######## mem_access ########
==> src/rtl/mips_pkg.sv <==
// Shared definitions for the MIPS memory-access stage: access size encodings,
// FSM state type and writeback bundle widths.
package mips_pkg;

    localparam int unsigned DATA_W = 32;
    localparam int unsigned REG_W  = 5;
    localparam int unsigned BE_W   = DATA_W / 8;

    localparam logic [1:0] SZ_BYTE = 2'b00;
    localparam logic [1:0] SZ_HALF = 2'b01;
    localparam logic [1:0] SZ_WORD = 2'b10;

    typedef enum logic {
        ST_IDLE   = 1'b0,
        ST_ACCESS = 1'b1
    } ms_state_e;

endpackage

==> src/rtl/mem_align.sv <==
// Little-endian byte-lane logic: store-side enables/replication/misalign
// detection and load-side lane selection with sign or zero extension.
module mem_align
    import mips_pkg::*;
(
    input  logic [1:0]        st_off,
    input  logic [1:0]        st_size,
    input  logic [DATA_W-1:0] st_data,
    output logic [BE_W-1:0]   st_be,
    output logic [DATA_W-1:0] st_wdata,
    output logic              st_misalign,
    input  logic [DATA_W-1:0] ld_rdata,
    input  logic [1:0]        ld_off,
    input  logic [1:0]        ld_size,
    input  logic              ld_unsigned,
    output logic [DATA_W-1:0] ld_data
);

    logic [7:0]  ld_byte;
    logic [15:0] ld_half;

    // Size 2'b11 falls through to the word defaults on both sides.
    always_comb begin
        st_be       = 4'b1111;
        st_wdata    = st_data;
        st_misalign = (st_off != 2'b00);
        case (st_size)
            SZ_BYTE: begin
                st_be       = 4'b0001 << st_off;
                st_wdata    = {4{st_data[7:0]}};
                st_misalign = 1'b0;
            end
            SZ_HALF: begin
                st_be       = st_off[1] ? 4'b1100 : 4'b0011;
                st_wdata    = {2{st_data[15:0]}};
                st_misalign = st_off[0];
            end
            default: ;
        endcase
    end

    always_comb begin
        case (ld_off)
            2'd0:    ld_byte = ld_rdata[7:0];
            2'd1:    ld_byte = ld_rdata[15:8];
            2'd2:    ld_byte = ld_rdata[23:16];
            default: ld_byte = ld_rdata[31:24];
        endcase
        ld_half = ld_off[1] ? ld_rdata[31:16] : ld_rdata[15:0];
        case (ld_size)
            SZ_BYTE: ld_data = {{24{~ld_unsigned & ld_byte[7]}}, ld_byte};
            SZ_HALF: ld_data = {{16{~ld_unsigned & ld_half[15]}}, ld_half};
            default: ld_data = ld_rdata;
        endcase
    end

endmodule

==> src/rtl/mem_access.sv <==
// MIPS memory-access stage: pass-through of ALU results, byte/half/word
// loads and stores over a req/ack data-memory port, one registered WB result.
module mem_access
    import mips_pkg::*;
(
    input  logic              clk,
    input  logic              rst_n,
    input  logic              ex_valid,
    input  logic [DATA_W-1:0] ex_alu_result,
    input  logic [DATA_W-1:0] ex_store_data,
    input  logic              ex_mem_read,
    input  logic              ex_mem_write,
    input  logic [1:0]        ex_size,
    input  logic              ex_load_unsigned,
    input  logic [REG_W-1:0]  ex_rd,
    input  logic              ex_reg_write,
    output logic              ms_stall,
    output logic              dmem_req,
    output logic              dmem_we,
    output logic [DATA_W-1:0] dmem_addr,
    output logic [DATA_W-1:0] dmem_wdata,
    output logic [BE_W-1:0]   dmem_be,
    input  logic [DATA_W-1:0] dmem_rdata,
    input  logic              dmem_ack,
    output logic              wb_valid,
    output logic [DATA_W-1:0] wb_data,
    output logic [REG_W-1:0]  wb_rd,
    output logic              wb_reg_write,
    output logic              misalign
);

    ms_state_e         state_q, state_d;
    logic              req_q, req_d, we_q, we_d;
    logic [DATA_W-1:0] addr_q, addr_d, wdata_q, wdata_d;
    logic [BE_W-1:0]   be_q, be_d;
    logic [1:0]        off_q, off_d, size_q, size_d;
    logic              uns_q, uns_d, acc_rw_q, acc_rw_d;
    logic [REG_W-1:0]  acc_rd_q, acc_rd_d;
    logic              wbv_q, wbv_d, wbrw_q, wbrw_d, mis_q, mis_d;
    logic [DATA_W-1:0] wbd_q, wbd_d;
    logic [REG_W-1:0]  wbrd_q, wbrd_d;

    logic              mem_op, stall_c;
    logic              st_mis;
    logic [BE_W-1:0]   st_be;
    logic [DATA_W-1:0] st_wdata, ld_data;

    assign mem_op = ex_mem_read | ex_mem_write;

    mem_align u_align (
        .st_off      (ex_alu_result[1:0]),
        .st_size     (ex_size),
        .st_data     (ex_store_data),
        .st_be       (st_be),
        .st_wdata    (st_wdata),
        .st_misalign (st_mis),
        .ld_rdata    (dmem_rdata),
        .ld_off      (off_q),
        .ld_size     (size_q),
        .ld_unsigned (uns_q),
        .ld_data     (ld_data)
    );

    always_comb begin
        state_d  = state_q;
        req_d    = req_q;
        we_d     = we_q;
        addr_d   = addr_q;
        wdata_d  = wdata_q;
        be_d     = be_q;
        off_d    = off_q;
        size_d   = size_q;
        uns_d    = uns_q;
        acc_rd_d = acc_rd_q;
        acc_rw_d = acc_rw_q;
        wbv_d    = 1'b0;
        wbd_d    = wbd_q;
        wbrd_d   = wbrd_q;
        wbrw_d   = wbrw_q;
        mis_d    = 1'b0;
        stall_c  = 1'b0;
        case (state_q)
            ST_IDLE: begin
                if (ex_valid) begin
                    if (!mem_op || st_mis) begin
                        wbv_d  = 1'b1;
                        wbd_d  = ex_alu_result;
                        wbrd_d = ex_rd;
                        wbrw_d = ex_reg_write & !mem_op;
                        mis_d  = mem_op;
                    end else begin
                        state_d  = ST_ACCESS;
                        req_d    = 1'b1;
                        we_d     = ex_mem_write;
                        addr_d   = {ex_alu_result[DATA_W-1:2], 2'b00};
                        wdata_d  = st_wdata;
                        be_d     = st_be;
                        off_d    = ex_alu_result[1:0];
                        size_d   = ex_size;
                        uns_d    = ex_load_unsigned;
                        acc_rd_d = ex_rd;
                        acc_rw_d = ex_reg_write;
                        stall_c  = 1'b1;
                    end
                end
            end
            ST_ACCESS: begin
                stall_c = !dmem_ack;
                if (dmem_ack) begin
                    state_d = ST_IDLE;
                    req_d   = 1'b0;
                    we_d    = 1'b0;
                    wbv_d   = 1'b1;
                    wbrd_d  = acc_rd_q;
                    wbrw_d  = acc_rw_q & !we_q;
                    if (!we_q) begin
                        wbd_d = ld_data;
                    end
                end
            end
            default: state_d = ST_IDLE;
        endcase
    end

    always_ff @(posedge clk or negedge rst_n) begin
        if (!rst_n) begin
            state_q  <= ST_IDLE;
            req_q    <= 1'b0;
            we_q     <= 1'b0;
            addr_q   <= '0;
            wdata_q  <= '0;
            be_q     <= '0;
            off_q    <= '0;
            size_q   <= '0;
            uns_q    <= 1'b0;
            acc_rd_q <= '0;
            acc_rw_q <= 1'b0;
            wbv_q    <= 1'b0;
            wbd_q    <= '0;
            wbrd_q   <= '0;
            wbrw_q   <= 1'b0;
            mis_q    <= 1'b0;
        end else begin
            state_q  <= state_d;
            req_q    <= req_d;
            we_q     <= we_d;
            addr_q   <= addr_d;
            wdata_q  <= wdata_d;
            be_q     <= be_d;
            off_q    <= off_d;
            size_q   <= size_d;
            uns_q    <= uns_d;
            acc_rd_q <= acc_rd_d;
            acc_rw_q <= acc_rw_d;
            wbv_q    <= wbv_d;
            wbd_q    <= wbd_d;
            wbrd_q   <= wbrd_d;
            wbrw_q   <= wbrw_d;
            mis_q    <= mis_d;
        end
    end

    // Stall is forced low while reset is held, even if EX still offers a memory op.
    assign ms_stall     = rst_n & stall_c;
    assign dmem_req     = req_q;
    assign dmem_we      = we_q;
    assign dmem_addr    = addr_q;
    assign dmem_wdata   = wdata_q;
    assign dmem_be      = be_q;
    assign wb_valid     = wbv_q;
    assign wb_data      = wbd_q;
    assign wb_rd        = wbrd_q;
    assign wb_reg_write = wbrw_q;
    assign misalign     = mis_q;

endmodule

==> config.mk <==
export PLATFORM = sky130hd
export DESIGN_NAME = mem_access
export DESIGN_NICKNAME = d
export VERILOG_FILES = /design/src/rtl/mips_pkg.sv /design/src/rtl/mem_align.sv /design/src/rtl/mem_access.sv
export SDC_FILE = /design/constraint.sdc
export NUM_CORES = 1
export LEC_CHECK = 0
export ABC_AREA = 1
export CORE_MARGIN = 10
export CORE_UTILIZATION = 45
export DETAILED_ROUTE_END_ITERATION = 6
export PLACE_DENSITY_LB_ADDON = 0.1
export SETUP_SLACK_MARGIN = 0.3
export SLEW_MARGIN = 20
export SYNTH_ARGS = -nofsm -noshare
export SYNTH_HDL_FRONTEND = slang
export SYNTH_SLANG_ARGS = --single-unit
==> constraint.sdc <==
create_clock -name clk -period 1.7 [get_ports clk]
set_input_delay 0.17 -clock clk [delete_from_list [all_inputs] [get_ports clk]]
set_output_delay 0.17 -clock clk [all_outputs]
set_load 0.1 [all_outputs]
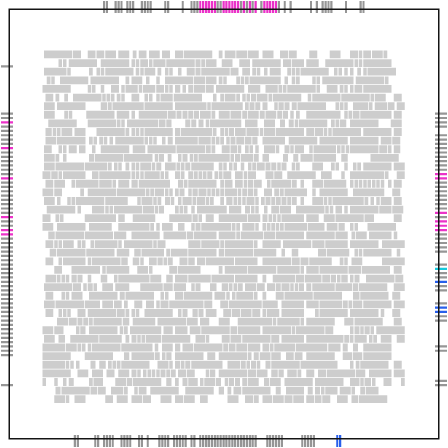
(mem_access/io_placement.png)
Pins as bars across the die edge, other pins in gray.
- dmem_rdata: magenta (pins 32; direction input; edge 20 top, 6 left, 6 right)
- ex_rd: blue (pins 5; direction input; edge 3 right, 2 bottom)
- ex_load_unsigned: cyan (pins 1; direction input; edge right)
die span in y: 135 um
number of port buffers: 219

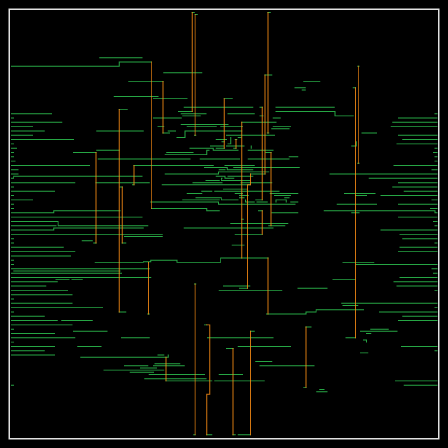
(mem_access/wires.png)
Only two layers are drawn.
- metal 3: green (wire length 2,800 um)
- metal 4: orange (wire length 790 um)
DR vias: 6,907
final routed wirelength across all metal layers: 26,600 um
final routed wire length divided by cell count: 20.8 um

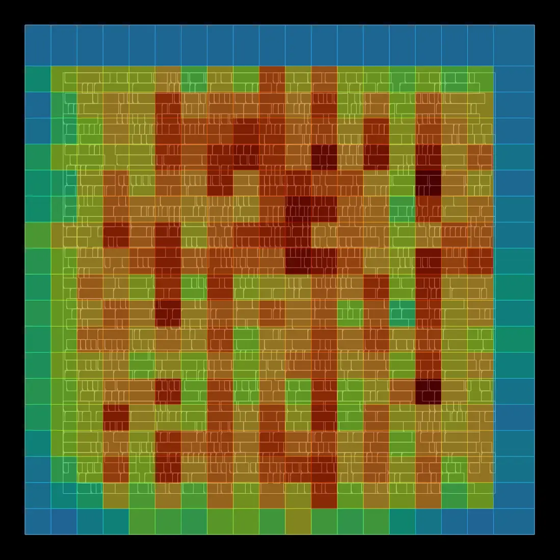
(mem_access/congestion.png)
total global routing track utilization: 0.267
GR Layer Usage met3: 0.105

## tightest hold or removal path: stages
cell and delay (ps):
clkdlybuf4s50_1 390, inv_1 80, o21ai_1 70
## report_power, final
| part | total, mW | leakage [nW] | internal, mW | switching, mW |
|---|---|---|---|---|
| Clock | 3.80 | 0.307 | 2.50 | 1.31 |
| Sequential | 4.34 | 1.48 | 3.65 | 0.693 |
| Combinational | 10.8 | 3.69 | 3.13 | 7.69 |
## cell families after synthesis
family,Yosys count
DFF,120
buffers and inverters,85
AOI/OAI and AO/OA,114
other,1
and+or+nand+nor,489
==> impl_metrics.ini <==
; yosys + openroad results
[status]
outcome = finished, violations left
failed_checks = negative setup slack

[floorplan]
floorplan.die.width_um = 135
chip_area_um2 = 18200
floorplan.core_area_um2 = 12800

[yosys]
synth.logic.top_family = simple AND/OR/NAND/NOR gates
synth.yosys.chip_area_um2 = 5960
muxShareOfSynthArea = 0
ys_sh_aoi = 0.102

[finish]
final_area_um2 = 10900
clk_share = 0.0566
post_route_cells_drive_above_1_share = 0.310

[global_route]
grt_max_usage_layer = met2
vias_in_the_first_global_route = 6692
grt_pass1_wl_um = 37900
number_of_antenna_violations_at_the_first_check_in_global_routing = 0

[placement]
dp.final_hpwl_um = 14900
dpl_cell_area_um2 = 8550

[worst_hold_path]
hp-start = ex_rd[2]

[worst_setup_path]
critical_path.reg2reg.endpoint = dmem_wdata[11]
r2r-start = state_q
rrSetupSlack_ps = -110
critical_path.startpoint_type = flip-flop

[sta]
setup_viol = 33
finalMaxSlewViolations = 0
final_worst_setup_slack_ps = -108

[route]
detailroute.wirelength.met2_um = 12900

######## soc_gpio_ctrl ########
--- src/rtl/soc_gpio_pkg.sv ---
// Shared register map, decoded word index and bus access payload for soc_gpio_ctrl.
package soc_gpio_pkg;

  localparam int unsigned DATA_W = 32;
  localparam int unsigned ADDR_W = 8;

  localparam logic [ADDR_W-1:0] GPIO_ODR     = 8'h00;
  localparam logic [ADDR_W-1:0] GPIO_IDR     = 8'h04;
  localparam logic [ADDR_W-1:0] GPIO_OENR    = 8'h08;
  localparam logic [ADDR_W-1:0] GPIO_RIER    = 8'h0C;
  localparam logic [ADDR_W-1:0] GPIO_FIER    = 8'h10;
  localparam logic [ADDR_W-1:0] GPIO_ISR     = 8'h14;
  localparam logic [ADDR_W-1:0] GPIO_ODR_SET = 8'h18;
  localparam logic [ADDR_W-1:0] GPIO_ODR_CLR = 8'h1C;

  localparam logic [DATA_W-1:0] OENR_RST = 32'hFFFF_FFFF;

  typedef enum logic [2:0] {
    REG_ODR     = GPIO_ODR[4:2],
    REG_IDR     = GPIO_IDR[4:2],
    REG_OENR    = GPIO_OENR[4:2],
    REG_RIER    = GPIO_RIER[4:2],
    REG_FIER    = GPIO_FIER[4:2],
    REG_ISR     = GPIO_ISR[4:2],
    REG_ODR_SET = GPIO_ODR_SET[4:2],
    REG_ODR_CLR = GPIO_ODR_CLR[4:2]
  } gpio_reg_t;

  typedef struct packed {
    logic              wr;
    logic              mapped;
    gpio_reg_t         idx;
    logic [DATA_W-1:0] wdata;
  } gpio_acc_t;

  // Anything outside the 8 aligned words of the block is unmapped.
  function automatic gpio_acc_t decode_acc(input logic we, input logic [ADDR_W-1:0] addr,
                                           input logic [DATA_W-1:0] wdata);
    gpio_acc_t a;
    a.wr     = we;
    a.mapped = (addr[7:5] == 3'd0) && (addr[1:0] == 2'd0);
    a.idx    = gpio_reg_t'(addr[4:2]);
    a.wdata  = wdata;
    return a;
  endfunction

endpackage

--- src/rtl/soc_gpio_debouncer.sv ---
// Per-bit 3-sample majority-free debounce filter, sampled on a divided tick.
module soc_gpio_debouncer
  import soc_gpio_pkg::*;
#(
  parameter int unsigned DEBOUNCE_DIV = 16
) (
  input  logic              clk,
  input  logic              rst,
  input  logic [DATA_W-1:0] sync_in,
  input  logic [DATA_W-1:0] idr,
  output logic [DATA_W-1:0] idr_nxt_c
);

  localparam int unsigned CNT_W = $clog2(DEBOUNCE_DIV);

  logic [CNT_W-1:0]  tick_cnt;
  logic              tick_c;
  logic [DATA_W-1:0] hist0, hist1, hist2;

  assign tick_c = (tick_cnt == CNT_W'(DEBOUNCE_DIV - 1));

  always_ff @(posedge clk) begin
    if (rst) begin
      tick_cnt <= '0;
      hist0    <= '0;
      hist1    <= '0;
      hist2    <= '0;
    end else begin
      tick_cnt <= tick_c ? '0 : tick_cnt + CNT_W'(1);
      if (tick_c) begin
        hist2 <= hist1;
        hist1 <= hist0;
        hist0 <= sync_in;
      end
    end
  end

  // All-ones forces 1, all-zeros forces 0, any disagreement keeps the current IDR.
  assign idr_nxt_c = (hist0 & hist1 & hist2) | (idr & (hist0 | hist1 | hist2));

endmodule

--- src/rtl/soc_gpio_ctrl.sv ---
// Memory-mapped 32-bit GPIO controller; optional input debounce under SOC_GPIO_DEBOUNCE_EN.
module soc_gpio_ctrl
  import soc_gpio_pkg::*;
#(
  parameter int unsigned DEBOUNCE_DIV = 16
) (
  input  logic              clk,
  input  logic              rst,
  input  logic              bus_req,
  output logic              bus_gnt,
  input  logic              bus_we,
  input  logic [ADDR_W-1:0] bus_addr,
  input  logic [DATA_W-1:0] bus_wdata,
  output logic              bus_rvalid,
  output logic [DATA_W-1:0] bus_rdata,
  output logic [DATA_W-1:0] gpio_dout,
  output logic [DATA_W-1:0] gpio_oe_n,
  input  logic [DATA_W-1:0] gpio_din,
  output logic              gpio_irq
);

  if (DEBOUNCE_DIV < 2) begin : g_div_chk
    $error("DEBOUNCE_DIV must be at least 2");
  end

  gpio_acc_t         acc_c;
  logic              wr_hit_c;
  logic [DATA_W-1:0] s1, s2, idr, idr_q, filt_c;
  logic [DATA_W-1:0] odr, oenr, rier, fier, isr;
  logic [DATA_W-1:0] rd_c, clr_c, rise_c, fall_c;

  assign bus_gnt  = bus_req;
  assign acc_c    = decode_acc(bus_we, bus_addr, bus_wdata);
  assign wr_hit_c = bus_req && acc_c.wr && acc_c.mapped;

`ifdef SOC_GPIO_DEBOUNCE_EN
  soc_gpio_debouncer #(
    .DEBOUNCE_DIV(DEBOUNCE_DIV)
  ) u_debouncer (
    .clk      (clk),
    .rst      (rst),
    .sync_in  (s2),
    .idr      (idr),
    .idr_nxt_c(filt_c)
  );
`else
  assign filt_c = s2;
`endif

  assign rise_c = idr & ~idr_q;
  assign fall_c = ~idr & idr_q;
  assign clr_c  = (wr_hit_c && acc_c.idx == REG_ISR) ? acc_c.wdata : '0;

  // Read mux; write-only and unmapped locations read as zero.
  always_comb begin
    rd_c = '0;
    if (acc_c.mapped) begin
      case (acc_c.idx)
        REG_ODR:  rd_c = odr;
        REG_IDR:  rd_c = idr;
        REG_OENR: rd_c = oenr;
        REG_RIER: rd_c = rier;
        REG_FIER: rd_c = fier;
        REG_ISR:  rd_c = isr;
        default:  rd_c = '0;
      endcase
    end
  end

  always_ff @(posedge clk) begin
    if (rst) begin
      s1         <= '0;
      s2         <= '0;
      idr        <= '0;
      idr_q      <= '0;
      odr        <= '0;
      oenr       <= OENR_RST;
      rier       <= '0;
      fier       <= '0;
      isr        <= '0;
      bus_rvalid <= 1'b0;
      bus_rdata  <= '0;
    end else begin
      s1    <= gpio_din;
      s2    <= s1;
      idr   <= filt_c;
      idr_q <= idr;
      // New edges are OR-ed in after the clear so a same-cycle set survives.
      isr   <= (isr & ~clr_c) | (rise_c & rier) | (fall_c & fier);
      if (wr_hit_c) begin
        case (acc_c.idx)
          REG_ODR:     odr  <= acc_c.wdata;
          REG_OENR:    oenr <= acc_c.wdata;
          REG_RIER:    rier <= acc_c.wdata;
          REG_FIER:    fier <= acc_c.wdata;
          REG_ODR_SET: odr  <= odr | acc_c.wdata;
          REG_ODR_CLR: odr  <= odr & ~acc_c.wdata;
          default:     ;
        endcase
      end
      bus_rvalid <= bus_req;
      if (bus_req) begin
        bus_rdata <= acc_c.wr ? '0 : rd_c;
      end
    end
  end

  assign gpio_dout = odr;
  assign gpio_oe_n = oenr;
  assign gpio_irq  = |isr;

endmodule

--- config.mk ---
export PLATFORM = sky130hd
export DESIGN_NAME = soc_gpio_ctrl
export DESIGN_NICKNAME = d
export VERILOG_FILES = /design/src/rtl/soc_gpio_pkg.sv /design/src/rtl/soc_gpio_debouncer.sv /design/src/rtl/soc_gpio_ctrl.sv
export SDC_FILE = /design/constraint.sdc
export NUM_CORES = 1
export LEC_CHECK = 0
export CORE_AREA = 3 3 234 236
export CTS_BUF_LIST = sky130_fd_sc_hd__clkbuf_8
export DETAILED_ROUTE_END_ITERATION = 10
export DIE_AREA = 0 0 237 239
export GPL_TIMING_DRIVEN = 1
export SETUP_SLACK_MARGIN = 0.2
export SYNTH_ARGS = -nofsm -noshare
export SYNTH_HDL_FRONTEND = slang
export SYNTH_SLANG_ARGS = --single-unit
--- constraint.sdc ---
create_clock -name clk -period 3.4 [get_ports clk]
set_input_delay 0.34 -clock clk [delete_from_list [all_inputs] [get_ports clk]]
set_output_delay 0.34 -clock clk [all_outputs]
set_load 0.01 [all_outputs]
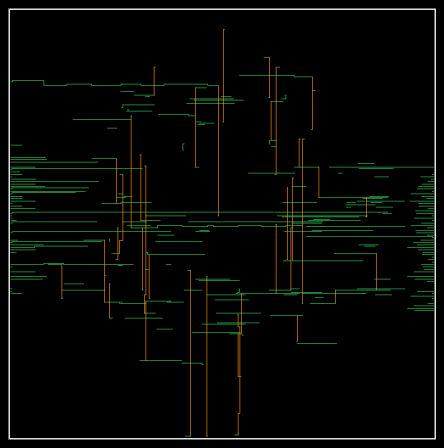
(soc_gpio_ctrl/wires.png)
Only two layers are drawn.
- metal 3: green (wire length 3,600 um)
- metal 4: orange (wire length 1,390 um)
final routed wire length divided by cell count: 19.1 um
total global routing track utilization: 0.143

==> impl_metrics.ini <==
; yosys + openroad results
[yosys]
synthMostInstantiatedCell = dfxtp_1
synth_warn = 0
postSynthSeqShare = 0.510
netlist_top_cells_count = dfxtp_1, nor2b_1, nor2_1, mux2i_1, o21ai_0

[finish]
filler_cell_count = 5432
inverters_excl_clock = 43
clk_share = 0.0704

[status]
outcome = completed

[cts]
cts.repair.resized = 0
clock-sinks = 321
number_of_h_tree_levels = 2

[job]
total_tool_warning_count = 32

[worst_setup_path]
timing.reg2reg.worst_path_depth = 4
critPathMaxFanout = 3

[floorplan]
pin_count = 175

[route]
detail_route.wirelength_um = 41800
dr_vias = 10200

[placement]
dpl_cell_area_um2 = 15100
gpl.final_weighted_congestion = 0.786

[global_route]
vias_in_the_first_global_route = 10300

[power]
power_report.internal_total_mw = 5.98
pg_seq_mw = 3.84
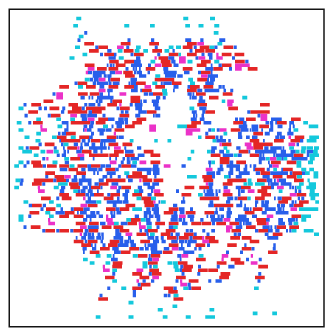
(soc_gpio_ctrl/placement_by_type.png)
- remaining buffers and delay cells: cyan (cells 202; share of their area 13%)
- clock drivers and dummy loads: magenta (cells 101; share of their area 7.4%)
- combinational and other logic: blue (cells 869; share of their area 38%)
- sequential cells: red (cells 321; share of their area 42%)
post-route core utilization: 0.308
Row Count: 84

==> per-layer routing <==
layer,up-vias,wire [um],global-route usage,part of all wire
li1,4783,-,-,-
met1,4925,18000,0.180,0.43
met2,369,18700,0.227,0.45
met3,82,3600,0.0472,0.086
met4,0,1390,0.0586,0.033
met5,-,0,0,0
==> state kept, by name, indices dropped and copies added (netlist names) <==
register	flops
bus_rdata	32
fier	32
filt_c	32
gpio_dout	32
gpio_oe_n	32
idr	32
idr_q	32
isr	32
rier	32
s1	32
bus_rvalid	1

######## i2c_line_filter ########
File: src/rtl/i2c_line_filter.sv
`default_nettype none
// ============================================================================
//  Module      : i2c_line_filter
//  Description : 2-flop synchronizer plus stability filter for one bus line;
//                produces the filtered level and one-cycle edge flags
//  Revision    : 1.0 - initial release
// ============================================================================
module i2c_line_filter #(
    parameter int unsigned FILTER_LEN = 3
) (
    input  logic clk,
    input  logic rst,
    input  logic din,
    output logic level,
    output logic rise,
    output logic fall
);

    logic [1:0] r_sync;
    logic [3:0] r_cnt;
    logic       r_level;
    logic       r_rise;
    logic       r_fall;
    logic [3:0] w_cnt_inc;
    logic       w_settle;

    // r_cnt counts consecutive synchronized samples that differ from the
    // current filtered level; the level flips when that run reaches FILTER_LEN
    assign w_cnt_inc = r_cnt + 4'd1;
    assign w_settle  = (r_sync[1] != r_level) && (w_cnt_inc == 4'(FILTER_LEN));

    // Synchronize, then accept a new level only after a stable run
    always_ff @(posedge clk) begin
        if (rst) begin
            r_sync  <= 2'b11;
            r_cnt   <= 4'd0;
            r_level <= 1'b1;
            r_rise  <= 1'b0;
            r_fall  <= 1'b0;
        end else begin
            r_sync <= {r_sync[0], din};
            r_rise <= 1'b0;
            r_fall <= 1'b0;
            if (r_sync[1] == r_level) begin
                r_cnt <= 4'd0;
            end else if (w_settle) begin
                r_cnt   <= 4'd0;
                r_level <= r_sync[1];
                r_rise  <= r_sync[1];
                r_fall  <= ~r_sync[1];
            end else begin
                r_cnt <= w_cnt_inc;
            end
        end
    end

    assign level = r_level;
    assign rise  = r_rise;
    assign fall  = r_fall;

endmodule
`default_nettype wire

File: config.mk
export PLATFORM = sky130hd
export DESIGN_NAME = i2c_line_filter
export DESIGN_NICKNAME = d
export VERILOG_FILES = /design/src/rtl/i2c_line_filter.sv
export SDC_FILE = /design/constraint.sdc
export NUM_CORES = 1
export LEC_CHECK = 0
export ABC_AREA = 1
export CAP_MARGIN = 20
export CELL_PAD_IN_SITES_DETAIL_PLACEMENT = 1
export CELL_PAD_IN_SITES_GLOBAL_PLACEMENT = 2
export CORE_UTILIZATION = 26
export DETAILED_ROUTE_END_ITERATION = 6
export PLACE_DENSITY = 0.72
export SYNTH_ARGS = -nofsm -noshare
export SYNTH_HDL_FRONTEND = slang
export SYNTH_SLANG_ARGS = --single-unit
File: constraint.sdc
create_clock -name clk -period 1.41 [get_ports clk]
set_input_delay 0.141 -clock clk [delete_from_list [all_inputs] [get_ports clk]]
set_output_delay 0.141 -clock clk [all_outputs]
set_load 0.01 [all_outputs]
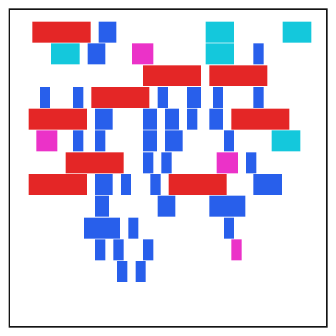
(i2c_line_filter/placement_by_type.png)
- clock drivers and dummy loads: magenta (cells 4; share of their area 6.0%)
- sequential cells: red (cells 9; share of their area 41%)
- remaining buffers and delay cells: cyan (cells 5; share of their area 11%)
- combinational and other logic: blue (cells 37; share of their area 42%)
Row Count: 13
final design instance area without fill: 460 um^2
sequential share of cell area: 0.391

==> impl_metrics.ini <==
; yosys + openroad results
[finish]
final-comb-area_um2 = 148
layout.non_clock_buffers = 5
lay_top_cells = inv_1, nand2_1, dfxtp_1, clkdlybuf4s50_1, nand3_1
area_share_nonclk_buffers = 0.109
multi_input_comb_cells = 27

[yosys]
edf_count = 0
synthMostInstantiatedCell = inv_1
synth.largest_area_cell = dfxtp_1
synth-cells-yosys = 46
syn_area_per_cell_um2 = 7.94
ys.flops = 9

[power]
ir_worst_vdd_mv = 0.515
cellLeakagePower_nw = 0.221

[worst_hold_path]
hp-start = r_sync[0]

[sta]
report.final.hold_viol_count = 0
setup_total_negative_slack_ps = 0
finalMaxSlewViolations = 0
finalCriticalPeriod_ps = 1320

[route]
routed-wl-met3_um = 38
wl_met1_um = 331
dr_vias = 297

[worst_setup_path]
critPathCapture = level

[cts]
cts.repair.resized = 0

[status]
outcome = completed

[global_route]
largest_net_degree_at_the_start_of_global_routing = 6
globalRouteMet2Util = 0.152
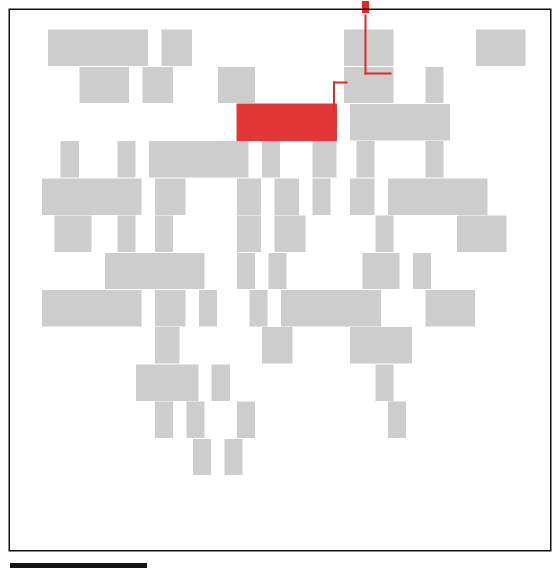
(i2c_line_filter/io_fan.png)
Scale bar: 10 um.
- fall: red (bits 1; direction output; edge top; end cells 1; buffers 1; wire 9.10 um)
number of port buffers: 5
number of ports placed on the die boundary: 6

## where the power goes
group	total (mW)	internal (mW)	switching (mW)	leakage [nW]
Sequential	0.260	0.258	0.00255	0.0731
Clock	0.198	0.109	0.0892	0.0150
Combinational	0.0158	0.00845	0.00738	0.133
Total	0.474	0.375	0.0992	0.221
## kinds of logic after synthesis
group | count (synthesis) | synth area share
AND/OR/NAND/NOR | 25 | 0.336
buffers and inverters | 10 | 0.103
flip-flops | 9 | 0.493
adder cells (fa/ha/maj) | 2 | 0.0685
## flip-flops by register name, indices dropped and copies added (netlist names)
signal and cells:
r_cnt 4, rise 1, r_sync 2, fall 1, level 1

######## regfile_scoreboard ########
==> regfile_scoreboard/placement_by_type.png <==
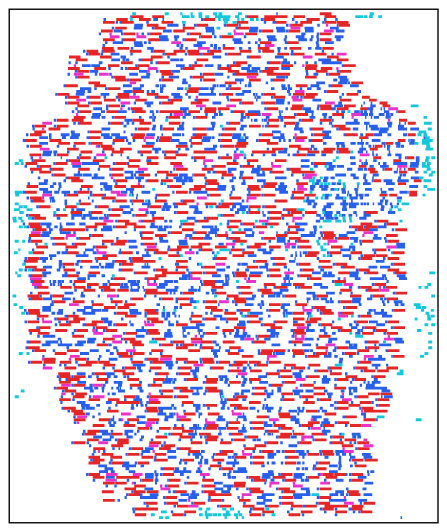
==> regfile_scoreboard/clk_routes.png <==
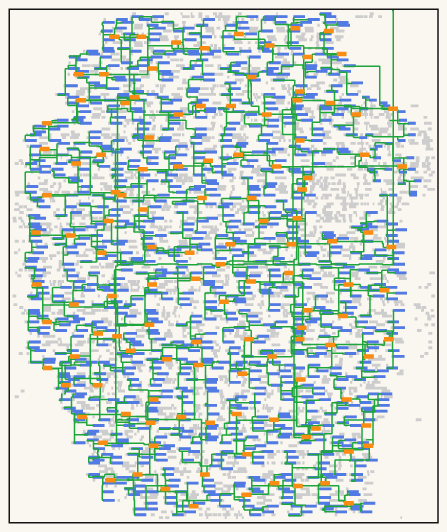
`config.mk`:
```
export PLATFORM = sky130hd
export DESIGN_NAME = regfile_scoreboard
export DESIGN_NICKNAME = d
export VERILOG_FILES = /design/src/rtl/regfile_scoreboard.sv
export SDC_FILE = /design/constraint.sdc
export NUM_CORES = 2
export LEC_CHECK = 0
export CAP_MARGIN = 20
export CORE_ASPECT_RATIO = 1.2
export CORE_MARGIN = 2
export CORE_UTILIZATION = 30
export CTS_CLUSTER_SIZE = 40
export DETAILED_ROUTE_END_ITERATION = 6
export MAX_ROUTING_LAYER = met4
export PLACE_DENSITY_LB_ADDON = 0.1
export SLEW_MARGIN = 20
export SYNTH_ARGS = -nofsm -noshare
export SYNTH_HDL_FRONTEND = slang
export SYNTH_SLANG_ARGS = --single-unit
export TNS_END_PERCENT = 30
```
`constraint.sdc`:
```
create_clock -name clk -period 7.6 [get_ports clk]
set_input_delay 0.76 -clock clk [delete_from_list [all_inputs] [get_ports clk]]
set_output_delay 0.76 -clock clk [all_outputs]
set_load 0.01 [all_outputs]
```
`src/rtl/regfile_scoreboard.sv`:
```
// Integer register file with a hardwired-zero x0, NRD combinational read ports,
// optional write-to-read bypass and a per-register busy scoreboard for decode stalls.
module regfile_scoreboard #(
  parameter int XLEN   = 32,
  parameter int NREGS  = 32,
  parameter int NRD    = 2,
  parameter int BYPASS = 1,
  parameter int AW     = $clog2(NREGS)
) (
  input  logic                clk,
  input  logic                rst,
  input  logic                WriteEn,
  input  logic [AW-1:0]       WriteAddr,
  input  logic [XLEN-1:0]     WriteData,
  input  logic [NRD*AW-1:0]   ReadAddr,
  output logic [NRD*XLEN-1:0] ReadData,
  output logic [NRD-1:0]      ReadBusy,
  input  logic                IssueEn,
  input  logic [AW-1:0]       IssueAddr,
  input  logic                Flush,
  output logic [NREGS-1:0]    BusyVec
);

  // An address names a real, writable register: not x0 and inside the file
  // (NREGS need not be a power of two, so the top codes can be holes).
  function automatic logic addr_ok(input logic [AW-1:0] a);
    return (a != '0) && (int'(a) < NREGS);
  endfunction

  logic [XLEN-1:0]  regs_q [NREGS];
  logic [NREGS-1:0] busy_q;
  logic [NREGS-1:0] busy_d;
  logic             wr_valid;
  logic             iss_valid;

  assign wr_valid  = WriteEn && addr_ok(WriteAddr);
  assign iss_valid = IssueEn && addr_ok(IssueAddr);

  always_ff @(posedge clk) begin
    if (rst) begin
      for (int r = 0; r < NREGS; r++) begin
        regs_q[r] <= '0;
      end
    end else if (wr_valid) begin
      regs_q[WriteAddr] <= WriteData;
    end
  end

  // Issue outranks a same-cycle writeback: the newer producer owns the register.
  always_comb begin
    busy_d = busy_q;
    if (Flush) begin
      busy_d = '0;
    end else begin
      for (int r = 1; r < NREGS; r++) begin
        if (iss_valid && (IssueAddr == AW'(r))) begin
          busy_d[r] = 1'b1;
        end else if (wr_valid && (WriteAddr == AW'(r))) begin
          busy_d[r] = 1'b0;
        end
      end
    end
    busy_d[0] = 1'b0;
  end

  always_ff @(posedge clk) begin
    if (rst) begin
      busy_q <= '0;
    end else begin
      busy_q <= busy_d;
    end
  end

  assign BusyVec = busy_q;

  genvar gi;
  generate
    for (gi = 0; gi < NRD; gi++) begin : g_rd
      logic [AW-1:0] ra;
      logic          ra_ok;
      logic          fwd;

      assign ra    = ReadAddr[gi*AW +: AW];
      assign ra_ok = addr_ok(ra);
      assign fwd   = (BYPASS != 0) && wr_valid && (WriteAddr == ra);

      always_comb begin
        ReadData[gi*XLEN +: XLEN] = '0;
        ReadBusy[gi]              = 1'b0;
        if (ra_ok) begin
          if (fwd) begin
            ReadData[gi*XLEN +: XLEN] = WriteData;
          end else begin
            ReadData[gi*XLEN +: XLEN] = regs_q[ra];
            ReadBusy[gi]              = busy_q[ra];
          end
        end
      end
    end
  endgenerate

endmodule

```
==> impl_metrics.ini <==
; yosys + openroad results
[worst_setup_path]
timing.setup.critical_path_class = primary input to primary output
timing.reg2reg.worst_path_depth = 2
arrival_ps = 4700

[sta]
unrepaired_setup_endpoints_after_global_routing = no
final_worst_setup_slack_ps = 2140
max_freq_mhz = 183
fin_worst_hold_slack_ps = 476

[yosys]
syn_area_per_cell_um2 = 14.3
edf_count = 1024
ys_sh_aoi = 0.0588
synth_largest_type_area_fraction = 0.535

[route]
routed-wl-met3_um = 17300
post_detailed_route_drc_marker_count = 0
detail_route.wirelength_um = 251000
wl_met1_um = 112000

[worst_hold_path]
hold_path_class = primary input to flip-flop
holdPathStages = 1
hp-start = rst

[power]
cellPowerDensity_nw_per_um2 = 221

[floorplan]
floorplan_utilization = 0.301

[cts]
tritoncts_clock_tree = done
ctsRootBufferMaster = clkbuf_16
postCtsSetupBuffers = 0
cts.repair.resized = 0

[finish]
register_area_um2 = 31400
final-comb-area_um2 = 24700
post_route_cells_drive_above_1_share = 0.199

[status]
outcome = completed

[global_route]
use_met1 = 0.366

[job]
total_tool_warning_count = 27
Notes on regfile_scoreboard/placement_by_type.png above:
- combinational and other logic: blue (cells 2,561; share of their area 40%)
- remaining buffers and delay cells: cyan (cells 282; share of their area 4.2%)
- clock drivers and dummy loads: magenta (cells 221; share of their area 5.9%)
- sequential cells: red (cells 1,055; share of their area 50%)
post-route core utilization: 0.343
Row Count: 176
final design instance area without fill: 65,500 um^2
sequential share of cell area: 0.479

Notes on regfile_scoreboard/clk_routes.png above:
- flip-flops: blue (count 1,055)
- clock drivers: orange (count 121)
- clock wires: green (length 16,900 um)
- flops lie: widely spread
part of the total power dissipated in the clock network: 0.391
insertion delay at the late pin of the worst-skew pair: 760 ps
clk_skew: 0 ps
power consumed by the clock network: 5.68 mW

power by group through the flow:
stage          clock (mW)  sequential (mW)  combinational (mW)
2_1_floorplan           0             6.92                1.13
3_3_place_gp            0             6.98                1.97
3_5_place_dp            0             6.99                1.96
4_1_cts              5.77             6.86                1.97
5_1_grt              5.97             6.90                2.04
6_report             5.68             6.87                1.96
cell type report:
cell class,count,share of cell area
repair buffers,282,0.0396
well taps,2492,0.0476
clock buffers,160,0.0492
diodes,19,0.000726
inverters,5,0.000287
flip-flops and latches,1055,0.479
clock inverters,61,0.00655
multi-input cells,2556,0.377

######## mux_arb_n_to_1 ########
<file path="src/rtl/mux_arb_n_to_1.sv">
// Registered N:1 valid/ready multiplexer: round-robin (mode=0) or fixed-select (mode=1) arbitration.
// Optional macro MUX_ARB_XFER_CNT_EN adds a saturating 16-bit input-transfer counter (xfer_cnt).
module mux_arb_n_to_1 #(
  parameter int N     = 4,
  parameter int W     = 8,
  parameter int SEL_W = 2
) (
  input  logic             clk,
  input  logic             reset,
  input  logic [N*W-1:0]   in_data,
  input  logic [N-1:0]     in_valid,
  output logic [N-1:0]     in_ready,
  input  logic             mode,
  input  logic [SEL_W-1:0] sel,
  output logic [W-1:0]     out_data,
  output logic [SEL_W-1:0] out_chan,
  output logic             out_valid,
  input  logic             out_ready
`ifdef MUX_ARB_XFER_CNT_EN
  ,
  output logic [15:0]      xfer_cnt
`endif
);

  if (N < 2 || N > 16 || (1 << SEL_W) < N) begin : g_param_check
    $fatal(1, "mux_arb_n_to_1: need 2 <= N <= 16 and 2**SEL_W >= N");
  end

  logic [N-1:0][W-1:0] lanes;
  logic [2*N-1:0]      rot;
  logic [SEL_W-1:0]    ptr, gnt;
  logic [W-1:0]        gnt_data;
  logic                gnt_vld, load_en, xfer;
  int                  sum;

  assign lanes   = in_data;
  assign load_en = !out_valid || out_ready;
  assign xfer    = !reset && load_en && gnt_vld;

  // Rotating by ptr puts the search order at bit 0; scanning downward leaves the first hit.
  always_comb begin
    gnt_vld  = 1'b0;
    gnt      = '0;
    gnt_data = '0;
    sum      = 0;
    rot      = {in_valid, in_valid} >> ptr;
    if (mode) begin
      for (int i = 0; i < N; i++)
        if (sel == SEL_W'(i) && in_valid[i]) begin
          gnt_vld = 1'b1;
          gnt     = SEL_W'(i);
        end
    end else begin
      for (int k = N - 1; k >= 0; k--)
        if (rot[k]) begin
          gnt_vld = 1'b1;
          sum     = int'(ptr) + k;
        end
      if (sum >= N) sum = sum - N;
      gnt = SEL_W'(sum);
    end
    for (int i = 0; i < N; i++)
      if (gnt == SEL_W'(i)) gnt_data = lanes[i];
  end

  for (genvar i = 0; i < N; i++) begin : g_ready
    assign in_ready[i] = xfer && (gnt == SEL_W'(i));
  end

  always_ff @(posedge clk) begin
    if (reset) begin
      out_valid <= 1'b0;
      out_data  <= '0;
      out_chan  <= '0;
      ptr       <= '0;
    end else if (xfer) begin
      out_valid <= 1'b1;
      out_data  <= gnt_data;
      out_chan  <= gnt;
      ptr       <= (gnt == SEL_W'(N - 1)) ? '0 : gnt + SEL_W'(1);
    end else if (out_ready) begin
      out_valid <= 1'b0;
    end
  end

`ifdef MUX_ARB_XFER_CNT_EN
  always_ff @(posedge clk) begin
    if (reset)                          xfer_cnt <= '0;
    else if (xfer && xfer_cnt != '1)    xfer_cnt <= xfer_cnt + 16'd1;
  end
`endif

endmodule
</file>
<file path="config.mk">
export PLATFORM = sky130hd
export DESIGN_NAME = mux_arb_n_to_1
export DESIGN_NICKNAME = d
export VERILOG_FILES = /design/src/rtl/mux_arb_n_to_1.sv
export SDC_FILE = /design/constraint.sdc
export NUM_CORES = 1
export LEC_CHECK = 0
export CORE_MARGIN = 4
export CORE_UTILIZATION = 30
export CTS_CLUSTER_DIAMETER = 200
export CTS_CLUSTER_SIZE = 8
export DETAILED_ROUTE_END_ITERATION = 16
export SETUP_SLACK_MARGIN = 0.5
export SLEW_MARGIN = 25
export SYNTH_ARGS = -nofsm -noshare
export SYNTH_HDL_FRONTEND = slang
export SYNTH_SLANG_ARGS = --single-unit
</file>
<file path="constraint.sdc">
create_clock -name clk -period 3.8 [get_ports clk]
set_input_delay 0.95 -clock clk [delete_from_list [all_inputs] [get_ports clk]]
set_output_delay 0.95 -clock clk [all_outputs]
set_load 0.02 [all_outputs]
</file>
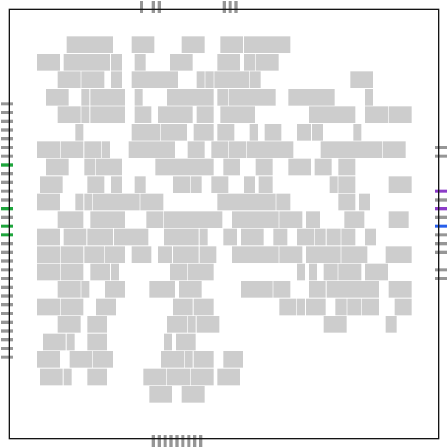
(mux_arb_n_to_1/io_placement.png)
Pins as bars across the die edge, other pins in gray.
- mode: blue (pins 1; direction input; edge right)
- in_ready: green (pins 4; direction output; edge left)
- sel: purple (pins 2; direction input; edge right)
- all pins by edge: 30 left, 12 right, 9 bottom, 6 top
width of the die: 66.6 um
die span in y: 66.6 um
number of port buffers: 56

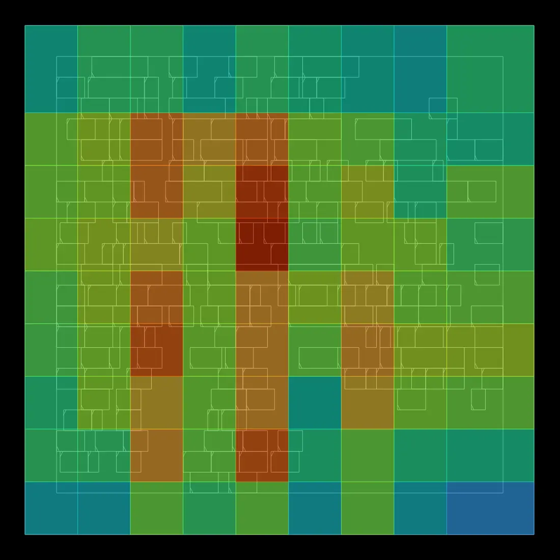
(mux_arb_n_to_1/congestion.png)
global routing met2 resource utilization: 0.269
met1 demand-to-capacity share in global routing: 0.193

==> impl_metrics.ini <==
; yosys + openroad results
[status]
outcome = completed

[yosys]
postSynthSeqShare = 0.252
synth_adder_area_share = 0.0485
synth_warn = 0

[finish]
regMostFlops = out_data
register_area_um2 = 260
final_area_um2 = 1850
layout.non_clock_buffers = 77
sh_seq_area = 0.141
finish.cell_count_without_fillers = 235
final_layout_top_logic_cell = clkdlybuf4s50_1

[worst_setup_path]
rrSetupSlack_ps = 1360
critical_path.reg2reg.endpoint = out_data[3]
critPathCapture = in_ready[1]

[sta]
setup_viol = 0
report.final.hold_viol_count = 0
max_freq_mhz = 306

[power]
pg_seq_uw = 167
largestPowerGroup = combinational cells

[cts]
number_of_h_tree_levels = 1
cts_made_buffers = 3
postCtsSetupBuffers = 1

[route]
routedWlPerCell_um = 14.4
drt_iter0_markers = 49

[floorplan]
tap_cells = 46

[global_route]
groute.usage.overall = 0.159
grt_max_usage_layer = met2
[cells in the mapped netlist (all sizes together), types with 2 or more instances]
master  count  area (um^2)
nor2b       2         12.5
nand2b      7         51.3
inv        12         45.0
clkbuf      5         18.8
buf         4         25.0
o21ai       2         10.0
ha          4         50.1
dfxtp      13          260
a221oi      8         87.6
mux2i       6         60.1
nand2      12         45.0
a311oi      8          114
a211o       8         70.1
a21oi      11         55.1
and3        4         25.0

######## cp0 ########
==> config.mk <==
export PLATFORM = sky130hd
export DESIGN_NAME = cp0
export DESIGN_NICKNAME = d
export VERILOG_FILES = /design/src/rtl/cp0_pkg.sv /design/src/rtl/cp0.sv
export SDC_FILE = /design/constraint.sdc
export NUM_CORES = 1
export LEC_CHECK = 0
export ABC_AREA = 1
export ABC_CLOCK_PERIOD_IN_PS = 1740
export CORE_MARGIN = 3
export CORE_UTILIZATION = 43
export DETAILED_ROUTE_END_ITERATION = 16
export PLACE_DENSITY = 0.86
export SYNTH_ARGS = -nofsm -noshare
export SYNTH_HDL_FRONTEND = slang
export SYNTH_SLANG_ARGS = --single-unit
==> constraint.sdc <==
create_clock -name clk -period 1.74 [get_ports clk]
set_clock_uncertainty 0.1 [all_clocks]
set_input_delay 0.174 -clock clk [delete_from_list [all_inputs] [get_ports clk]]
set_output_delay 0.174 -clock clk [all_outputs]
set_load 0.005 [all_outputs]
==> src/rtl/cp0_pkg.sv <==
// Shared CP0 constants: register numbers, SR/Cause field positions and exception codes.
// The PC-select logic and the pipeline import this same package.
package cp0_pkg;

  localparam logic [4:0] REG_SR    = 5'd12;
  localparam logic [4:0] REG_CAUSE = 5'd13;
  localparam logic [4:0] REG_EPC   = 5'd14;
  localparam logic [4:0] REG_PRID  = 5'd15;

  localparam int unsigned SR_IE    = 0;
  localparam int unsigned SR_EXL   = 1;
  localparam int unsigned SR_IM_LO = 10;
  localparam int unsigned SR_IM_HI = 15;

  localparam int unsigned CAUSE_EXC_LO = 2;
  localparam int unsigned CAUSE_EXC_HI = 6;
  localparam int unsigned CAUSE_IP_LO  = 10;
  localparam int unsigned CAUSE_IP_HI  = 15;
  localparam int unsigned CAUSE_BD     = 31;

  localparam logic [4:0] EXC_INT  = 5'd0;
  localparam logic [4:0] EXC_ADEL = 5'd4;
  localparam logic [4:0] EXC_ADES = 5'd5;
  localparam logic [4:0] EXC_RI   = 5'd10;
  localparam logic [4:0] EXC_OV   = 5'd12;

endpackage

==> src/rtl/cp0.sv <==
// Coprocessor 0: SR, Cause, EPC and PRId with interrupt/exception acceptance and eret.
// Flat register file; accepted events take precedence over mtc0 and eret.
module cp0
  import cp0_pkg::*;
#(
  parameter logic [31:0] PRID_VALUE = 32'h0000_0001
) (
  input  logic        clk,
  input  logic        reset,
  input  logic [4:0]  raddr,
  output logic [31:0] rdata,
  input  logic        we,
  input  logic [4:0]  waddr,
  input  logic [31:0] wdata,
  input  logic [31:0] pc_victim,
  input  logic        bd_victim,
  input  logic [4:0]  exc_code_in,
  input  logic [5:0]  hw_int,
  input  logic        eret,
  output logic        interrupt,
  output logic        exception,
  output logic [31:0] EPC
);

  logic [5:0]  im_q, im_d;
  logic        exl_q, exl_d;
  logic        ie_q, ie_d;
  logic        bd_q, bd_d;
  logic [5:0]  ip_q, ip_d;
  logic [4:0]  exc_q, exc_d;
  logic [31:0] epc_q, epc_d;

  logic        event_acc;
  logic [31:0] sr_word;
  logic [31:0] cause_word;
  logic        unused_pc_lsb;

  assign unused_pc_lsb = ^pc_victim[1:0];

  // Gated by reset so no event is reported while the registers are being cleared.
  assign interrupt = ~reset & (|(hw_int & im_q)) & ie_q & ~exl_q;
  assign exception = ~reset & (exc_code_in != 5'd0) & ~exl_q & ~interrupt;
  assign event_acc = interrupt | exception;
  assign EPC       = epc_q;

  always_comb begin
    im_d  = im_q;
    exl_d = exl_q;
    ie_d  = ie_q;
    bd_d  = bd_q;
    ip_d  = hw_int;
    exc_d = exc_q;
    epc_d = epc_q;
    if (event_acc) begin
      exl_d = 1'b1;
      bd_d  = bd_victim;
      exc_d = interrupt ? EXC_INT : exc_code_in;
      epc_d = {pc_victim[31:2], 2'b00} - (bd_victim ? 32'd4 : 32'd0);
    end else begin
      if (eret) begin
        exl_d = 1'b0;
      end
      if (we && (waddr == REG_SR)) begin
        im_d  = wdata[SR_IM_HI:SR_IM_LO];
        exl_d = wdata[SR_EXL];
        ie_d  = wdata[SR_IE];
      end
      if (we && (waddr == REG_EPC)) begin
        epc_d = {wdata[31:2], 2'b00};
      end
    end
  end

  always_ff @(posedge clk) begin
    if (reset) begin
      im_q  <= '0;
      exl_q <= 1'b0;
      ie_q  <= 1'b0;
      bd_q  <= 1'b0;
      ip_q  <= '0;
      exc_q <= '0;
      epc_q <= '0;
    end else begin
      im_q  <= im_d;
      exl_q <= exl_d;
      ie_q  <= ie_d;
      bd_q  <= bd_d;
      ip_q  <= ip_d;
      exc_q <= exc_d;
      epc_q <= epc_d;
    end
  end

  always_comb begin
    sr_word                        = '0;
    sr_word[SR_IE]                 = ie_q;
    sr_word[SR_EXL]                = exl_q;
    sr_word[SR_IM_HI:SR_IM_LO]     = im_q;
    cause_word                           = '0;
    cause_word[CAUSE_BD]                 = bd_q;
    cause_word[CAUSE_IP_HI:CAUSE_IP_LO]  = ip_q;
    cause_word[CAUSE_EXC_HI:CAUSE_EXC_LO] = exc_q;
    rdata = '0;
    case (raddr)
      REG_SR:    rdata = sr_word;
      REG_CAUSE: rdata = cause_word;
      REG_EPC:   rdata = epc_q;
      REG_PRID:  rdata = PRID_VALUE;
      default:   rdata = '0;
    endcase
  end

endmodule

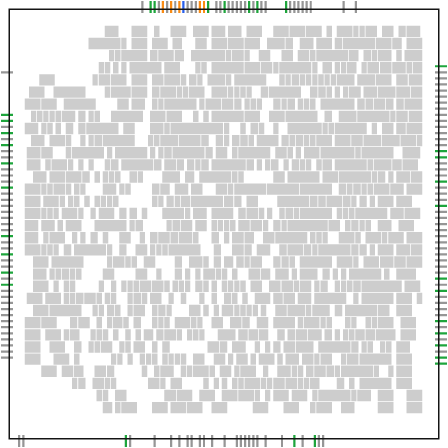
(cp0/io_placement.png)
Pins as bars across the die edge, other pins in gray.
- eret: blue (pins 1; direction input; edge top)
- waddr: orange (pins 5; direction input; edge top)
- EPC: green (pins 32; direction output; edge 12 right, 10 left, 7 top, 3 bottom)
die span in y: 95.9 um
number of port buffers: 151
width of the die: 95.9 um

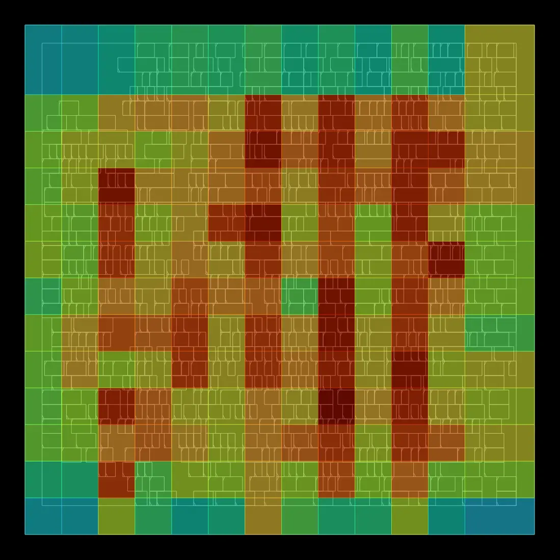
(cp0/congestion.png)
GRT Max-Usage Layer: met2
total global routing track utilization: 0.298

==> impl_metrics.ini <==
; yosys + openroad results
[status]
outcome = completed

[global_route]
use_met1 = 0.351

[cts]
max-clock-path-buffers = 2
tritoncts_clock_tree = done
postCtsSetupBuffers = 10
cts_made_buffers = 5

[yosys]
yosys.area_share.simple = 0.409
muxShareOfSynthArea = 0

[finish]
clockBufferCount = 5
layout.non_clock_buffers = 251

[power]
largestPowerGroup = sequential cells

[placement]
dpl_cell_area_um2 = 5640

[worst_setup_path]
timing.critical_path.from = raddr[2]

[floorplan]
tap_cells = 102

[route]
post_detailed_route_drc_marker_count = 0
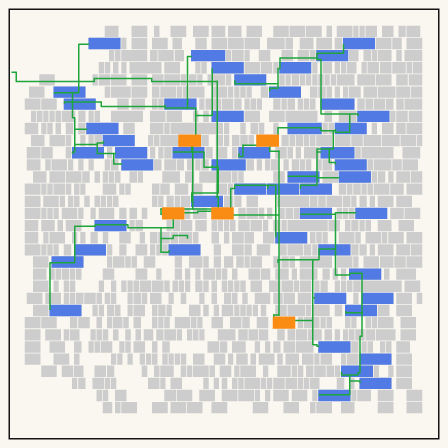
(cp0/clk_routes.png)
- clock drivers: orange (count 5)
- flip-flops: blue (count 50)
- clock wires: green (length 687 um)
- routed clock nets: 6
insertion delay at the late pin of the worst-skew pair: 310 ps
power consumed by the clock network: 709 uW
part of the total power dissipated in the clock network: 0.243

## stage by stage
stage,hold slack (ps),utilization
5_1_grt,137,0.776
4_1_cts,130,0.754
6_report,125,0.776
3_3_place_gp,354,0.726
3_5_place_dp,364,0.726
2_1_floorplan,181,-
## flip-flops by register name (all words and copies together), names as in the netlist
signal,cells
bd_q,1
ie_q,1
exl_q,1
EPC,30
ip_q,6
im_q,6
exc_q,5
## worst max-delay path, stage by stage
cell	delay [ps]
dlygate4sd2_1	220
nand2_2	100
nor2_4	130
nand2_4	110
inv_4	90
a22o_1	130
clkdlybuf4s50_1	490

######## alpu_piped_hs ########
==> src/rtl/alpu_pkg.sv <==
// Shared opcode, shift-mode and sizing definitions for the pipelined ALPU.
// Optional macro ALPU_FLAGS_EN adds an {N,Z,C,V} flag output to alpu_piped_hs.
package alpu_pkg;

    typedef enum logic [3:0] {
        OP_NOT  = 4'h0,
        OP_AND  = 4'h1,
        OP_OR   = 4'h2,
        OP_XOR  = 4'h3,
        OP_ADD  = 4'h4,
        OP_SUB  = 4'h5,
        OP_NAND = 4'h6,
        OP_NOR  = 4'h7,
        OP_XNOR = 4'h8,
        OP_RSH  = 4'h9,
        OP_LSH  = 4'hA,
        OP_RRO  = 4'hB,
        OP_LRO  = 4'hC
    } alpu_op_e;

    localparam int ALPU_NUM_LEGAL_OPS = 13;

    typedef enum logic [1:0] {
        SH_RSH = 2'd0,
        SH_LSH = 2'd1,
        SH_RRO = 2'd2,
        SH_LRO = 2'd3
    } alpu_sh_mode_e;

    function automatic int alpu_shamt_w(input int width);
        return (width > 1) ? $clog2(width) : 1;
    endfunction

    // Opcodes 0xD..0xF are reserved and flagged as illegal.
    function automatic logic alpu_op_legal(input logic [3:0] op);
        return op < 4'(ALPU_NUM_LEGAL_OPS);
    endfunction

endpackage

==> src/rtl/alpu_barrel_shifter.sv <==
// Combinational log2-stage barrel shifter: logical right/left shift and rotates,
// reporting the last bit shifted out for the logical modes.
module alpu_barrel_shifter
    import alpu_pkg::*;
#(
    parameter int W  = 16,
    parameter int SW = alpu_shamt_w(W)
) (
    input  logic [W-1:0]   a_i,
    input  logic [SW-1:0]  shamt_i,
    input  alpu_sh_mode_e  mode_i,
    output logic [W-1:0]   out_o,
    output logic           cout_o
);

    for (genvar i = 0; i < SW; i++) begin : g_lvl
        localparam int K = 1 << i;
        logic [W-1:0] src;
        logic [W-1:0] v;
        logic         src_c;
        logic         c;

        if (i == 0) begin : g_first
            assign src   = a_i;
            assign src_c = 1'b0;
        end else begin : g_next
            assign src   = g_lvl[i-1].v;
            assign src_c = g_lvl[i-1].c;
        end

        // The last active level discards the final bits, so its carry wins.
        always_comb begin
            v = src;
            c = src_c;
            if (shamt_i[i]) begin
                case (mode_i)
                    SH_RSH: begin
                        v = src >> K;
                        c = src[K-1];
                    end
                    SH_LSH: begin
                        v = src << K;
                        c = src[W-K];
                    end
                    SH_RRO: begin
                        v = (src >> K) | (src << (W - K));
                        c = 1'b0;
                    end
                    default: begin
                        v = (src << K) | (src >> (W - K));
                        c = 1'b0;
                    end
                endcase
            end
        end
    end

    assign out_o  = g_lvl[SW-1].v;
    assign cout_o = g_lvl[SW-1].c;

endmodule

==> src/rtl/alpu_piped_hs.sv <==
// Pipelined valid/ready ALPU: stage 1 captures the operation, the ALU result is
// registered into the next stage, remaining stages are delay. Macro: ALPU_FLAGS_EN.
module alpu_piped_hs
    import alpu_pkg::*;
#(
    parameter int REG_WIDTH   = 16,
    parameter int PIPE_STAGES = 2,
    parameter int TAG_WIDTH   = 4
) (
    input  logic                 clk,
    input  logic                 reset,
    input  logic                 in_valid_i,
    output logic                 in_ready_o,
    input  logic [3:0]           instr_i,
    input  logic [REG_WIDTH-1:0] a_i,
    input  logic [REG_WIDTH-1:0] b_i,
    input  logic                 cin_i,
    input  logic [TAG_WIDTH-1:0] tag_i,
    output logic                 out_valid_o,
    input  logic                 out_ready_i,
    output logic [REG_WIDTH-1:0] out_o,
    output logic                 cout_o,
    output logic [TAG_WIDTH-1:0] tag_o,
    output logic                 illegal_o
`ifdef ALPU_FLAGS_EN
    ,
    output logic [3:0]           flags_o
`endif
);

    localparam int SW  = alpu_shamt_w(REG_WIDTH);
    localparam int MSB = REG_WIDTH - 1;
    // First stage that holds a computed result.
    localparam int R0  = (PIPE_STAGES == 1) ? 1 : 2;

    typedef struct packed {
        alpu_op_e             op;
        logic [REG_WIDTH-1:0] a;
        logic [REG_WIDTH-1:0] b;
        logic                 cin;
        logic [TAG_WIDTH-1:0] tag;
    } op_t;

    typedef struct packed {
        logic [REG_WIDTH-1:0] result;
        logic                 cout;
        logic                 illegal;
        logic [TAG_WIDTH-1:0] tag;
`ifdef ALPU_FLAGS_EN
        logic [3:0]           flags;
`endif
    } res_t;

    op_t                    in_op;
    op_t                    alu_src;
    res_t                   alu_res;
    logic [PIPE_STAGES:0]   vld_pipe;
    logic [PIPE_STAGES:1]   vld_q;
    logic [PIPE_STAGES:1]   vld_d;
    logic [PIPE_STAGES:1]   adv;
    res_t                   res_q [R0:PIPE_STAGES];
    res_t                   res_d [R0:PIPE_STAGES];

    always_comb begin
        in_op.op  = alpu_op_e'(instr_i);
        in_op.a   = a_i;
        in_op.b   = b_i;
        in_op.cin = cin_i;
        in_op.tag = tag_i;
    end

    assign vld_pipe = {vld_q, in_valid_i};

    // Ready ripples back from the consumer so bubbles are squeezed out.
    always_comb begin
        adv[PIPE_STAGES] = ~vld_q[PIPE_STAGES] | out_ready_i;
        for (int k = PIPE_STAGES - 1; k >= 1; k--) begin
            adv[k] = ~vld_q[k] | adv[k+1];
        end
    end

    always_comb begin
        for (int k = 1; k <= PIPE_STAGES; k++) begin
            vld_d[k] = adv[k] ? vld_pipe[k-1] : vld_q[k];
        end
    end

    always_ff @(posedge clk or posedge reset) begin
        if (reset) vld_q <= '0;
        else       vld_q <= vld_d;
    end

    if (PIPE_STAGES == 1) begin : g_direct
        assign alu_src = in_op;
    end else begin : g_s1
        op_t s1_q;
        op_t s1_d;

        always_comb s1_d = (adv[1] && in_valid_i) ? in_op : s1_q;

        always_ff @(posedge clk or posedge reset) begin
            if (reset) s1_q <= '0;
            else       s1_q <= s1_d;
        end

        assign alu_src = s1_q;
    end

    logic [REG_WIDTH-1:0] b_eff;
    logic [REG_WIDTH:0]   sum;
    alpu_sh_mode_e        sh_mode;
    logic [REG_WIDTH-1:0] sh_out;
    logic                 sh_cout;

    always_comb begin
        b_eff = (alu_src.op == OP_SUB) ? ~alu_src.b : alu_src.b;
        sum   = {1'b0, alu_src.a} + {1'b0, b_eff} + {{REG_WIDTH{1'b0}}, alu_src.cin};
    end

    always_comb begin
        case (alu_src.op)
            OP_LSH:  sh_mode = SH_LSH;
            OP_RRO:  sh_mode = SH_RRO;
            OP_LRO:  sh_mode = SH_LRO;
            default: sh_mode = SH_RSH;
        endcase
    end

    alpu_barrel_shifter #(
        .W  (REG_WIDTH),
        .SW (SW)
    ) u_shift (
        .a_i     (alu_src.a),
        .shamt_i (alu_src.b[SW-1:0]),
        .mode_i  (sh_mode),
        .out_o   (sh_out),
        .cout_o  (sh_cout)
    );

`ifdef ALPU_FLAGS_EN
    logic ovf;

    always_comb begin
        ovf = (alu_src.op == OP_ADD || alu_src.op == OP_SUB)
              && (alu_src.a[MSB] == b_eff[MSB])
              && (sum[MSB] != alu_src.a[MSB]);
    end
`endif

    always_comb begin
        alu_res         = '0;
        alu_res.tag     = alu_src.tag;
        alu_res.illegal = ~alpu_op_legal(alu_src.op);
        case (alu_src.op)
            OP_NOT:  alu_res.result = ~alu_src.a;
            OP_AND:  alu_res.result = alu_src.a & alu_src.b;
            OP_OR:   alu_res.result = alu_src.a | alu_src.b;
            OP_XOR:  alu_res.result = alu_src.a ^ alu_src.b;
            OP_NAND: alu_res.result = ~(alu_src.a & alu_src.b);
            OP_NOR:  alu_res.result = ~(alu_src.a | alu_src.b);
            OP_XNOR: alu_res.result = ~(alu_src.a ^ alu_src.b);
            OP_ADD, OP_SUB: begin
                alu_res.result = sum[MSB:0];
                alu_res.cout   = sum[REG_WIDTH];
            end
            OP_RSH, OP_LSH, OP_RRO, OP_LRO: begin
                alu_res.result = sh_out;
                alu_res.cout   = sh_cout;
            end
            default: ;
        endcase
`ifdef ALPU_FLAGS_EN
        alu_res.flags = {alu_res.result[MSB], alu_res.result == '0, alu_res.cout, ovf};
`endif
    end

    always_comb begin
        res_d = res_q;
        if (adv[R0] && vld_pipe[R0-1]) res_d[R0] = alu_res;
        for (int k = R0 + 1; k <= PIPE_STAGES; k++) begin
            if (adv[k] && vld_pipe[k-1]) res_d[k] = res_q[k-1];
        end
    end

    always_ff @(posedge clk or posedge reset) begin
        if (reset) begin
            for (int k = R0; k <= PIPE_STAGES; k++) res_q[k] <= '0;
        end else begin
            res_q <= res_d;
        end
    end

    assign in_ready_o  = adv[1];
    assign out_valid_o = vld_q[PIPE_STAGES];
    assign out_o       = res_q[PIPE_STAGES].result;
    assign cout_o      = res_q[PIPE_STAGES].cout;
    assign tag_o       = res_q[PIPE_STAGES].tag;
    assign illegal_o   = res_q[PIPE_STAGES].illegal;
`ifdef ALPU_FLAGS_EN
    assign flags_o     = res_q[PIPE_STAGES].flags;
`endif

endmodule

==> config.mk <==
export PLATFORM = sky130hd
export DESIGN_NAME = alpu_piped_hs
export DESIGN_NICKNAME = d
export VERILOG_FILES = /design/src/rtl/alpu_pkg.sv /design/src/rtl/alpu_barrel_shifter.sv /design/src/rtl/alpu_piped_hs.sv
export SDC_FILE = /design/constraint.sdc
export NUM_CORES = 1
export LEC_CHECK = 0
export CAP_MARGIN = 20
export CORE_ASPECT_RATIO = 1.2
export CORE_MARGIN = 2
export CORE_UTILIZATION = 60
export CTS_CLUSTER_SIZE = 25
export DETAILED_ROUTE_END_ITERATION = 16
export MAX_ROUTING_LAYER = met4
export PLACE_DENSITY = 0.88
export REMOVE_ABC_BUFFERS = 1
export SLEW_MARGIN = 20
export SYNTH_ARGS = -nofsm -noshare
export SYNTH_HDL_FRONTEND = slang
export SYNTH_HIERARCHICAL = 1
export SYNTH_SLANG_ARGS = --single-unit
export TNS_END_PERCENT = 10
==> constraint.sdc <==
create_clock -name clk -period 11.95 [get_ports clk]
set_input_delay 3.585 -clock clk [delete_from_list [all_inputs] [get_ports clk]]
set_output_delay 3.585 -clock clk [all_outputs]
set_load 0.005 [all_outputs]
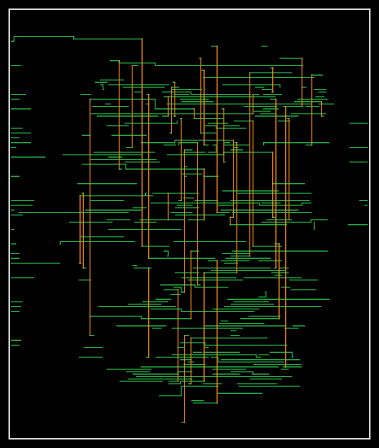
(alpu_piped_hs/wires.png)
Only two layers are drawn.
- metal 4: orange (wire length 1,090 um)
- metal 3: green (wire length 2,520 um)
final routed wirelength across all metal layers: 22,400 um
final routed wire length divided by cell count: 23.0 um
total global routing track utilization: 0.387
DR vias: 6,934

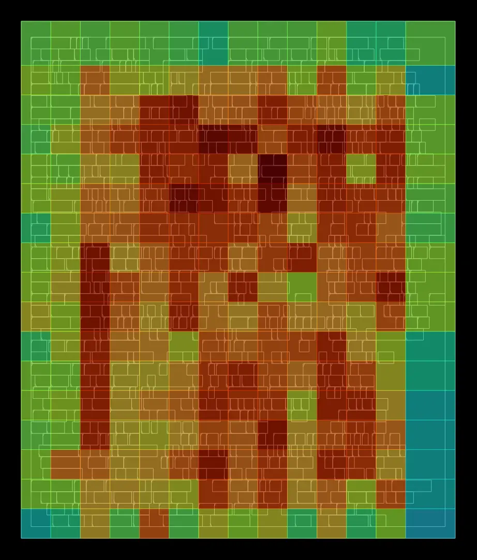
(alpu_piped_hs/congestion.png)
GRT Max-Usage Layer: met2
GR Layer Usage met3: 0.0757

==> impl_metrics.ini <==
; yosys + openroad results
[status]
outcome = completed

[floorplan]
tap_cells = 132
die_h_um = 121

[yosys]
synth.distinct_cells = 69
ys_dominant_reg_cell = dfrtp_1
post_synth_main_area_contributors = dfrtp_1, mux2_2, ha_1
edf_count = 0
synth-async-reset-ratio = 1.00
synth.largest_area_cell = dfrtp_1
synth-cells-yosys = 801
postSynthSeqShare = 0.239

[route]
detailroute.wirelength.met2_um = 10200
drt_iter0_markers = 930

[sta]
fin_worst_hold_slack_ps = 478
final_worst_setup_slack_ps = 3650
setup_viol = 0

[finish]
lay_top_cells = nand2_1, clkdlybuf4s50_1, dfrtp_1, mux2_2, nor2_1
inverters_excl_clock = 48

[placement]
gpl.final_weighted_congestion = 0.987

[global_route]
largest_net_degree_at_the_start_of_global_routing = 69
globalRouteMet2Util = 0.571

[worst_hold_path]
hold_path_class = flip-flop to flip-flop

[worst_setup_path]
timing.critical_path.required_ps = 8370
rrSetupSlack_ps = 6770
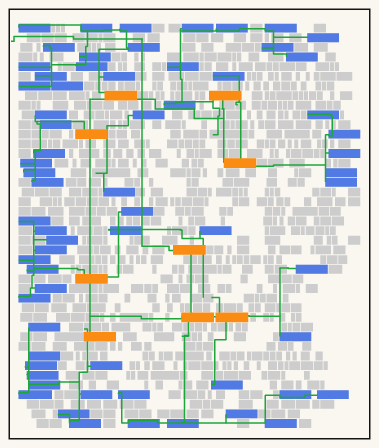
(alpu_piped_hs/clk_routes.png)
- clock drivers: orange (count 9)
- flip-flops: blue (count 65)
- clock wires: green (length 1,130 um)
- routed clock nets: 10
- flops lie: widely spread
insertion delay at the late pin of the worst-skew pair: 350 ps
power consumed by the clock network: 301 uW
part of the total power dissipated in the clock network: 0.222
clk_skew: 9.42 ps

## where the power goes
group	switching (mW)	internal, mW	total, mW	leakage [nW]
clock network	0.112	0.189	0.301	0.159
registers	0.0773	0.267	0.344	0.779
logic	0.391	0.322	0.713	2.27
## cell families after synthesis
group | after synthesis | synth area share
adder cells (fa/ha/maj) | 49 | 0.0922
buffers and inverters | 107 | 0.0674
XOR/XNOR | 29 | 0.0373
multiplexers | 101 | 0.170
AND-OR/OR-AND | 246 | 0.260
AND/OR/NAND/NOR | 204 | 0.135
flip-flops | 65 | 0.239

######## tick_scheduler_flat ########
==> tick_scheduler_flat/io_placement.png <==
Pins as bars across the die edge, other pins in gray.
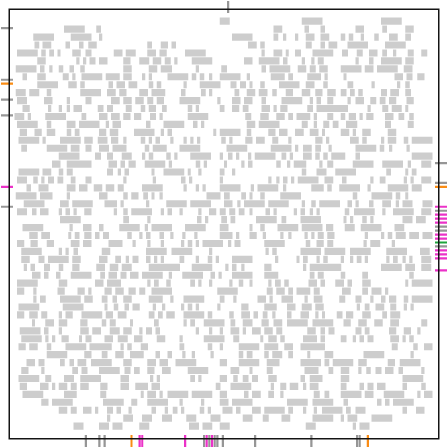
==> tick_scheduler_flat/wires.png <==
Only two layers are drawn.
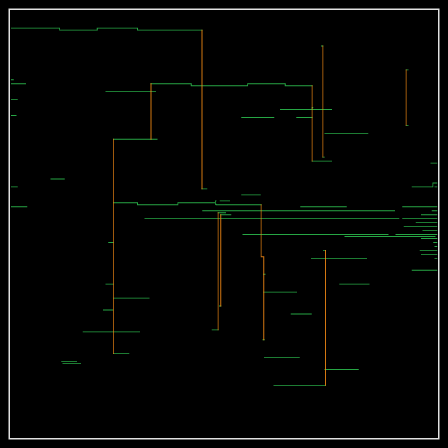
==> tick_scheduler_flat/clk_routes.png <==
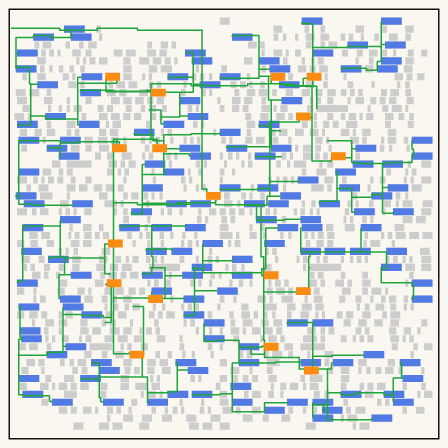
===== src/rtl/tick_scheduler_pkg.sv =====
// Shared constants and channel state encoding for the millisecond tick scheduler.
// The tick generator also uses TICKS_PER_MS, so keep it in step with the board clock.
package tick_sched_pkg;

    localparam int NUM_CH_DEF   = 4;
    localparam int PER_W_DEF    = 16;
    localparam int TICKS_PER_MS = 50000;

    typedef enum logic {
        IDLE = 1'b0,
        RUN  = 1'b1
    } ch_state_e;

endpackage


===== src/rtl/tick_scheduler_if.sv =====
// Configuration, ack and status bundle between game logic (master) and the scheduler (slave).
interface tick_scheduler_if #(
    parameter int NUM_CH = 4,
    parameter int PER_W  = 16
);
    localparam int CH_W = (NUM_CH > 1) ? $clog2(NUM_CH) : 1;

    logic              tick_1ms;
    logic              pause;
    logic              cfg_we;
    logic [CH_W-1:0]   cfg_ch;
    logic [PER_W-1:0]  cfg_period;
    logic              cfg_en;
    logic              cfg_oneshot;
    logic [NUM_CH-1:0] ack;
    logic [NUM_CH-1:0] fire;
    logic [NUM_CH-1:0] pending;
    logic [NUM_CH-1:0] overrun;
    logic [NUM_CH-1:0] active;

    modport master (
        output tick_1ms, pause, cfg_we, cfg_ch, cfg_period, cfg_en, cfg_oneshot, ack,
        input  fire, pending, overrun, active
    );

    modport slave (
        input  tick_1ms, pause, cfg_we, cfg_ch, cfg_period, cfg_en, cfg_oneshot, ack,
        output fire, pending, overrun, active
    );

endinterface


===== src/rtl/tick_scheduler_channel.sv =====
// One scheduler channel: period counter, IDLE/RUN state, sticky pending/overrun flags.
// All outputs are registered; a config write always overrides a same-cycle expiry.
module sched_channel
    import tick_sched_pkg::*;
#(
    parameter int PER_W = PER_W_DEF
) (
    input  logic             clk,
    input  logic             reset,
    input  logic             tick_i,
    input  logic             pause_i,
    input  logic             we_i,
    input  logic [PER_W-1:0] period_i,
    input  logic             en_i,
    input  logic             oneshot_i,
    input  logic             ack_i,
    output logic             fire_o,
    output logic             pending_o,
    output logic             overrun_o,
    output logic             active_o
);

    ch_state_e        state_q, state_d;
    logic [PER_W-1:0] cnt_q, cnt_d;
    logic [PER_W-1:0] period_q, period_d;
    logic             oneshot_q, oneshot_d;
    logic             fire_q, fire_d;
    logic             pending_q, pending_d;
    logic             overrun_q, overrun_d;
    logic             advance;
    logic             expire;

    // An ack is ignored while an expiry is being set or its fire pulse is visible: set wins.
    always_comb begin
        state_d   = state_q;
        cnt_d     = cnt_q;
        period_d  = period_q;
        oneshot_d = oneshot_q;
        fire_d    = 1'b0;
        pending_d = pending_q;
        overrun_d = overrun_q;
        advance   = (state_q == RUN) && tick_i && !pause_i;
        expire    = advance && (cnt_q == period_q - PER_W'(1));

        if (we_i) begin
            period_d  = period_i;
            oneshot_d = oneshot_i;
            cnt_d     = '0;
            pending_d = 1'b0;
            overrun_d = 1'b0;
            state_d   = (en_i && (period_i != '0)) ? RUN : IDLE;
        end else begin
            if (expire) begin
                cnt_d     = '0;
                fire_d    = 1'b1;
                pending_d = 1'b1;
                if (pending_q && !ack_i) overrun_d = 1'b1;
                if (oneshot_q) state_d = IDLE;
            end else if (advance) begin
                cnt_d = cnt_q + PER_W'(1);
            end
            if (ack_i && !expire && !fire_q) pending_d = 1'b0;
        end
    end

    always_ff @(posedge clk) begin
        if (reset) begin
            state_q   <= IDLE;
            cnt_q     <= '0;
            period_q  <= '0;
            oneshot_q <= 1'b0;
            fire_q    <= 1'b0;
            pending_q <= 1'b0;
            overrun_q <= 1'b0;
        end else begin
            state_q   <= state_d;
            cnt_q     <= cnt_d;
            period_q  <= period_d;
            oneshot_q <= oneshot_d;
            fire_q    <= fire_d;
            pending_q <= pending_d;
            overrun_q <= overrun_d;
        end
    end

    assign fire_o    = fire_q;
    assign pending_o = pending_q;
    assign overrun_o = overrun_q;
    assign active_o  = (state_q == RUN);

endmodule


===== src/rtl/tick_scheduler.sv =====
// Multi-channel millisecond event scheduler: decodes config writes per channel and
// fans the shared tick and pause out to independent channel instances.
module tick_scheduler
    import tick_sched_pkg::*;
#(
    parameter int NUM_CH = NUM_CH_DEF,
    parameter int PER_W  = PER_W_DEF
) (
    input  logic             clk,
    input  logic             reset,
    tick_scheduler_if.slave  bus
);

    logic [NUM_CH-1:0] ch_we;

    // Channel indices beyond NUM_CH match no decode line, so such writes are dropped.
    for (genvar k = 0; k < NUM_CH; k++) begin : g_ch
        assign ch_we[k] = bus.cfg_we && (int'(bus.cfg_ch) == k);

        sched_channel #(
            .PER_W(PER_W)
        ) u_channel (
            .clk       (clk),
            .reset     (reset),
            .tick_i    (bus.tick_1ms),
            .pause_i   (bus.pause),
            .we_i      (ch_we[k]),
            .period_i  (bus.cfg_period),
            .en_i      (bus.cfg_en),
            .oneshot_i (bus.cfg_oneshot),
            .ack_i     (bus.ack[k]),
            .fire_o    (bus.fire[k]),
            .pending_o (bus.pending[k]),
            .overrun_o (bus.overrun[k]),
            .active_o  (bus.active[k])
        );
    end

endmodule


===== src/flat_wrapper.sv =====
// flat-port wrapper written by rule: the top's interface ports become plain ports
module tick_scheduler_flat import tick_sched_pkg::*;
#(
    parameter int NUM_CH = NUM_CH_DEF,
    parameter int PER_W  = PER_W_DEF
)
  (clk, reset, bus_tick_1ms, bus_pause, bus_cfg_we, bus_cfg_ch, bus_cfg_period, bus_cfg_en, bus_cfg_oneshot, bus_ack, bus_fire, bus_pending, bus_overrun, bus_active);
  tick_scheduler_if #(.NUM_CH(NUM_CH), .PER_W(PER_W)) bus_i ();
  input  logic clk;
  input  logic reset;
  input wire logic [$bits(bus_i.tick_1ms)-1:0] bus_tick_1ms;
  input wire logic [$bits(bus_i.pause)-1:0] bus_pause;
  input wire logic [$bits(bus_i.cfg_we)-1:0] bus_cfg_we;
  input wire logic [$bits(bus_i.cfg_ch)-1:0] bus_cfg_ch;
  input wire logic [$bits(bus_i.cfg_period)-1:0] bus_cfg_period;
  input wire logic [$bits(bus_i.cfg_en)-1:0] bus_cfg_en;
  input wire logic [$bits(bus_i.cfg_oneshot)-1:0] bus_cfg_oneshot;
  input wire logic [$bits(bus_i.ack)-1:0] bus_ack;
  output wire logic [$bits(bus_i.fire)-1:0] bus_fire;
  output wire logic [$bits(bus_i.pending)-1:0] bus_pending;
  output wire logic [$bits(bus_i.overrun)-1:0] bus_overrun;
  output wire logic [$bits(bus_i.active)-1:0] bus_active;
  assign bus_i.tick_1ms = bus_tick_1ms;
  assign bus_i.pause = bus_pause;
  assign bus_i.cfg_we = bus_cfg_we;
  assign bus_i.cfg_ch = bus_cfg_ch;
  assign bus_i.cfg_period = bus_cfg_period;
  assign bus_i.cfg_en = bus_cfg_en;
  assign bus_i.cfg_oneshot = bus_cfg_oneshot;
  assign bus_i.ack = bus_ack;
  assign bus_fire = bus_i.fire;
  assign bus_pending = bus_i.pending;
  assign bus_overrun = bus_i.overrun;
  assign bus_active = bus_i.active;
  tick_scheduler #(.NUM_CH(NUM_CH), .PER_W(PER_W)) u_core (.clk(clk), .reset(reset), .bus(bus_i));
endmodule

===== config.mk =====
export PLATFORM = sky130hd
export DESIGN_NAME = tick_scheduler_flat
export DESIGN_NICKNAME = d
export VERILOG_FILES = /design/src/rtl/tick_scheduler_pkg.sv /design/src/rtl/tick_scheduler_if.sv /design/src/rtl/tick_scheduler_channel.sv /design/src/rtl/tick_scheduler.sv /design/src/flat_wrapper.sv
export SDC_FILE = /design/constraint.sdc
export NUM_CORES = 1
export LEC_CHECK = 0
export CAP_MARGIN = 5
export CELL_PAD_IN_SITES_DETAIL_PLACEMENT = 1
export CELL_PAD_IN_SITES_GLOBAL_PLACEMENT = 2
export CORE_UTILIZATION = 40
export CTS_BUF_LIST = sky130_fd_sc_hd__clkbuf_8
export CTS_CLUSTER_SIZE = 16
export DETAILED_ROUTE_END_ITERATION = 8
export PLACE_DENSITY_LB_ADDON = 0.1
export SYNTH_ARGS = -nofsm -noshare
export SYNTH_HDL_FRONTEND = slang
export SYNTH_SLANG_ARGS = --single-unit

===== constraint.sdc =====
create_clock -name clk -period 6.5 [get_ports clk]
set_input_delay 1.625 -clock clk [delete_from_list [all_inputs] [get_ports clk]]
set_output_delay 1.625 -clock clk [all_outputs]
set_load 0.03 [all_outputs]

==> impl_metrics.ini <==
; yosys + openroad results
[finish]
nets = 1099
multi_input_comb_cells = 815
lay_top_cells = nand2_1, dfxtp_1, a21oi_1, xnor2_1, nor3_1

[global_route]
number_of_antenna_violations_at_the_first_check_in_global_routing = 0
grt_max_usage_layer = met2
globalRouteMet3Util = 0.0363

[worst_setup_path]
cp_slowest_cell = o2111a_1
worst-path-stages = 7
critical_path.startpoint_type = primary input

[yosys]
muxShareOfSynthArea = 0.00957
synth.distinct_cells = 67
syn_area_per_cell_um2 = 7.91
postSynthSeqShare = 0.354
ys_sh_aoi = 0.138

[floorplan]
floorplan.rows = 52

[power]
power_report.internal_total_mw = 1.40
pwr-share-seq = 0.479
power.total_mw = 1.98
cellPowerDensity_nw_per_um2 = 213

[sta]
setup_total_negative_slack_ps = 0
fin_worst_skew_ps = 9.98
fin_crit_sh = 0.613
unrepaired_setup_endpoints_after_global_routing = no

[status]
outcome = completed

[route]
detailroute.wirelength.met2_um = 11000
postRouteAntennaNets = 0

[placement]
placed_cells = 1313

[cts]
cts.clk_slew.worst_paths_ps = 90
cts.repair.resized = 0
Notes on tick_scheduler_flat/io_placement.png above:
- bus_cfg_period: magenta (pins 16; direction input; edge 10 right, 5 bottom, 1 left)
- bus_pending: orange (pins 4; direction output; edge 2 bottom, 1 left, 1 right)
- bus_tick_1ms: green (pins 1; direction input; edge right)
die span in y: 147 um
number of port buffers: 44
width of the die: 147 um

Notes on tick_scheduler_flat/wires.png above:
- metal 4: orange (wire length 395 um)
- metal 3: green (wire length 809 um)
DR vias: 7,503
final routed wire length divided by cell count: 18.0 um
total global routing track utilization: 0.233
final routed wirelength across all metal layers: 24,200 um

Notes on tick_scheduler_flat/clk_routes.png above:
- flip-flops: blue (count 148)
- clock wires: green (length 2,240 um)
- clock drivers: orange (count 17)
- flops lie: widely spread
insertion delay at the late pin of the worst-skew pair: 480 ps
part of the total power dissipated in the clock network: 0.383

## power by group through the flow
stage | clock network (mW) | logic (mW) | registers, mW
3_5_place_dp | 0 | 0.272 | 0.970
4_1_cts | 0.778 | 0.274 | 0.949
3_3_place_gp | 0 | 0.270 | 0.970
5_1_grt | 0.812 | 0.303 | 0.953
6_report | 0.759 | 0.273 | 0.949
2_1_floorplan | 0 | 0.190 | 0.959
## worst register-to-register path, cell delays in order, from the launching register on
cell,delay [ps]
dfxtp_1,380
inv_1,80
ha_1,180
or4b_1,560
or4b_1,550
a221o_1,440
nor4b_4,860
and2_1,220

######## switch_ctrl_flat ########
==> switch_ctrl_flat/placement_by_type.png <==
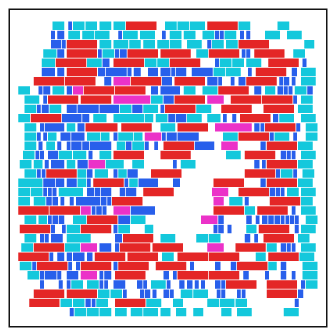
==> switch_ctrl_flat/clk_routes.png <==
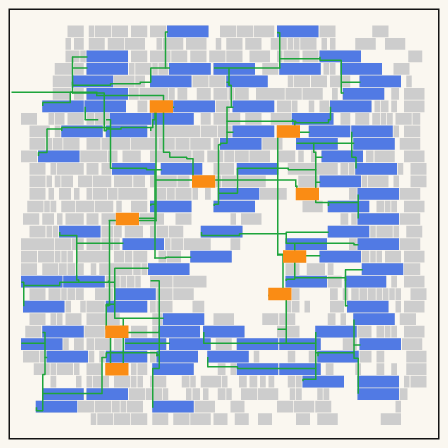
--- src/rtl/switch_ctrl_pkg.sv ---
// switch_ctrl_pkg: shared types for the switch request sequencer.
// The request struct is sized by SC_DATA_W/SC_ADDR_W; the top checks that
// its DATA_WIDTH/BYTE_ADDR_WIDTH parameters agree with them.
package switch_ctrl_pkg;
  localparam int SC_DATA_W = 16;
  localparam int SC_ADDR_W = 8;

  typedef enum logic [1:0] {ST_IDLE, ST_WR, ST_RD0, ST_RD1} state_t;

  // Encoding equals the switch's source select.
  typedef enum logic {SIDE_LEFT = 1'b0, SIDE_RIGHT = 1'b1} side_t;

  typedef struct packed {
    logic                 wr;
    logic [SC_ADDR_W-1:0] addr;
    logic [SC_DATA_W-1:0] data;
  } req_t;
endpackage

--- src/rtl/switch_ctrl_if.sv ---
// switch_ctrl_if: client request/response channels plus the switch drive bus.
// slave = sequencer side, master = clients + switch side.
interface switch_ctrl_if #(
  parameter int DATA_WIDTH      = 16,
  parameter int BYTE_ADDR_WIDTH = 8
);
  logic                       l_req_valid, l_req_ready, l_req_wr;
  logic [BYTE_ADDR_WIDTH-1:0] l_req_addr;
  logic [DATA_WIDTH-1:0]      l_req_data;
  logic                       r_req_valid, r_req_ready, r_req_wr;
  logic [BYTE_ADDR_WIDTH-1:0] r_req_addr;
  logic [DATA_WIDTH-1:0]      r_req_data;
  logic                       l_rsp_valid, r_rsp_valid;
  logic [DATA_WIDTH-1:0]      l_rsp_data, r_rsp_data;
  logic                       sw_ren, sw_wen, sw_source;
  logic [BYTE_ADDR_WIDTH-1:0] sw_addr;
  logic [DATA_WIDTH-1:0]      sw_left_i, sw_right_i, sw_rdata;

  modport slave (
    input  l_req_valid, l_req_wr, l_req_addr, l_req_data,
    input  r_req_valid, r_req_wr, r_req_addr, r_req_data, sw_rdata,
    output l_req_ready, r_req_ready, l_rsp_valid, l_rsp_data, r_rsp_valid, r_rsp_data,
    output sw_ren, sw_wen, sw_source, sw_addr, sw_left_i, sw_right_i
  );

  modport master (
    output l_req_valid, l_req_wr, l_req_addr, l_req_data,
    output r_req_valid, r_req_wr, r_req_addr, r_req_data, sw_rdata,
    input  l_req_ready, r_req_ready, l_rsp_valid, l_rsp_data, r_rsp_valid, r_rsp_data,
    input  sw_ren, sw_wen, sw_source, sw_addr, sw_left_i, sw_right_i
  );
endinterface

--- src/rtl/switch_ctrl_arb.sv ---
// rr_arbiter2: two-requester round-robin with per-requester block.
// Index 0 = left, 1 = right; pointer resets to left.
module rr_arbiter2 (
  input  logic       clk,
  input  logic       rst_n,
  input  logic [1:0] req,
  input  logic [1:0] blk,
  output logic [1:0] gnt
);
  logic ptr_q;

  // A valid-but-blocked favoured side holds the grant back (bubble) instead
  // of passing it on; that is what keeps write streams from starving reads.
  always_comb begin
    gnt = '0;
    if (req[ptr_q]) begin
      if (!blk[ptr_q]) gnt[ptr_q] = 1'b1;
    end else if (req[~ptr_q] && !blk[~ptr_q]) begin
      gnt[~ptr_q] = 1'b1;
    end
  end

  // After a grant, favour the side that was not granted.
  always_ff @(posedge clk or negedge rst_n) begin
    if (!rst_n)    ptr_q <= 1'b0;
    else if (|gnt) ptr_q <= gnt[0];
  end
endmodule

--- src/rtl/switch_ctrl.sv ---
// switch_ctrl: request sequencer driving the memory-backed switch.
// Optional stats counters: define SWITCH_CTRL_STATS_EN.
module switch_ctrl
  import switch_ctrl_pkg::*;
#(
  parameter int DATA_WIDTH      = SC_DATA_W,
  parameter int BYTE_ADDR_WIDTH = SC_ADDR_W,
  parameter int STAT_WIDTH      = 32
)(
  input logic          clk,
  input logic          rst_n,
  switch_ctrl_if.slave bus
`ifdef SWITCH_CTRL_STATS_EN
  ,
  output logic [STAT_WIDTH-1:0] stat_wr_cnt,
  output logic [STAT_WIDTH-1:0] stat_rd_cnt,
  output logic [STAT_WIDTH-1:0] stat_bubble_cnt
`endif
);
  if (DATA_WIDTH != SC_DATA_W || BYTE_ADDR_WIDTH != SC_ADDR_W || STAT_WIDTH < 1) begin : g_bad_cfg
    $error("switch_ctrl: widths must match switch_ctrl_pkg and STAT_WIDTH >= 1");
  end

  state_t                     state_q, state_d;
  side_t                      side_q, gside;
  logic [BYTE_ADDR_WIDTH-1:0] addr_q, nxt_addr;
  logic [1:0]                 vld, blk, gnt;
  logic                       accept;
  req_t                       l_req, r_req, sel;

  assign l_req = '{wr: bus.l_req_wr, addr: bus.l_req_addr, data: bus.l_req_data};
  assign r_req = '{wr: bus.r_req_wr, addr: bus.r_req_addr, data: bus.r_req_data};

  // Readys must stay low during reset, so valids are masked by rst_n.
  assign vld    = {bus.r_req_valid, bus.l_req_valid} & {2{rst_n}};
  // No issue from RD0; no read start while the switch commits a deferred write.
  assign blk[0] = (state_q == ST_RD0) || (state_q == ST_WR && !bus.l_req_wr);
  assign blk[1] = (state_q == ST_RD0) || (state_q == ST_WR && !bus.r_req_wr);

  rr_arbiter2 u_arb (.clk(clk), .rst_n(rst_n), .req(vld), .blk(blk), .gnt(gnt));

  assign accept          = |gnt;
  assign gside           = side_t'(gnt[1]);
  assign sel             = gnt[1] ? r_req : l_req;
  assign nxt_addr        = accept ? sel.addr : addr_q;
  assign bus.l_req_ready = gnt[0];
  assign bus.r_req_ready = gnt[1];

  // Next state: RD0 always continues to RD1, otherwise follow the grant.
  always_comb begin
    state_d = ST_IDLE;
    if (state_q == ST_RD0) state_d = ST_RD1;
    else if (accept)       state_d = sel.wr ? ST_WR : ST_RD0;
  end

  // State, latched request and registered switch drive (all zero in IDLE).
  always_ff @(posedge clk or negedge rst_n) begin
    if (!rst_n) begin
      state_q        <= ST_IDLE;
      side_q         <= SIDE_LEFT;
      addr_q         <= '0;
      bus.sw_wen     <= 1'b0;
      bus.sw_ren     <= 1'b0;
      bus.sw_source  <= 1'b0;
      bus.sw_addr    <= '0;
      bus.sw_left_i  <= '0;
      bus.sw_right_i <= '0;
    end else begin
      state_q <= state_d;
      if (accept) begin
        addr_q <= sel.addr;
        side_q <= gside;
      end
      bus.sw_wen     <= (state_d == ST_WR);
      bus.sw_ren     <= (state_d == ST_RD0) || (state_d == ST_RD1);
      bus.sw_source  <= (state_d == ST_WR) && (gside == SIDE_RIGHT);
      bus.sw_addr    <= (state_d == ST_IDLE) ? '0 : nxt_addr;
      bus.sw_left_i  <= (state_d == ST_WR && gside == SIDE_LEFT)  ? sel.data : '0;
      bus.sw_right_i <= (state_d == ST_WR && gside == SIDE_RIGHT) ? sel.data : '0;
    end
  end

  // Capture read data at the end of RD1 into the requester's response.
  always_ff @(posedge clk or negedge rst_n) begin
    if (!rst_n) begin
      bus.l_rsp_valid <= 1'b0;
      bus.r_rsp_valid <= 1'b0;
      bus.l_rsp_data  <= '0;
      bus.r_rsp_data  <= '0;
    end else begin
      bus.l_rsp_valid <= (state_q == ST_RD1) && (side_q == SIDE_LEFT);
      bus.r_rsp_valid <= (state_q == ST_RD1) && (side_q == SIDE_RIGHT);
      if (state_q == ST_RD1 && side_q == SIDE_LEFT)  bus.l_rsp_data <= bus.sw_rdata;
      if (state_q == ST_RD1 && side_q == SIDE_RIGHT) bus.r_rsp_data <= bus.sw_rdata;
    end
  end

`ifdef SWITCH_CTRL_STATS_EN
  // Saturating activity counters; a bubble is a cycle with a valid request but no grant.
  always_ff @(posedge clk or negedge rst_n) begin
    if (!rst_n) begin
      stat_wr_cnt     <= '0;
      stat_rd_cnt     <= '0;
      stat_bubble_cnt <= '0;
    end else begin
      if (accept && sel.wr && stat_wr_cnt != '1)   stat_wr_cnt <= stat_wr_cnt + 1'b1;
      if (accept && !sel.wr && stat_rd_cnt != '1)  stat_rd_cnt <= stat_rd_cnt + 1'b1;
      if (|vld && !accept && stat_bubble_cnt != '1) stat_bubble_cnt <= stat_bubble_cnt + 1'b1;
    end
  end
`endif
endmodule

--- src/flat_wrapper.sv ---
// flat-port wrapper written by rule: the top's interface ports become plain ports
module switch_ctrl_flat import switch_ctrl_pkg::*;
#(
  parameter int DATA_WIDTH      = SC_DATA_W,
  parameter int BYTE_ADDR_WIDTH = SC_ADDR_W,
  parameter int STAT_WIDTH      = 32
)
  (clk, rst_n, bus_l_req_valid, bus_l_req_wr, bus_l_req_addr, bus_l_req_data, bus_r_req_valid, bus_r_req_wr, bus_r_req_addr, bus_r_req_data, bus_sw_rdata, bus_l_req_ready, bus_r_req_ready, bus_l_rsp_valid, bus_l_rsp_data, bus_r_rsp_valid, bus_r_rsp_data, bus_sw_ren, bus_sw_wen, bus_sw_source, bus_sw_addr, bus_sw_left_i, bus_sw_right_i);
  switch_ctrl_if #(.DATA_WIDTH(DATA_WIDTH), .BYTE_ADDR_WIDTH(BYTE_ADDR_WIDTH)) bus_i ();
  input logic clk;
  input logic rst_n;
  input wire logic [$bits(bus_i.l_req_valid)-1:0] bus_l_req_valid;
  input wire logic [$bits(bus_i.l_req_wr)-1:0] bus_l_req_wr;
  input wire logic [$bits(bus_i.l_req_addr)-1:0] bus_l_req_addr;
  input wire logic [$bits(bus_i.l_req_data)-1:0] bus_l_req_data;
  input wire logic [$bits(bus_i.r_req_valid)-1:0] bus_r_req_valid;
  input wire logic [$bits(bus_i.r_req_wr)-1:0] bus_r_req_wr;
  input wire logic [$bits(bus_i.r_req_addr)-1:0] bus_r_req_addr;
  input wire logic [$bits(bus_i.r_req_data)-1:0] bus_r_req_data;
  input wire logic [$bits(bus_i.sw_rdata)-1:0] bus_sw_rdata;
  output wire logic [$bits(bus_i.l_req_ready)-1:0] bus_l_req_ready;
  output wire logic [$bits(bus_i.r_req_ready)-1:0] bus_r_req_ready;
  output wire logic [$bits(bus_i.l_rsp_valid)-1:0] bus_l_rsp_valid;
  output wire logic [$bits(bus_i.l_rsp_data)-1:0] bus_l_rsp_data;
  output wire logic [$bits(bus_i.r_rsp_valid)-1:0] bus_r_rsp_valid;
  output wire logic [$bits(bus_i.r_rsp_data)-1:0] bus_r_rsp_data;
  output wire logic [$bits(bus_i.sw_ren)-1:0] bus_sw_ren;
  output wire logic [$bits(bus_i.sw_wen)-1:0] bus_sw_wen;
  output wire logic [$bits(bus_i.sw_source)-1:0] bus_sw_source;
  output wire logic [$bits(bus_i.sw_addr)-1:0] bus_sw_addr;
  output wire logic [$bits(bus_i.sw_left_i)-1:0] bus_sw_left_i;
  output wire logic [$bits(bus_i.sw_right_i)-1:0] bus_sw_right_i;
  assign bus_i.l_req_valid = bus_l_req_valid;
  assign bus_i.l_req_wr = bus_l_req_wr;
  assign bus_i.l_req_addr = bus_l_req_addr;
  assign bus_i.l_req_data = bus_l_req_data;
  assign bus_i.r_req_valid = bus_r_req_valid;
  assign bus_i.r_req_wr = bus_r_req_wr;
  assign bus_i.r_req_addr = bus_r_req_addr;
  assign bus_i.r_req_data = bus_r_req_data;
  assign bus_i.sw_rdata = bus_sw_rdata;
  assign bus_l_req_ready = bus_i.l_req_ready;
  assign bus_r_req_ready = bus_i.r_req_ready;
  assign bus_l_rsp_valid = bus_i.l_rsp_valid;
  assign bus_l_rsp_data = bus_i.l_rsp_data;
  assign bus_r_rsp_valid = bus_i.r_rsp_valid;
  assign bus_r_rsp_data = bus_i.r_rsp_data;
  assign bus_sw_ren = bus_i.sw_ren;
  assign bus_sw_wen = bus_i.sw_wen;
  assign bus_sw_source = bus_i.sw_source;
  assign bus_sw_addr = bus_i.sw_addr;
  assign bus_sw_left_i = bus_i.sw_left_i;
  assign bus_sw_right_i = bus_i.sw_right_i;
  switch_ctrl #(.DATA_WIDTH(DATA_WIDTH), .BYTE_ADDR_WIDTH(BYTE_ADDR_WIDTH), .STAT_WIDTH(STAT_WIDTH)) u_core (.clk(clk), .rst_n(rst_n), .bus(bus_i));
endmodule
--- config.mk ---
export PLATFORM = sky130hd
export DESIGN_NAME = switch_ctrl_flat
export DESIGN_NICKNAME = d
export VERILOG_FILES = /design/src/rtl/switch_ctrl_pkg.sv /design/src/rtl/switch_ctrl_if.sv /design/src/rtl/switch_ctrl_arb.sv /design/src/rtl/switch_ctrl.sv /design/src/flat_wrapper.sv
export SDC_FILE = /design/constraint.sdc
export NUM_CORES = 1
export LEC_CHECK = 0
export ABC_AREA = 1
export CAP_MARGIN = 25
export CORE_MARGIN = 2
export CORE_UTILIZATION = 43
export CTS_BUF_LIST = sky130_fd_sc_hd__clkbuf_8
export DETAILED_ROUTE_END_ITERATION = 8
export PLACE_DENSITY = 0.89
export SETUP_SLACK_MARGIN = 0.5
export SLEW_MARGIN = 10
export SYNTH_ARGS = -nofsm -noshare
export SYNTH_HDL_FRONTEND = slang
export SYNTH_HIERARCHICAL = 1
export SYNTH_SLANG_ARGS = --single-unit
--- constraint.sdc ---
create_clock -name clk -period 2.25 [get_ports clk]
set_input_delay 0.225 -clock clk [delete_from_list [all_inputs] [get_ports clk]]
set_output_delay 0.225 -clock clk [all_outputs]
set_load 0.05 [all_outputs]
==> impl_metrics.ini <==
; yosys + openroad results
[placement]
dpl_cell_area_um2 = 5040
placed_cells = 583
preCtsSetupSlack_ps = 309

[global_route]
grt_max_usage_layer = met2
grt_pass1_wl_um = 13900

[route]
post_detailed_route_drc_marker_count = 0
detailroute.wirelength.met2_um = 5720

[worst_setup_path]
timing.setup.critical_path_class = flip-flop to primary output

[floorplan]
floorplan_utilization = 0.443
tap_cells = 102

[sta]
finalMaxSlewViolations = 0

[yosys]
muxShareOfSynthArea = 0
synth-async-reset-ratio = 1.00

[status]
outcome = completed

[power]
ir_worst_vdd_mv = 0.831
switching_share = 0.454

[finish]
flop-count = 89
lay_top_cells = dfrtp_1, clkdlybuf4s50_1, nand2_1, dlymetal6s2s_1, inv_1

[cts]
cts.repair.resized = 17
cts.clk_slew.worst_paths_ps = 90
About switch_ctrl_flat/placement_by_type.png:
- combinational and other logic: blue (cells 237; share of their area 24%)
- clock drivers and dummy loads: magenta (cells 16; share of their area 4.2%)
- sequential cells: red (cells 89; share of their area 39%)
- remaining buffers and delay cells: cyan (cells 178; share of their area 33%)
Row Count: 32
post-route core utilization: 0.762
Core Area: 7690 um^2
sequential share of cell area: 0.381
final design instance area without fill: 5860 um^2

About switch_ctrl_flat/clk_routes.png:
- clock drivers: orange (count 9)
- clock wires: green (length 970 um)
- flip-flops: blue (count 89)
- routed clock nets: 10
part of the total power dissipated in the clock network: 0.170
insertion delay at the late pin of the worst-skew pair: 350 ps
clk_skew: 6.47 ps

[state kept, by name, summed over array words and instances (netlist names)]
register                cells
u_core/bus.l_rsp_data      16
u_core/bus.r_rsp_data      16
u_core/bus.sw_left_i       16
u_core/bus.sw_right_i      16
u_core/addr_q               8
u_core/bus.sw_addr          8
u_core/state_q              2
u_core/bus.l_rsp_valid      1
u_core/bus.r_rsp_valid      1
u_core/bus.sw_ren           1
u_core/bus.sw_source        1
u_core/bus.sw_wen           1
u_core/side_q               1
u_core/u_arb/ptr_q          1

######## decode_issue_queue ########
==> decode_issue_queue/clk_routes.png <==
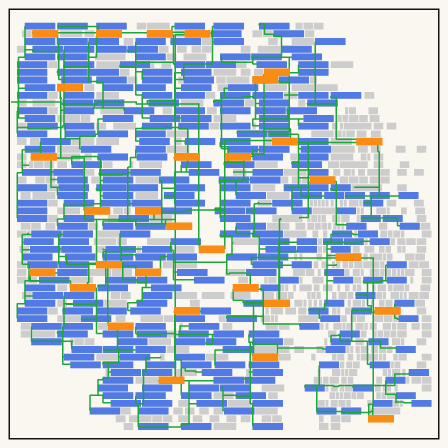
==> decode_issue_queue/congestion.png <==
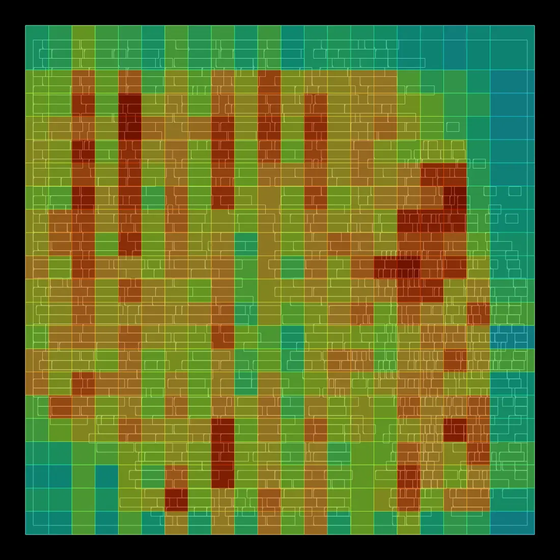
$ cat config.mk
export PLATFORM = sky130hd
export DESIGN_NAME = decode_issue_queue
export DESIGN_NICKNAME = d
export VERILOG_FILES = /design/src/rtl/decode_issue_queue.sv
export SDC_FILE = /design/constraint.sdc
export NUM_CORES = 1
export LEC_CHECK = 0
export CAP_MARGIN = 30
export CORE_MARGIN = 2
export CORE_UTILIZATION = 55
export DETAILED_ROUTE_END_ITERATION = 8
export PLACE_DENSITY = 0.9
export SLEW_MARGIN = 15
export SYNTH_ARGS = -nofsm -noshare
export SYNTH_HDL_FRONTEND = slang
export SYNTH_SLANG_ARGS = --single-unit
$ cat constraint.sdc
create_clock -name clk_i -period 4.4 [get_ports clk_i]
set_clock_uncertainty 0.05 [all_clocks]
set_input_delay 1.1 -clock clk_i [delete_from_list [all_inputs] [get_ports clk_i]]
set_output_delay 1.1 -clock clk_i [all_outputs]
set_load 0.01 [all_outputs]
$ cat src/rtl/decode_issue_queue.sv
// decode_issue_queue: in-order decode-to-execute issue queue with a load-use scoreboard
module decode_issue_queue #(
    parameter int WORD         = 32,
    parameter int ADDR_WIDTH   = 4,
    parameter int INSTR_WIDTH  = 16,
    parameter int QUEUE_DEPTH  = 4,
    parameter int LOAD_LATENCY = 1
) (
    input  logic                   clk_i,
    input  logic                   reset_i,
    input  logic                   push_valid_i,
    output logic                   push_ready_o,
    input  logic [INSTR_WIDTH-1:0] instr_i,
    input  logic [WORD-1:0]        pc_i,
    input  logic [ADDR_WIDTH-1:0]  src1_addr_i,
    input  logic [ADDR_WIDTH-1:0]  src2_addr_i,
    input  logic                   src1_used_i,
    input  logic                   src2_used_i,
    input  logic [ADDR_WIDTH-1:0]  dest_addr_i,
    input  logic                   is_load_i,
    output logic                   issue_valid_o,
    input  logic                   exe_ready_i,
    output logic [INSTR_WIDTH-1:0] instr_o,
    output logic [WORD-1:0]        pc_o,
    output logic [ADDR_WIDTH-1:0]  src1_addr_o,
    output logic [ADDR_WIDTH-1:0]  src2_addr_o,
    output logic [ADDR_WIDTH-1:0]  dest_addr_o,
    output logic                   is_load_o,
    input  logic                   flush_pipeline_i,
    output logic                   hazard_stall_o,
    output logic [WORD-1:0]        stall_cycles_o
);
    localparam int PW   = $clog2(QUEUE_DEPTH);
    localparam int CW   = $clog2(QUEUE_DEPTH + 1);
    localparam int BW   = $clog2(LOAD_LATENCY + 1);
    localparam int NREG = 2 ** ADDR_WIDTH;

    typedef struct packed {
        logic [INSTR_WIDTH-1:0] instr;
        logic [WORD-1:0]        pc;
        logic [ADDR_WIDTH-1:0]  src1;
        logic                   src1_used;
        logic [ADDR_WIDTH-1:0]  src2;
        logic                   src2_used;
        logic [ADDR_WIDTH-1:0]  dest;
        logic                   is_load;
    } entry_t;

    entry_t          mem_q [QUEUE_DEPTH];
    logic [PW-1:0]   rptr_q, rptr_d, wptr_q, wptr_d;
    logic [CW-1:0]   count_q, count_d;
    logic [BW-1:0]   busy_q [NREG];
    logic [BW-1:0]   busy_d [NREG];
    logic [WORD-1:0] stall_q, stall_d;
    entry_t          head;
    logic            empty, hazard, push, issue;

    assign head           = mem_q[rptr_q];
    assign empty          = count_q == '0;
    assign hazard         = (head.src1_used && busy_q[head.src1] != '0) || (head.src2_used && busy_q[head.src2] != '0);
    assign push_ready_o   = count_q != CW'(QUEUE_DEPTH) && !flush_pipeline_i;
    assign issue_valid_o  = !empty && !hazard && !flush_pipeline_i;
    assign hazard_stall_o = !empty && hazard && !flush_pipeline_i;
    assign push           = push_valid_i && push_ready_o;
    assign issue          = issue_valid_o && exe_ready_i;
    assign instr_o        = head.instr;
    assign pc_o           = head.pc;
    assign src1_addr_o    = head.src1;
    assign src2_addr_o    = head.src2;
    assign dest_addr_o    = head.dest;
    assign is_load_o      = head.is_load;
    assign stall_cycles_o = stall_q;

    // next state: pointers/count collapse on flush; scoreboard reload on load issue beats decrement
    always_comb begin
        rptr_d  = flush_pipeline_i ? '0 : issue ? rptr_q + PW'(1) : rptr_q;
        wptr_d  = flush_pipeline_i ? '0 : push ? wptr_q + PW'(1) : wptr_q;
        count_d = flush_pipeline_i ? '0 : count_q + CW'(push) - CW'(issue);
        stall_d = hazard_stall_o && stall_q != '1 ? stall_q + WORD'(1) : stall_q;
        for (int r = 0; r < NREG; r++)
            busy_d[r] = issue && head.is_load && head.dest == ADDR_WIDTH'(r) ? BW'(LOAD_LATENCY)
                                                                              : busy_q[r] - BW'(busy_q[r] != '0);
    end

    // control state registers with synchronous reset
    always_ff @(posedge clk_i) begin
        if (reset_i) begin
            rptr_q  <= '0;
            wptr_q  <= '0;
            count_q <= '0;
            stall_q <= '0;
            busy_q  <= '{default: '0};
        end else begin
            rptr_q  <= rptr_d;
            wptr_q  <= wptr_d;
            count_q <= count_d;
            stall_q <= stall_d;
            busy_q  <= busy_d;
        end
    end

    // entry storage, written only on an accepted push
    always_ff @(posedge clk_i) begin
        if (push)
            mem_q[wptr_q] <= '{instr: instr_i, pc: pc_i, src1: src1_addr_i, src1_used: src1_used_i,
                               src2: src2_addr_i, src2_used: src2_used_i, dest: dest_addr_i, is_load: is_load_i};
    end
endmodule

==> impl_metrics.ini <==
; yosys + openroad results
[status]
outcome = completed

[worst_setup_path]
rrSetupSlack_ps = 470
critical_path.reg2reg.endpoint = count_q[2]
worst_path_largest_cell_delay_ps = 570
cp_slowest_cell = mux4_2
cp_num_buf_inv = 4
timing.critical_path.required_ps = 3250

[sta]
transition_time_of_the_tightest_slew_check_pin_ps = 774

[worst_hold_path]
hold_path_class = flip-flop to flip-flop
hp-start = stall_cycles_o[31]

[finish]
regMostFlops = mem_q
finish.cell_count_without_fillers = 1142
layout.non_clock_buffers = 186
clk_share = 0.0682
area_share_nonclk_buffers = 0.123

[cts]
max-clock-path-buffers = 3

[global_route]
grt_pass1_wl_um = 38900
groute.usage.overall = 0.227
grt_max_usage_layer = met2
vias_in_the_first_global_route = 6967

[job]
drv.max_cap_violation_count = 0

[yosys]
netlist_top_cells_count = edfxtp_1, mux4_2, dfxtp_1, nor2_1
synth_largest_type_area_fraction = 0.635
ys_sh_aoi = 0.0216

[placement]
placed_cells = 1075
dp.final_hpwl_um = 16100
## Picture notes: decode_issue_queue/clk_routes.png
- flip-flops: blue (count 309)
- clock wires: green (length 3,200 um)
- clock drivers: orange (count 30)
- flops lie: widely spread
part of the total power dissipated in the clock network: 0.426
insertion delay at the late pin of the worst-skew pair: 570 ps
power consumed by the clock network: 2.60 mW

## Picture notes: decode_issue_queue/congestion.png
global routing met2 resource utilization: 0.387
final routed wire length divided by cell count: 22.0 um
met1 demand-to-capacity share in global routing: 0.284
post-route core utilization: 0.711

-- worst reg2reg max path, delay by kind of cell (launching register included) --
family                   cells  cell delay, ps
XOR/XNOR                     2             310
AND-OR/OR-AND                3             740
flip-flops                   1             410
multiplexers                 2             670
buffers and inverters        4             700
AND/OR/NAND/NOR              2             130
adder cells (fa/ha/maj)      3             840
-- through the flow --
step | instance area [um^2] | total power [mW] | util
finish | 15000 | 6.09 | 0.711
global route | 15000 | 6.25 | 0.711
global placement | 13900 | 3.54 | 0.658
floorplan | 11900 | 3.38 | -
CTS | 15000 | 6.13 | 0.711
detailed placement | 13900 | 3.56 | 0.658

######## phy_rx_lane ########
==> phy_rx_lane/congestion.png <==
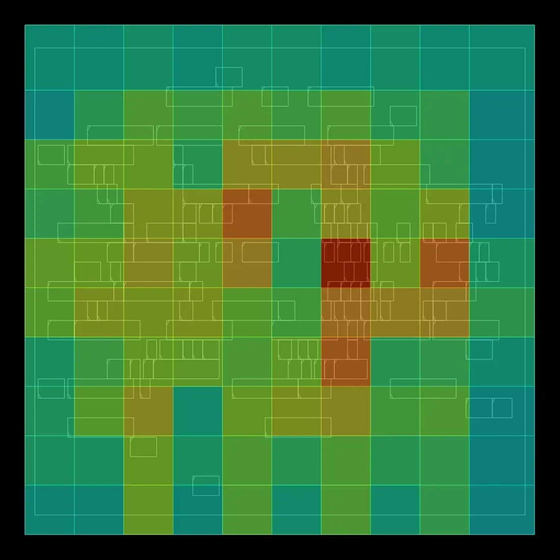
==> phy_rx_lane/wires.png <==
Only two layers are drawn.
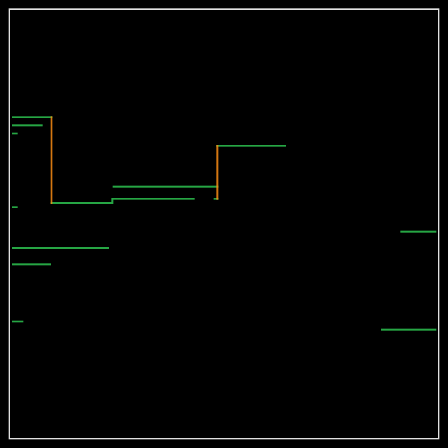
==> phy_rx_lane/io_placement.png <==
Pins as bars across the die edge, other pins in gray.
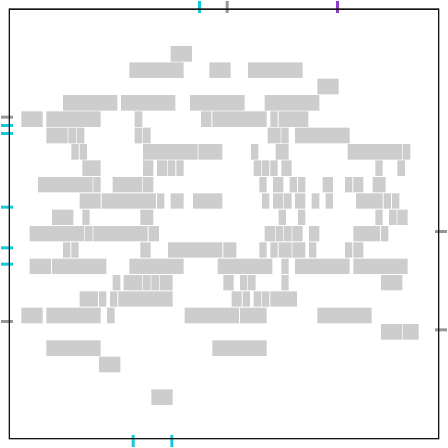
### src/rtl/phy_pkg.sv
// phy_pkg: shared PHY constants and the rx lane state encoding.
package phy_pkg;

    localparam logic [7:0] COM_SYM_DEFAULT    = 8'hBC;
    localparam int         LOCK_COUNT_DEFAULT = 4;

    typedef enum logic [1:0] {
        HUNT   = 2'd0,
        SYNC   = 2'd1,
        ACTIVE = 2'd2
    } rx_state_t;

endpackage

### src/rtl/phy_rx_aligner.sv
// phy_rx_aligner: comma-based byte alignment and lock state machine for one rx lane.
module phy_rx_aligner
    import phy_pkg::*;
#(
    parameter int              DATA_W     = 8,
    parameter logic [DATA_W-1:0] COM_SYM  = COM_SYM_DEFAULT,
    parameter int              LOCK_COUNT = LOCK_COUNT_DEFAULT
) (
    input  logic              clk_8f,
    input  logic              reset_L,
    input  logic              serial_in,
    output logic [DATA_W-1:0] cand,
    output logic              boundary,
    output rx_state_t         state
);

    localparam int CW = $clog2(DATA_W);

    logic [DATA_W-1:0] sr;
    logic [CW-1:0]     bit_cnt, bit_cnt_nx;
    logic [3:0]        com_cnt, com_cnt_nx;
    rx_state_t         state_nx;
    logic              is_com;

    assign cand   = {sr[DATA_W-2:0], serial_in};
    assign is_com = cand == COM_SYM;

    always_ff @(posedge clk_8f or negedge reset_L) begin
        if (!reset_L) begin
            sr      <= '0;
            state   <= HUNT;
            bit_cnt <= '0;
            com_cnt <= '0;
        end else begin
            sr      <= cand;
            state   <= state_nx;
            bit_cnt <= bit_cnt_nx;
            com_cnt <= com_cnt_nx;
        end
    end

    // bit_cnt only runs once aligned; any drop back to HUNT restarts it at 0
    always_comb begin
        state_nx   = state;
        com_cnt_nx = com_cnt;
        bit_cnt_nx = (state == HUNT) ? '0 : bit_cnt + 1'b1;
        case (state)
            HUNT: if (is_com) begin
                state_nx   = (LOCK_COUNT == 1) ? ACTIVE : SYNC;
                com_cnt_nx = 4'd1;
            end
            SYNC: if (boundary) begin
                if (is_com) begin
                    com_cnt_nx = com_cnt + 4'd1;
                    state_nx   = (com_cnt_nx == LOCK_COUNT[3:0]) ? ACTIVE : SYNC;
                end else begin
                    state_nx   = HUNT;
                    com_cnt_nx = '0;
                    bit_cnt_nx = '0;
                end
            end
            ACTIVE: ;
            default: state_nx = HUNT;
        endcase
    end

    always_comb begin
        boundary = (state != HUNT) && (bit_cnt == '1);
    end

endmodule

### src/rtl/phy_rx_lane.sv
// phy_rx_lane: single-lane serial-to-parallel receiver with comma lock.
// Optional rx_count statistics port enabled by PHY_RX_LANE_STATS_EN.
module phy_rx_lane
    import phy_pkg::*;
#(
    parameter int                DATA_W     = 8,
    parameter logic [DATA_W-1:0] COM_SYM    = COM_SYM_DEFAULT,
    parameter int                LOCK_COUNT = LOCK_COUNT_DEFAULT
) (
    input  logic              clk_8f,
    input  logic              reset_L,
    input  logic              serial_in,
    output logic [DATA_W-1:0] data_out,
    output logic              valid_out,
    output logic              active,
    output logic              byte_strobe
`ifdef PHY_RX_LANE_STATS_EN
    ,
    output logic [15:0]       rx_count
`endif
);

    logic [DATA_W-1:0] cand;
    logic              boundary;
    rx_state_t         state;
    logic              act_bnd;
    logic              hit;

    phy_rx_aligner #(
        .DATA_W     (DATA_W),
        .COM_SYM    (COM_SYM),
        .LOCK_COUNT (LOCK_COUNT)
    ) u_aligner (
        .clk_8f    (clk_8f),
        .reset_L   (reset_L),
        .serial_in (serial_in),
        .cand      (cand),
        .boundary  (boundary),
        .state     (state)
    );

    assign act_bnd = (state == ACTIVE) && boundary;
    assign hit     = act_bnd && (cand != COM_SYM);

    // a comma in ACTIVE is idle: valid drops but the last data byte is kept
    always_ff @(posedge clk_8f or negedge reset_L) begin
        if (!reset_L) begin
            data_out    <= '0;
            valid_out   <= 1'b0;
            active      <= 1'b0;
            byte_strobe <= 1'b0;
        end else begin
            byte_strobe <= boundary;
            active      <= state == ACTIVE;
            if (act_bnd) valid_out <= hit;
            if (hit) data_out <= cand;
        end
    end

`ifdef PHY_RX_LANE_STATS_EN
    always_ff @(posedge clk_8f or negedge reset_L) begin
        if (!reset_L) rx_count <= '0;
        else if (hit && rx_count != 16'hFFFF) rx_count <= rx_count + 16'd1;
    end
`endif

endmodule

### config.mk
export PLATFORM = sky130hd
export DESIGN_NAME = phy_rx_lane
export DESIGN_NICKNAME = d
export VERILOG_FILES = /design/src/rtl/phy_pkg.sv /design/src/rtl/phy_rx_aligner.sv /design/src/rtl/phy_rx_lane.sv
export SDC_FILE = /design/constraint.sdc
export NUM_CORES = 1
export LEC_CHECK = 0
export ABC_AREA = 1
export ABC_CLOCK_PERIOD_IN_PS = 3000
export CAP_MARGIN = 10
export CORE_UTILIZATION = 24
export CTS_CLUSTER_DIAMETER = 200
export DETAILED_ROUTE_END_ITERATION = 7
export PLACE_DENSITY_LB_ADDON = 0.2
export SETUP_SLACK_MARGIN = 0.2
export SKIP_CTS_REPAIR_TIMING = 1
export SYNTH_ARGS = -nofsm -noshare
export SYNTH_HDL_FRONTEND = slang
export SYNTH_SLANG_ARGS = --single-unit
### constraint.sdc
create_clock -name clk_8f -period 3 [get_ports clk_8f]
set_input_delay 0.6 -clock clk_8f [delete_from_list [all_inputs] [get_ports clk_8f]]
set_output_delay 0.6 -clock clk_8f [all_outputs]
set_load 0.02 [all_outputs]
==> impl_metrics.ini <==
; yosys + openroad results
[yosys]
synth_largest_type_area_fraction = 0.588
yosys.area_share.xor_xnor = 0
post_synth_main_area_contributors = dfrtp_1, nand2_1, nand3_1
synth-async-reset-ratio = 1.00
synth.yosys.chip_area_um2 = 1150
syn_area_per_cell_um2 = 9.43

[status]
outcome = completed

[route]
top_layer = met4

[finish]
combAreaFraction = 0.293
nets = 146
sh_seq_area = 0.491
post_route_cells_drive_above_1_share = 0.130
clk_share = 0.0336
num_antenna_cells = 0

[worst_setup_path]
setup.worst_path.end_class = primary output
worst-path-stages = 1
critical_path.startpoint_type = flip-flop
cp_slowest_cell = clkdlybuf4s50_1

[worst_hold_path]
hp-start = u_aligner.sr[0]

[cts]
ctsRootBufferMaster = clkbuf_8

[power]
cellLeakagePower_nw = 0.677
power_report.internal_total_uw = 477
p_sw_uw = 145
power_frac_comb = 0.050
largestPowerGroup = sequential cells

[sta]
transition_time_of_the_tightest_slew_check_pin_ps = 355
setup_viol = 0

[global_route]
globalRouteMet2Util = 0.154
## Picture notes: phy_rx_lane/congestion.png
GRT Max-Usage Layer: met2
total global routing track utilization: 0.0968
final routed wire length divided by cell count: 11.5 um

## Picture notes: phy_rx_lane/wires.png
- metal 3: green (wire length 104 um)
- metal 4: orange (wire length 23.1 um)
DR vias: 818
final routed wirelength across all metal layers: 2190 um

## Picture notes: phy_rx_lane/io_placement.png
- active: purple (pins 1; direction output; edge top)
- data_out: cyan (pins 8; direction output; edge 5 left, 2 bottom, 1 top)
- all pins by edge: 7 left, 3 top, 2 right, 2 bottom
die span in y: 71.2 um
number of port buffers: 13
width of the die: 71.2 um

[metrics by stage]
| step | total power [mW] | hold WS (ps) | setup WS, ps |
|---|---|---|---|
| floorplan | 0.405 | 304 | 1680 |
| global placement | 0.420 | 362 | 1070 |
| detailed placement | 0.422 | 372 | 999 |
| CTS | 0.634 | 395 | 1120 |
| global route | 0.661 | 402 | 1080 |
| finish | 0.622 | 390 | 1160 |
[state kept, by name (all words and copies together) (netlist names)]
signal             count
u_aligner.bit_cnt      3
data_out               8
u_aligner.com_cnt      4
u_aligner.state        2
u_aligner.sr           7
byte_strobe            1
valid_out              1
active                 1

######## serial_adder ########
===== src/rtl/serial_adder.sv =====
// Bit-serial WIDTH-bit adder built from two half_adder cells per bit and a carry flop.
// Optional subtract mode is compiled in with SERIAL_ADDER_SUB_EN.

module half_adder (
  input  logic a,
  input  logic b,
  output logic s,
  output logic c
);
  assign s = a ^ b;
  assign c = a & b;
endmodule

module serial_adder #(
  parameter int unsigned WIDTH = 8
) (
  input  logic             clk,
  input  logic             rst_n,
  input  logic             start_in,
  output logic             ready_out,
  input  logic [WIDTH-1:0] a_in,
  input  logic [WIDTH-1:0] b_in,
`ifdef SERIAL_ADDER_SUB_EN
  input  logic             sub_in,
`endif
  output logic [WIDTH-1:0] sum_out,
  output logic             carry_out,
  output logic             valid_out,
  input  logic             ready_in
);

  localparam int unsigned CW = (WIDTH > 1) ? $clog2(WIDTH) : 1;
  localparam logic [CW-1:0] LAST = CW'(WIDTH - 1);

  typedef enum logic [1:0] {IDLE, RUN, DONE} state_t;

  state_t           state_q, state_d;
  logic [WIDTH-1:0] a_q, a_d;
  logic [WIDTH-1:0] b_q, b_d;
  // Only WIDTH-1 partial bits are stored; the last bit goes straight to sum_out.
  logic [WIDTH-2:0] ps_q, ps_d;
  logic             c_q, c_d;
  logic [CW-1:0]    cnt_q, cnt_d;
  logic [WIDTH-1:0] sum_q, sum_d;
  logic             carry_q, carry_d;
  logic             valid_q, valid_d;

  logic             ha0_s, ha0_c, bit_s, ha1_c, c_next;
  logic [WIDTH-1:0] load_b;
  logic             load_c;

  half_adder u_ha0 (.a(a_q[0]), .b(b_q[0]), .s(ha0_s), .c(ha0_c));
  half_adder u_ha1 (.a(ha0_s),  .b(c_q),    .s(bit_s), .c(ha1_c));

  assign c_next = ha0_c | ha1_c;

`ifdef SERIAL_ADDER_SUB_EN
  assign load_b = sub_in ? ~b_in : b_in;
  assign load_c = sub_in;
`else
  assign load_b = b_in;
  assign load_c = 1'b0;
`endif

  always_ff @(posedge clk or negedge rst_n) begin
    if (!rst_n) begin
      state_q <= IDLE;
      a_q     <= '0;
      b_q     <= '0;
      ps_q    <= '0;
      c_q     <= 1'b0;
      cnt_q   <= '0;
      sum_q   <= '0;
      carry_q <= 1'b0;
      valid_q <= 1'b0;
    end else begin
      state_q <= state_d;
      a_q     <= a_d;
      b_q     <= b_d;
      ps_q    <= ps_d;
      c_q     <= c_d;
      cnt_q   <= cnt_d;
      sum_q   <= sum_d;
      carry_q <= carry_d;
      valid_q <= valid_d;
    end
  end

  always_comb begin
    state_d = state_q;
    unique case (state_q)
      IDLE:    if (start_in)       state_d = RUN;
      RUN:     if (cnt_q == LAST)  state_d = DONE;
      DONE:    if (ready_in)       state_d = IDLE;
      default:                     state_d = IDLE;
    endcase
  end

  always_comb begin
    a_d     = a_q;
    b_d     = b_q;
    ps_d    = ps_q;
    c_d     = c_q;
    cnt_d   = cnt_q;
    sum_d   = sum_q;
    carry_d = carry_q;
    valid_d = valid_q;
    unique case (state_q)
      IDLE: begin
        if (start_in) begin
          a_d   = a_in;
          b_d   = load_b;
          c_d   = load_c;
          cnt_d = '0;
          ps_d  = '0;
        end
      end
      RUN: begin
        a_d  = a_q >> 1;
        b_d  = b_q >> 1;
        c_d  = c_next;
        ps_d = (WIDTH-1)'({bit_s, ps_q} >> 1);
        // Counter holds at LAST on the final bit so it never wraps.
        if (cnt_q == LAST) begin
          sum_d   = {bit_s, ps_q};
          carry_d = c_next;
          valid_d = 1'b1;
        end else begin
          cnt_d = cnt_q + 1'b1;
        end
      end
      DONE: begin
        if (ready_in) valid_d = 1'b0;
      end
      default: ;
    endcase
  end

  always_comb begin
    ready_out = (state_q == IDLE);
    valid_out = valid_q;
    sum_out   = sum_q;
    carry_out = carry_q;
  end

endmodule


===== config.mk =====
export PLATFORM = sky130hd
export DESIGN_NAME = serial_adder
export DESIGN_NICKNAME = d
export VERILOG_FILES = /design/src/rtl/serial_adder.sv
export SDC_FILE = /design/constraint.sdc
export NUM_CORES = 1
export LEC_CHECK = 0
export CAP_MARGIN = 20
export CORE_MARGIN = 5
export CORE_UTILIZATION = 48
export CTS_BUF_LIST = sky130_fd_sc_hd__clkbuf_4 sky130_fd_sc_hd__clkbuf_8 sky130_fd_sc_hd__clkbuf_16
export CTS_CLUSTER_SIZE = 40
export DETAILED_ROUTE_END_ITERATION = 6
export GPL_TIMING_DRIVEN = 0
export PLACE_DENSITY = 0.73
export SKIP_CTS_REPAIR_TIMING = 1
export SYNTH_ARGS = -nofsm -noshare
export SYNTH_HDL_FRONTEND = slang
export SYNTH_SLANG_ARGS = --single-unit

===== constraint.sdc =====
create_clock -name clk -period 2.51 [get_ports clk]
set_clock_uncertainty 0.15 [all_clocks]
set_input_delay 0.502 -clock clk [delete_from_list [all_inputs] [get_ports clk]]
set_output_delay 0.502 -clock clk [all_outputs]
set_load 0.03 [all_outputs]

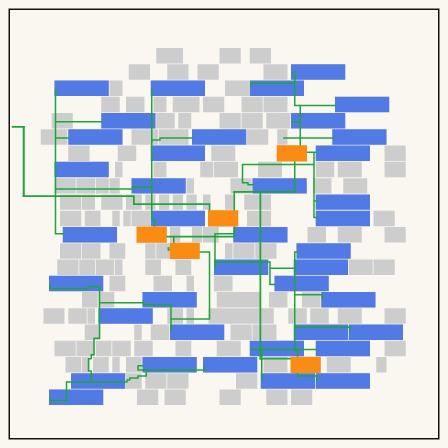
(serial_adder/clk_routes.png)
- flip-flops: blue (count 39)
- clock drivers: orange (count 5)
- clock wires: green (length 470 um)
- routed clock nets: 6
power consumed by the clock network: 540 uW
insertion delay at the late pin of the worst-skew pair: 290 ps

==> impl_metrics.ini <==
; yosys + openroad results
[status]
outcome = completed

[power]
p_comb_mw = 1.16
cellPowerDensity_nw_per_um2 = 1210
power_report.internal_total_mw = 1.82

[route]
detailroute.wirelength.met2_um = 1890
routed-wl-met3_um = 140

[sta]
slew_headroom = 0.420
fin_worst_hold_slack_ps = 172
finalMaxSlewViolations = 0

[worst_setup_path]
timing.setup.critical_path_class = flip-flop to primary output
rrSetupSlack_ps = 650
cp_num_buf_inv = 2
setup.worst_path.end_class = primary output
critPathCapture = ready_out

[finish]
inverters_excl_clock = 8
clk_share = 0.0513
num_antenna_cells = 0
synthToLayoutAreaGrowth_pct = 26.1
layout.non_clock_buffers = 42

[job]
total_tool_warning_count = 27

[yosys]
netlist_top_cells_count = dfrtp_1, a22o_1, mux2_2, nor3b_1, nor4b_1
synthesized_cell_area_um2 = 1820
edf_count = 0

[placement]
io_buffers = 30

[global_route]
globalRouteMet3Util = 0.0379

[cts]
clock-sinks = 39
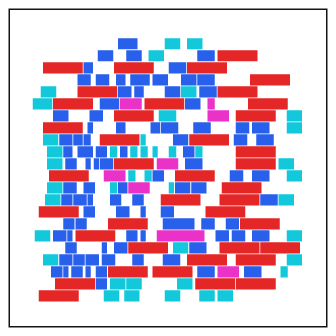
(serial_adder/placement_by_type.png)
- clock drivers and dummy loads: magenta (cells 8; share of their area 5.3%)
- remaining buffers and delay cells: cyan (cells 42; share of their area 16%)
- sequential cells: red (cells 39; share of their area 44%)
- combinational and other logic: blue (cells 92; share of their area 35%)
final design instance area without fill: 2290 um^2
post-route core utilization: 0.627
Row Count: 22
Core Area: 3660 um^2
sequential share of cell area: 0.425

[through the flow]
step / utilization / setup TNS, ps
floorplan: - / 0
global placement: 0.595 / -4080
detailed placement: 0.594 / 0
CTS: 0.626 / -22.2
global route: 0.627 / 0
finish: 0.627 / 0
[worst register-to-register path, cell delays in order (launching register included)]
cell and delay (ps):
dfrtp_1 410, ha_1 230, ha_1 290, nand3b_2 280
mux2_2 380
[registers in the layout, summed over array words and instances, names as in the netlist]
register   count
carry_out      1
b_q            8
cnt_q          3
valid_out      1
sum_out        8
a_q            8
ps_q           7
c_q            1
state_q        2


## Gallery

Congestion heat map.
image #1
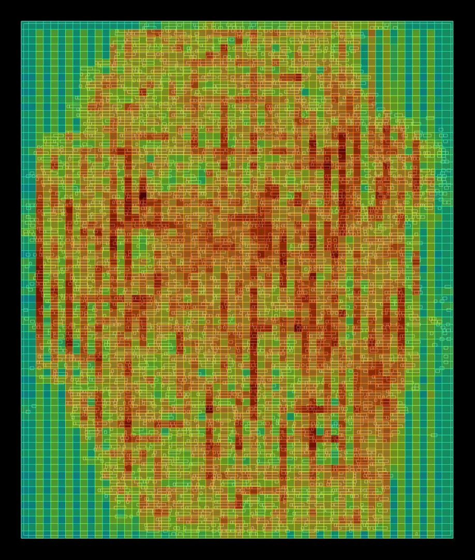
image #2
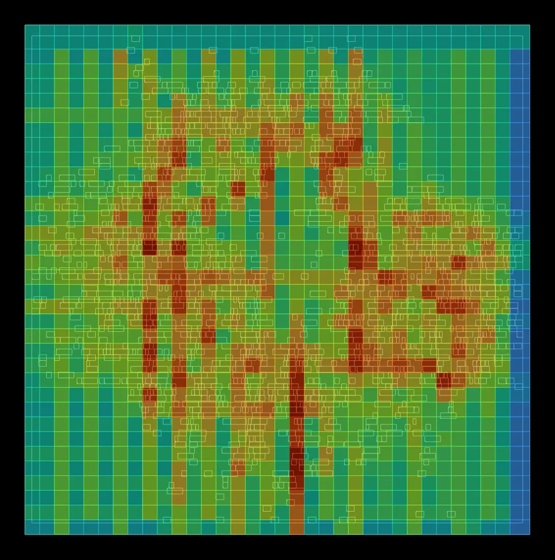
image #3
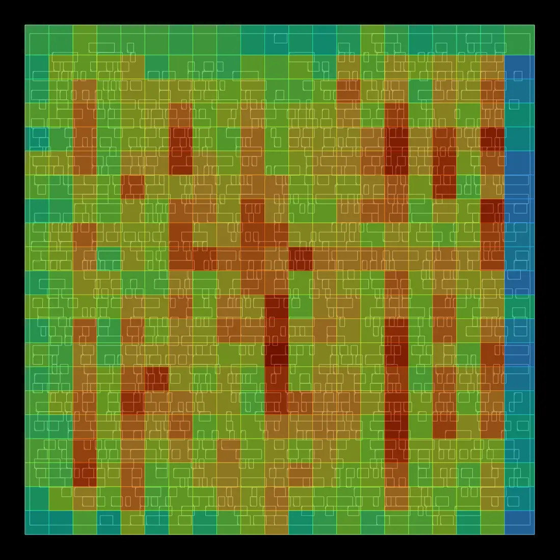
image #4
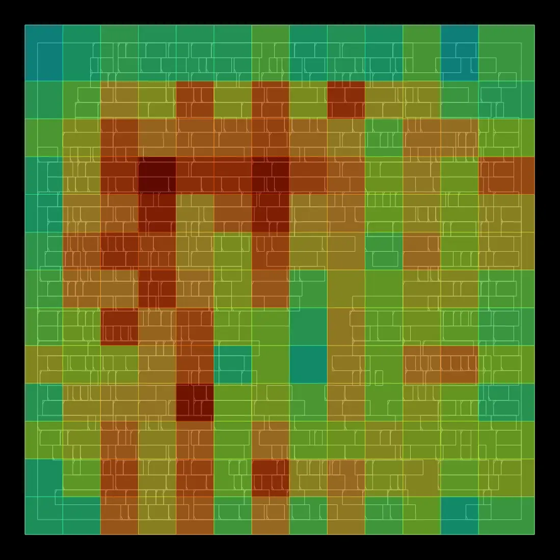
image #5
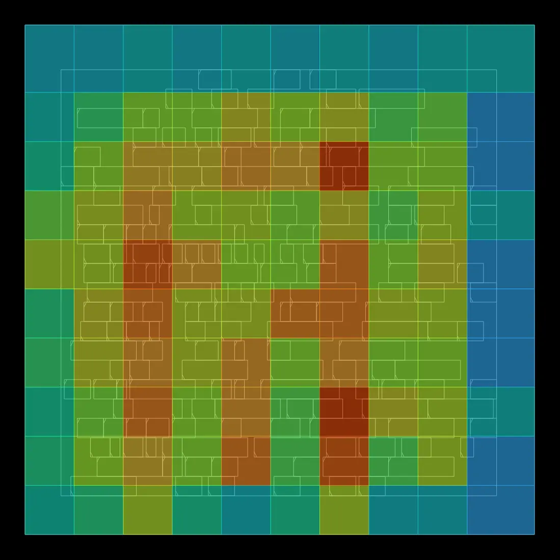
tick_scheduler_flat -> image #3
serial_adder -> image #5
switch_ctrl_flat -> image #4
soc_gpio_ctrl -> image #2
regfile_scoreboard -> image #1
Of these, highest utilization: image #4


==> notes/layouts.md <==
Pictures saved along the way, in no particular order.

Clock wires, drivers and flops.
(a)
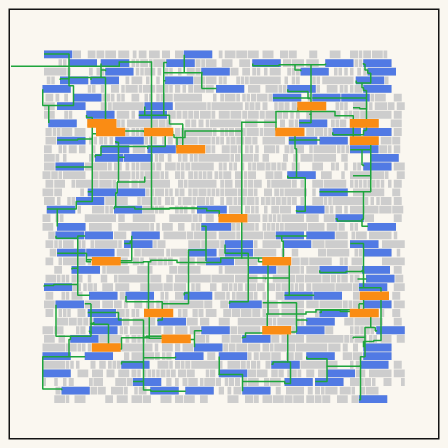
(b)
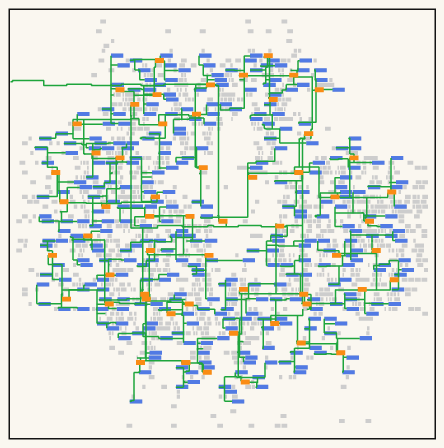
(c)
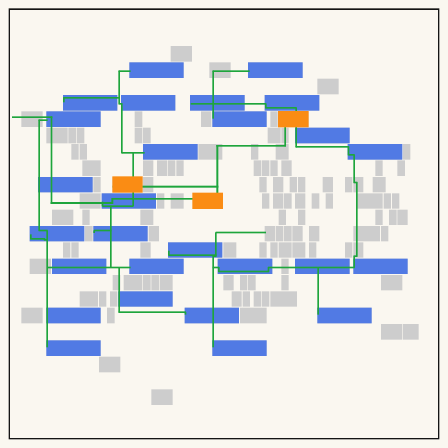
(d)
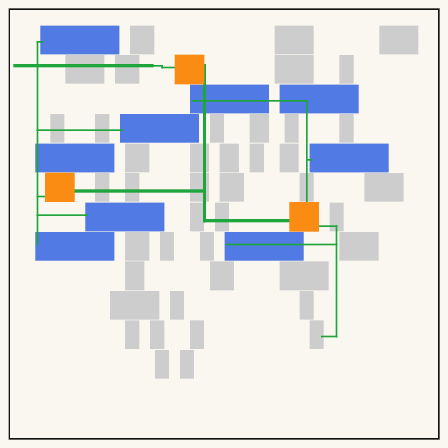
(e)
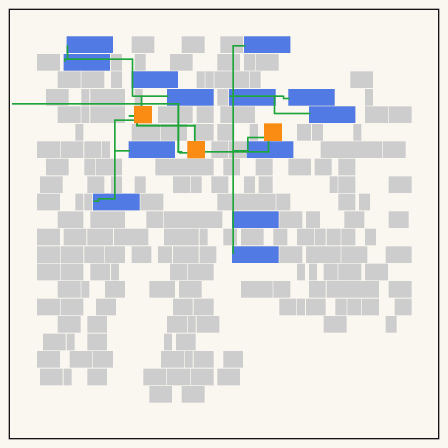
(c) comes from phy_rx_lane.
(b) comes from soc_gpio_ctrl.
(e) comes from mux_arb_n_to_1.
(a) comes from mem_access.
(d) comes from i2c_line_filter.

Power is estimated from default activity; no workload was simulated.
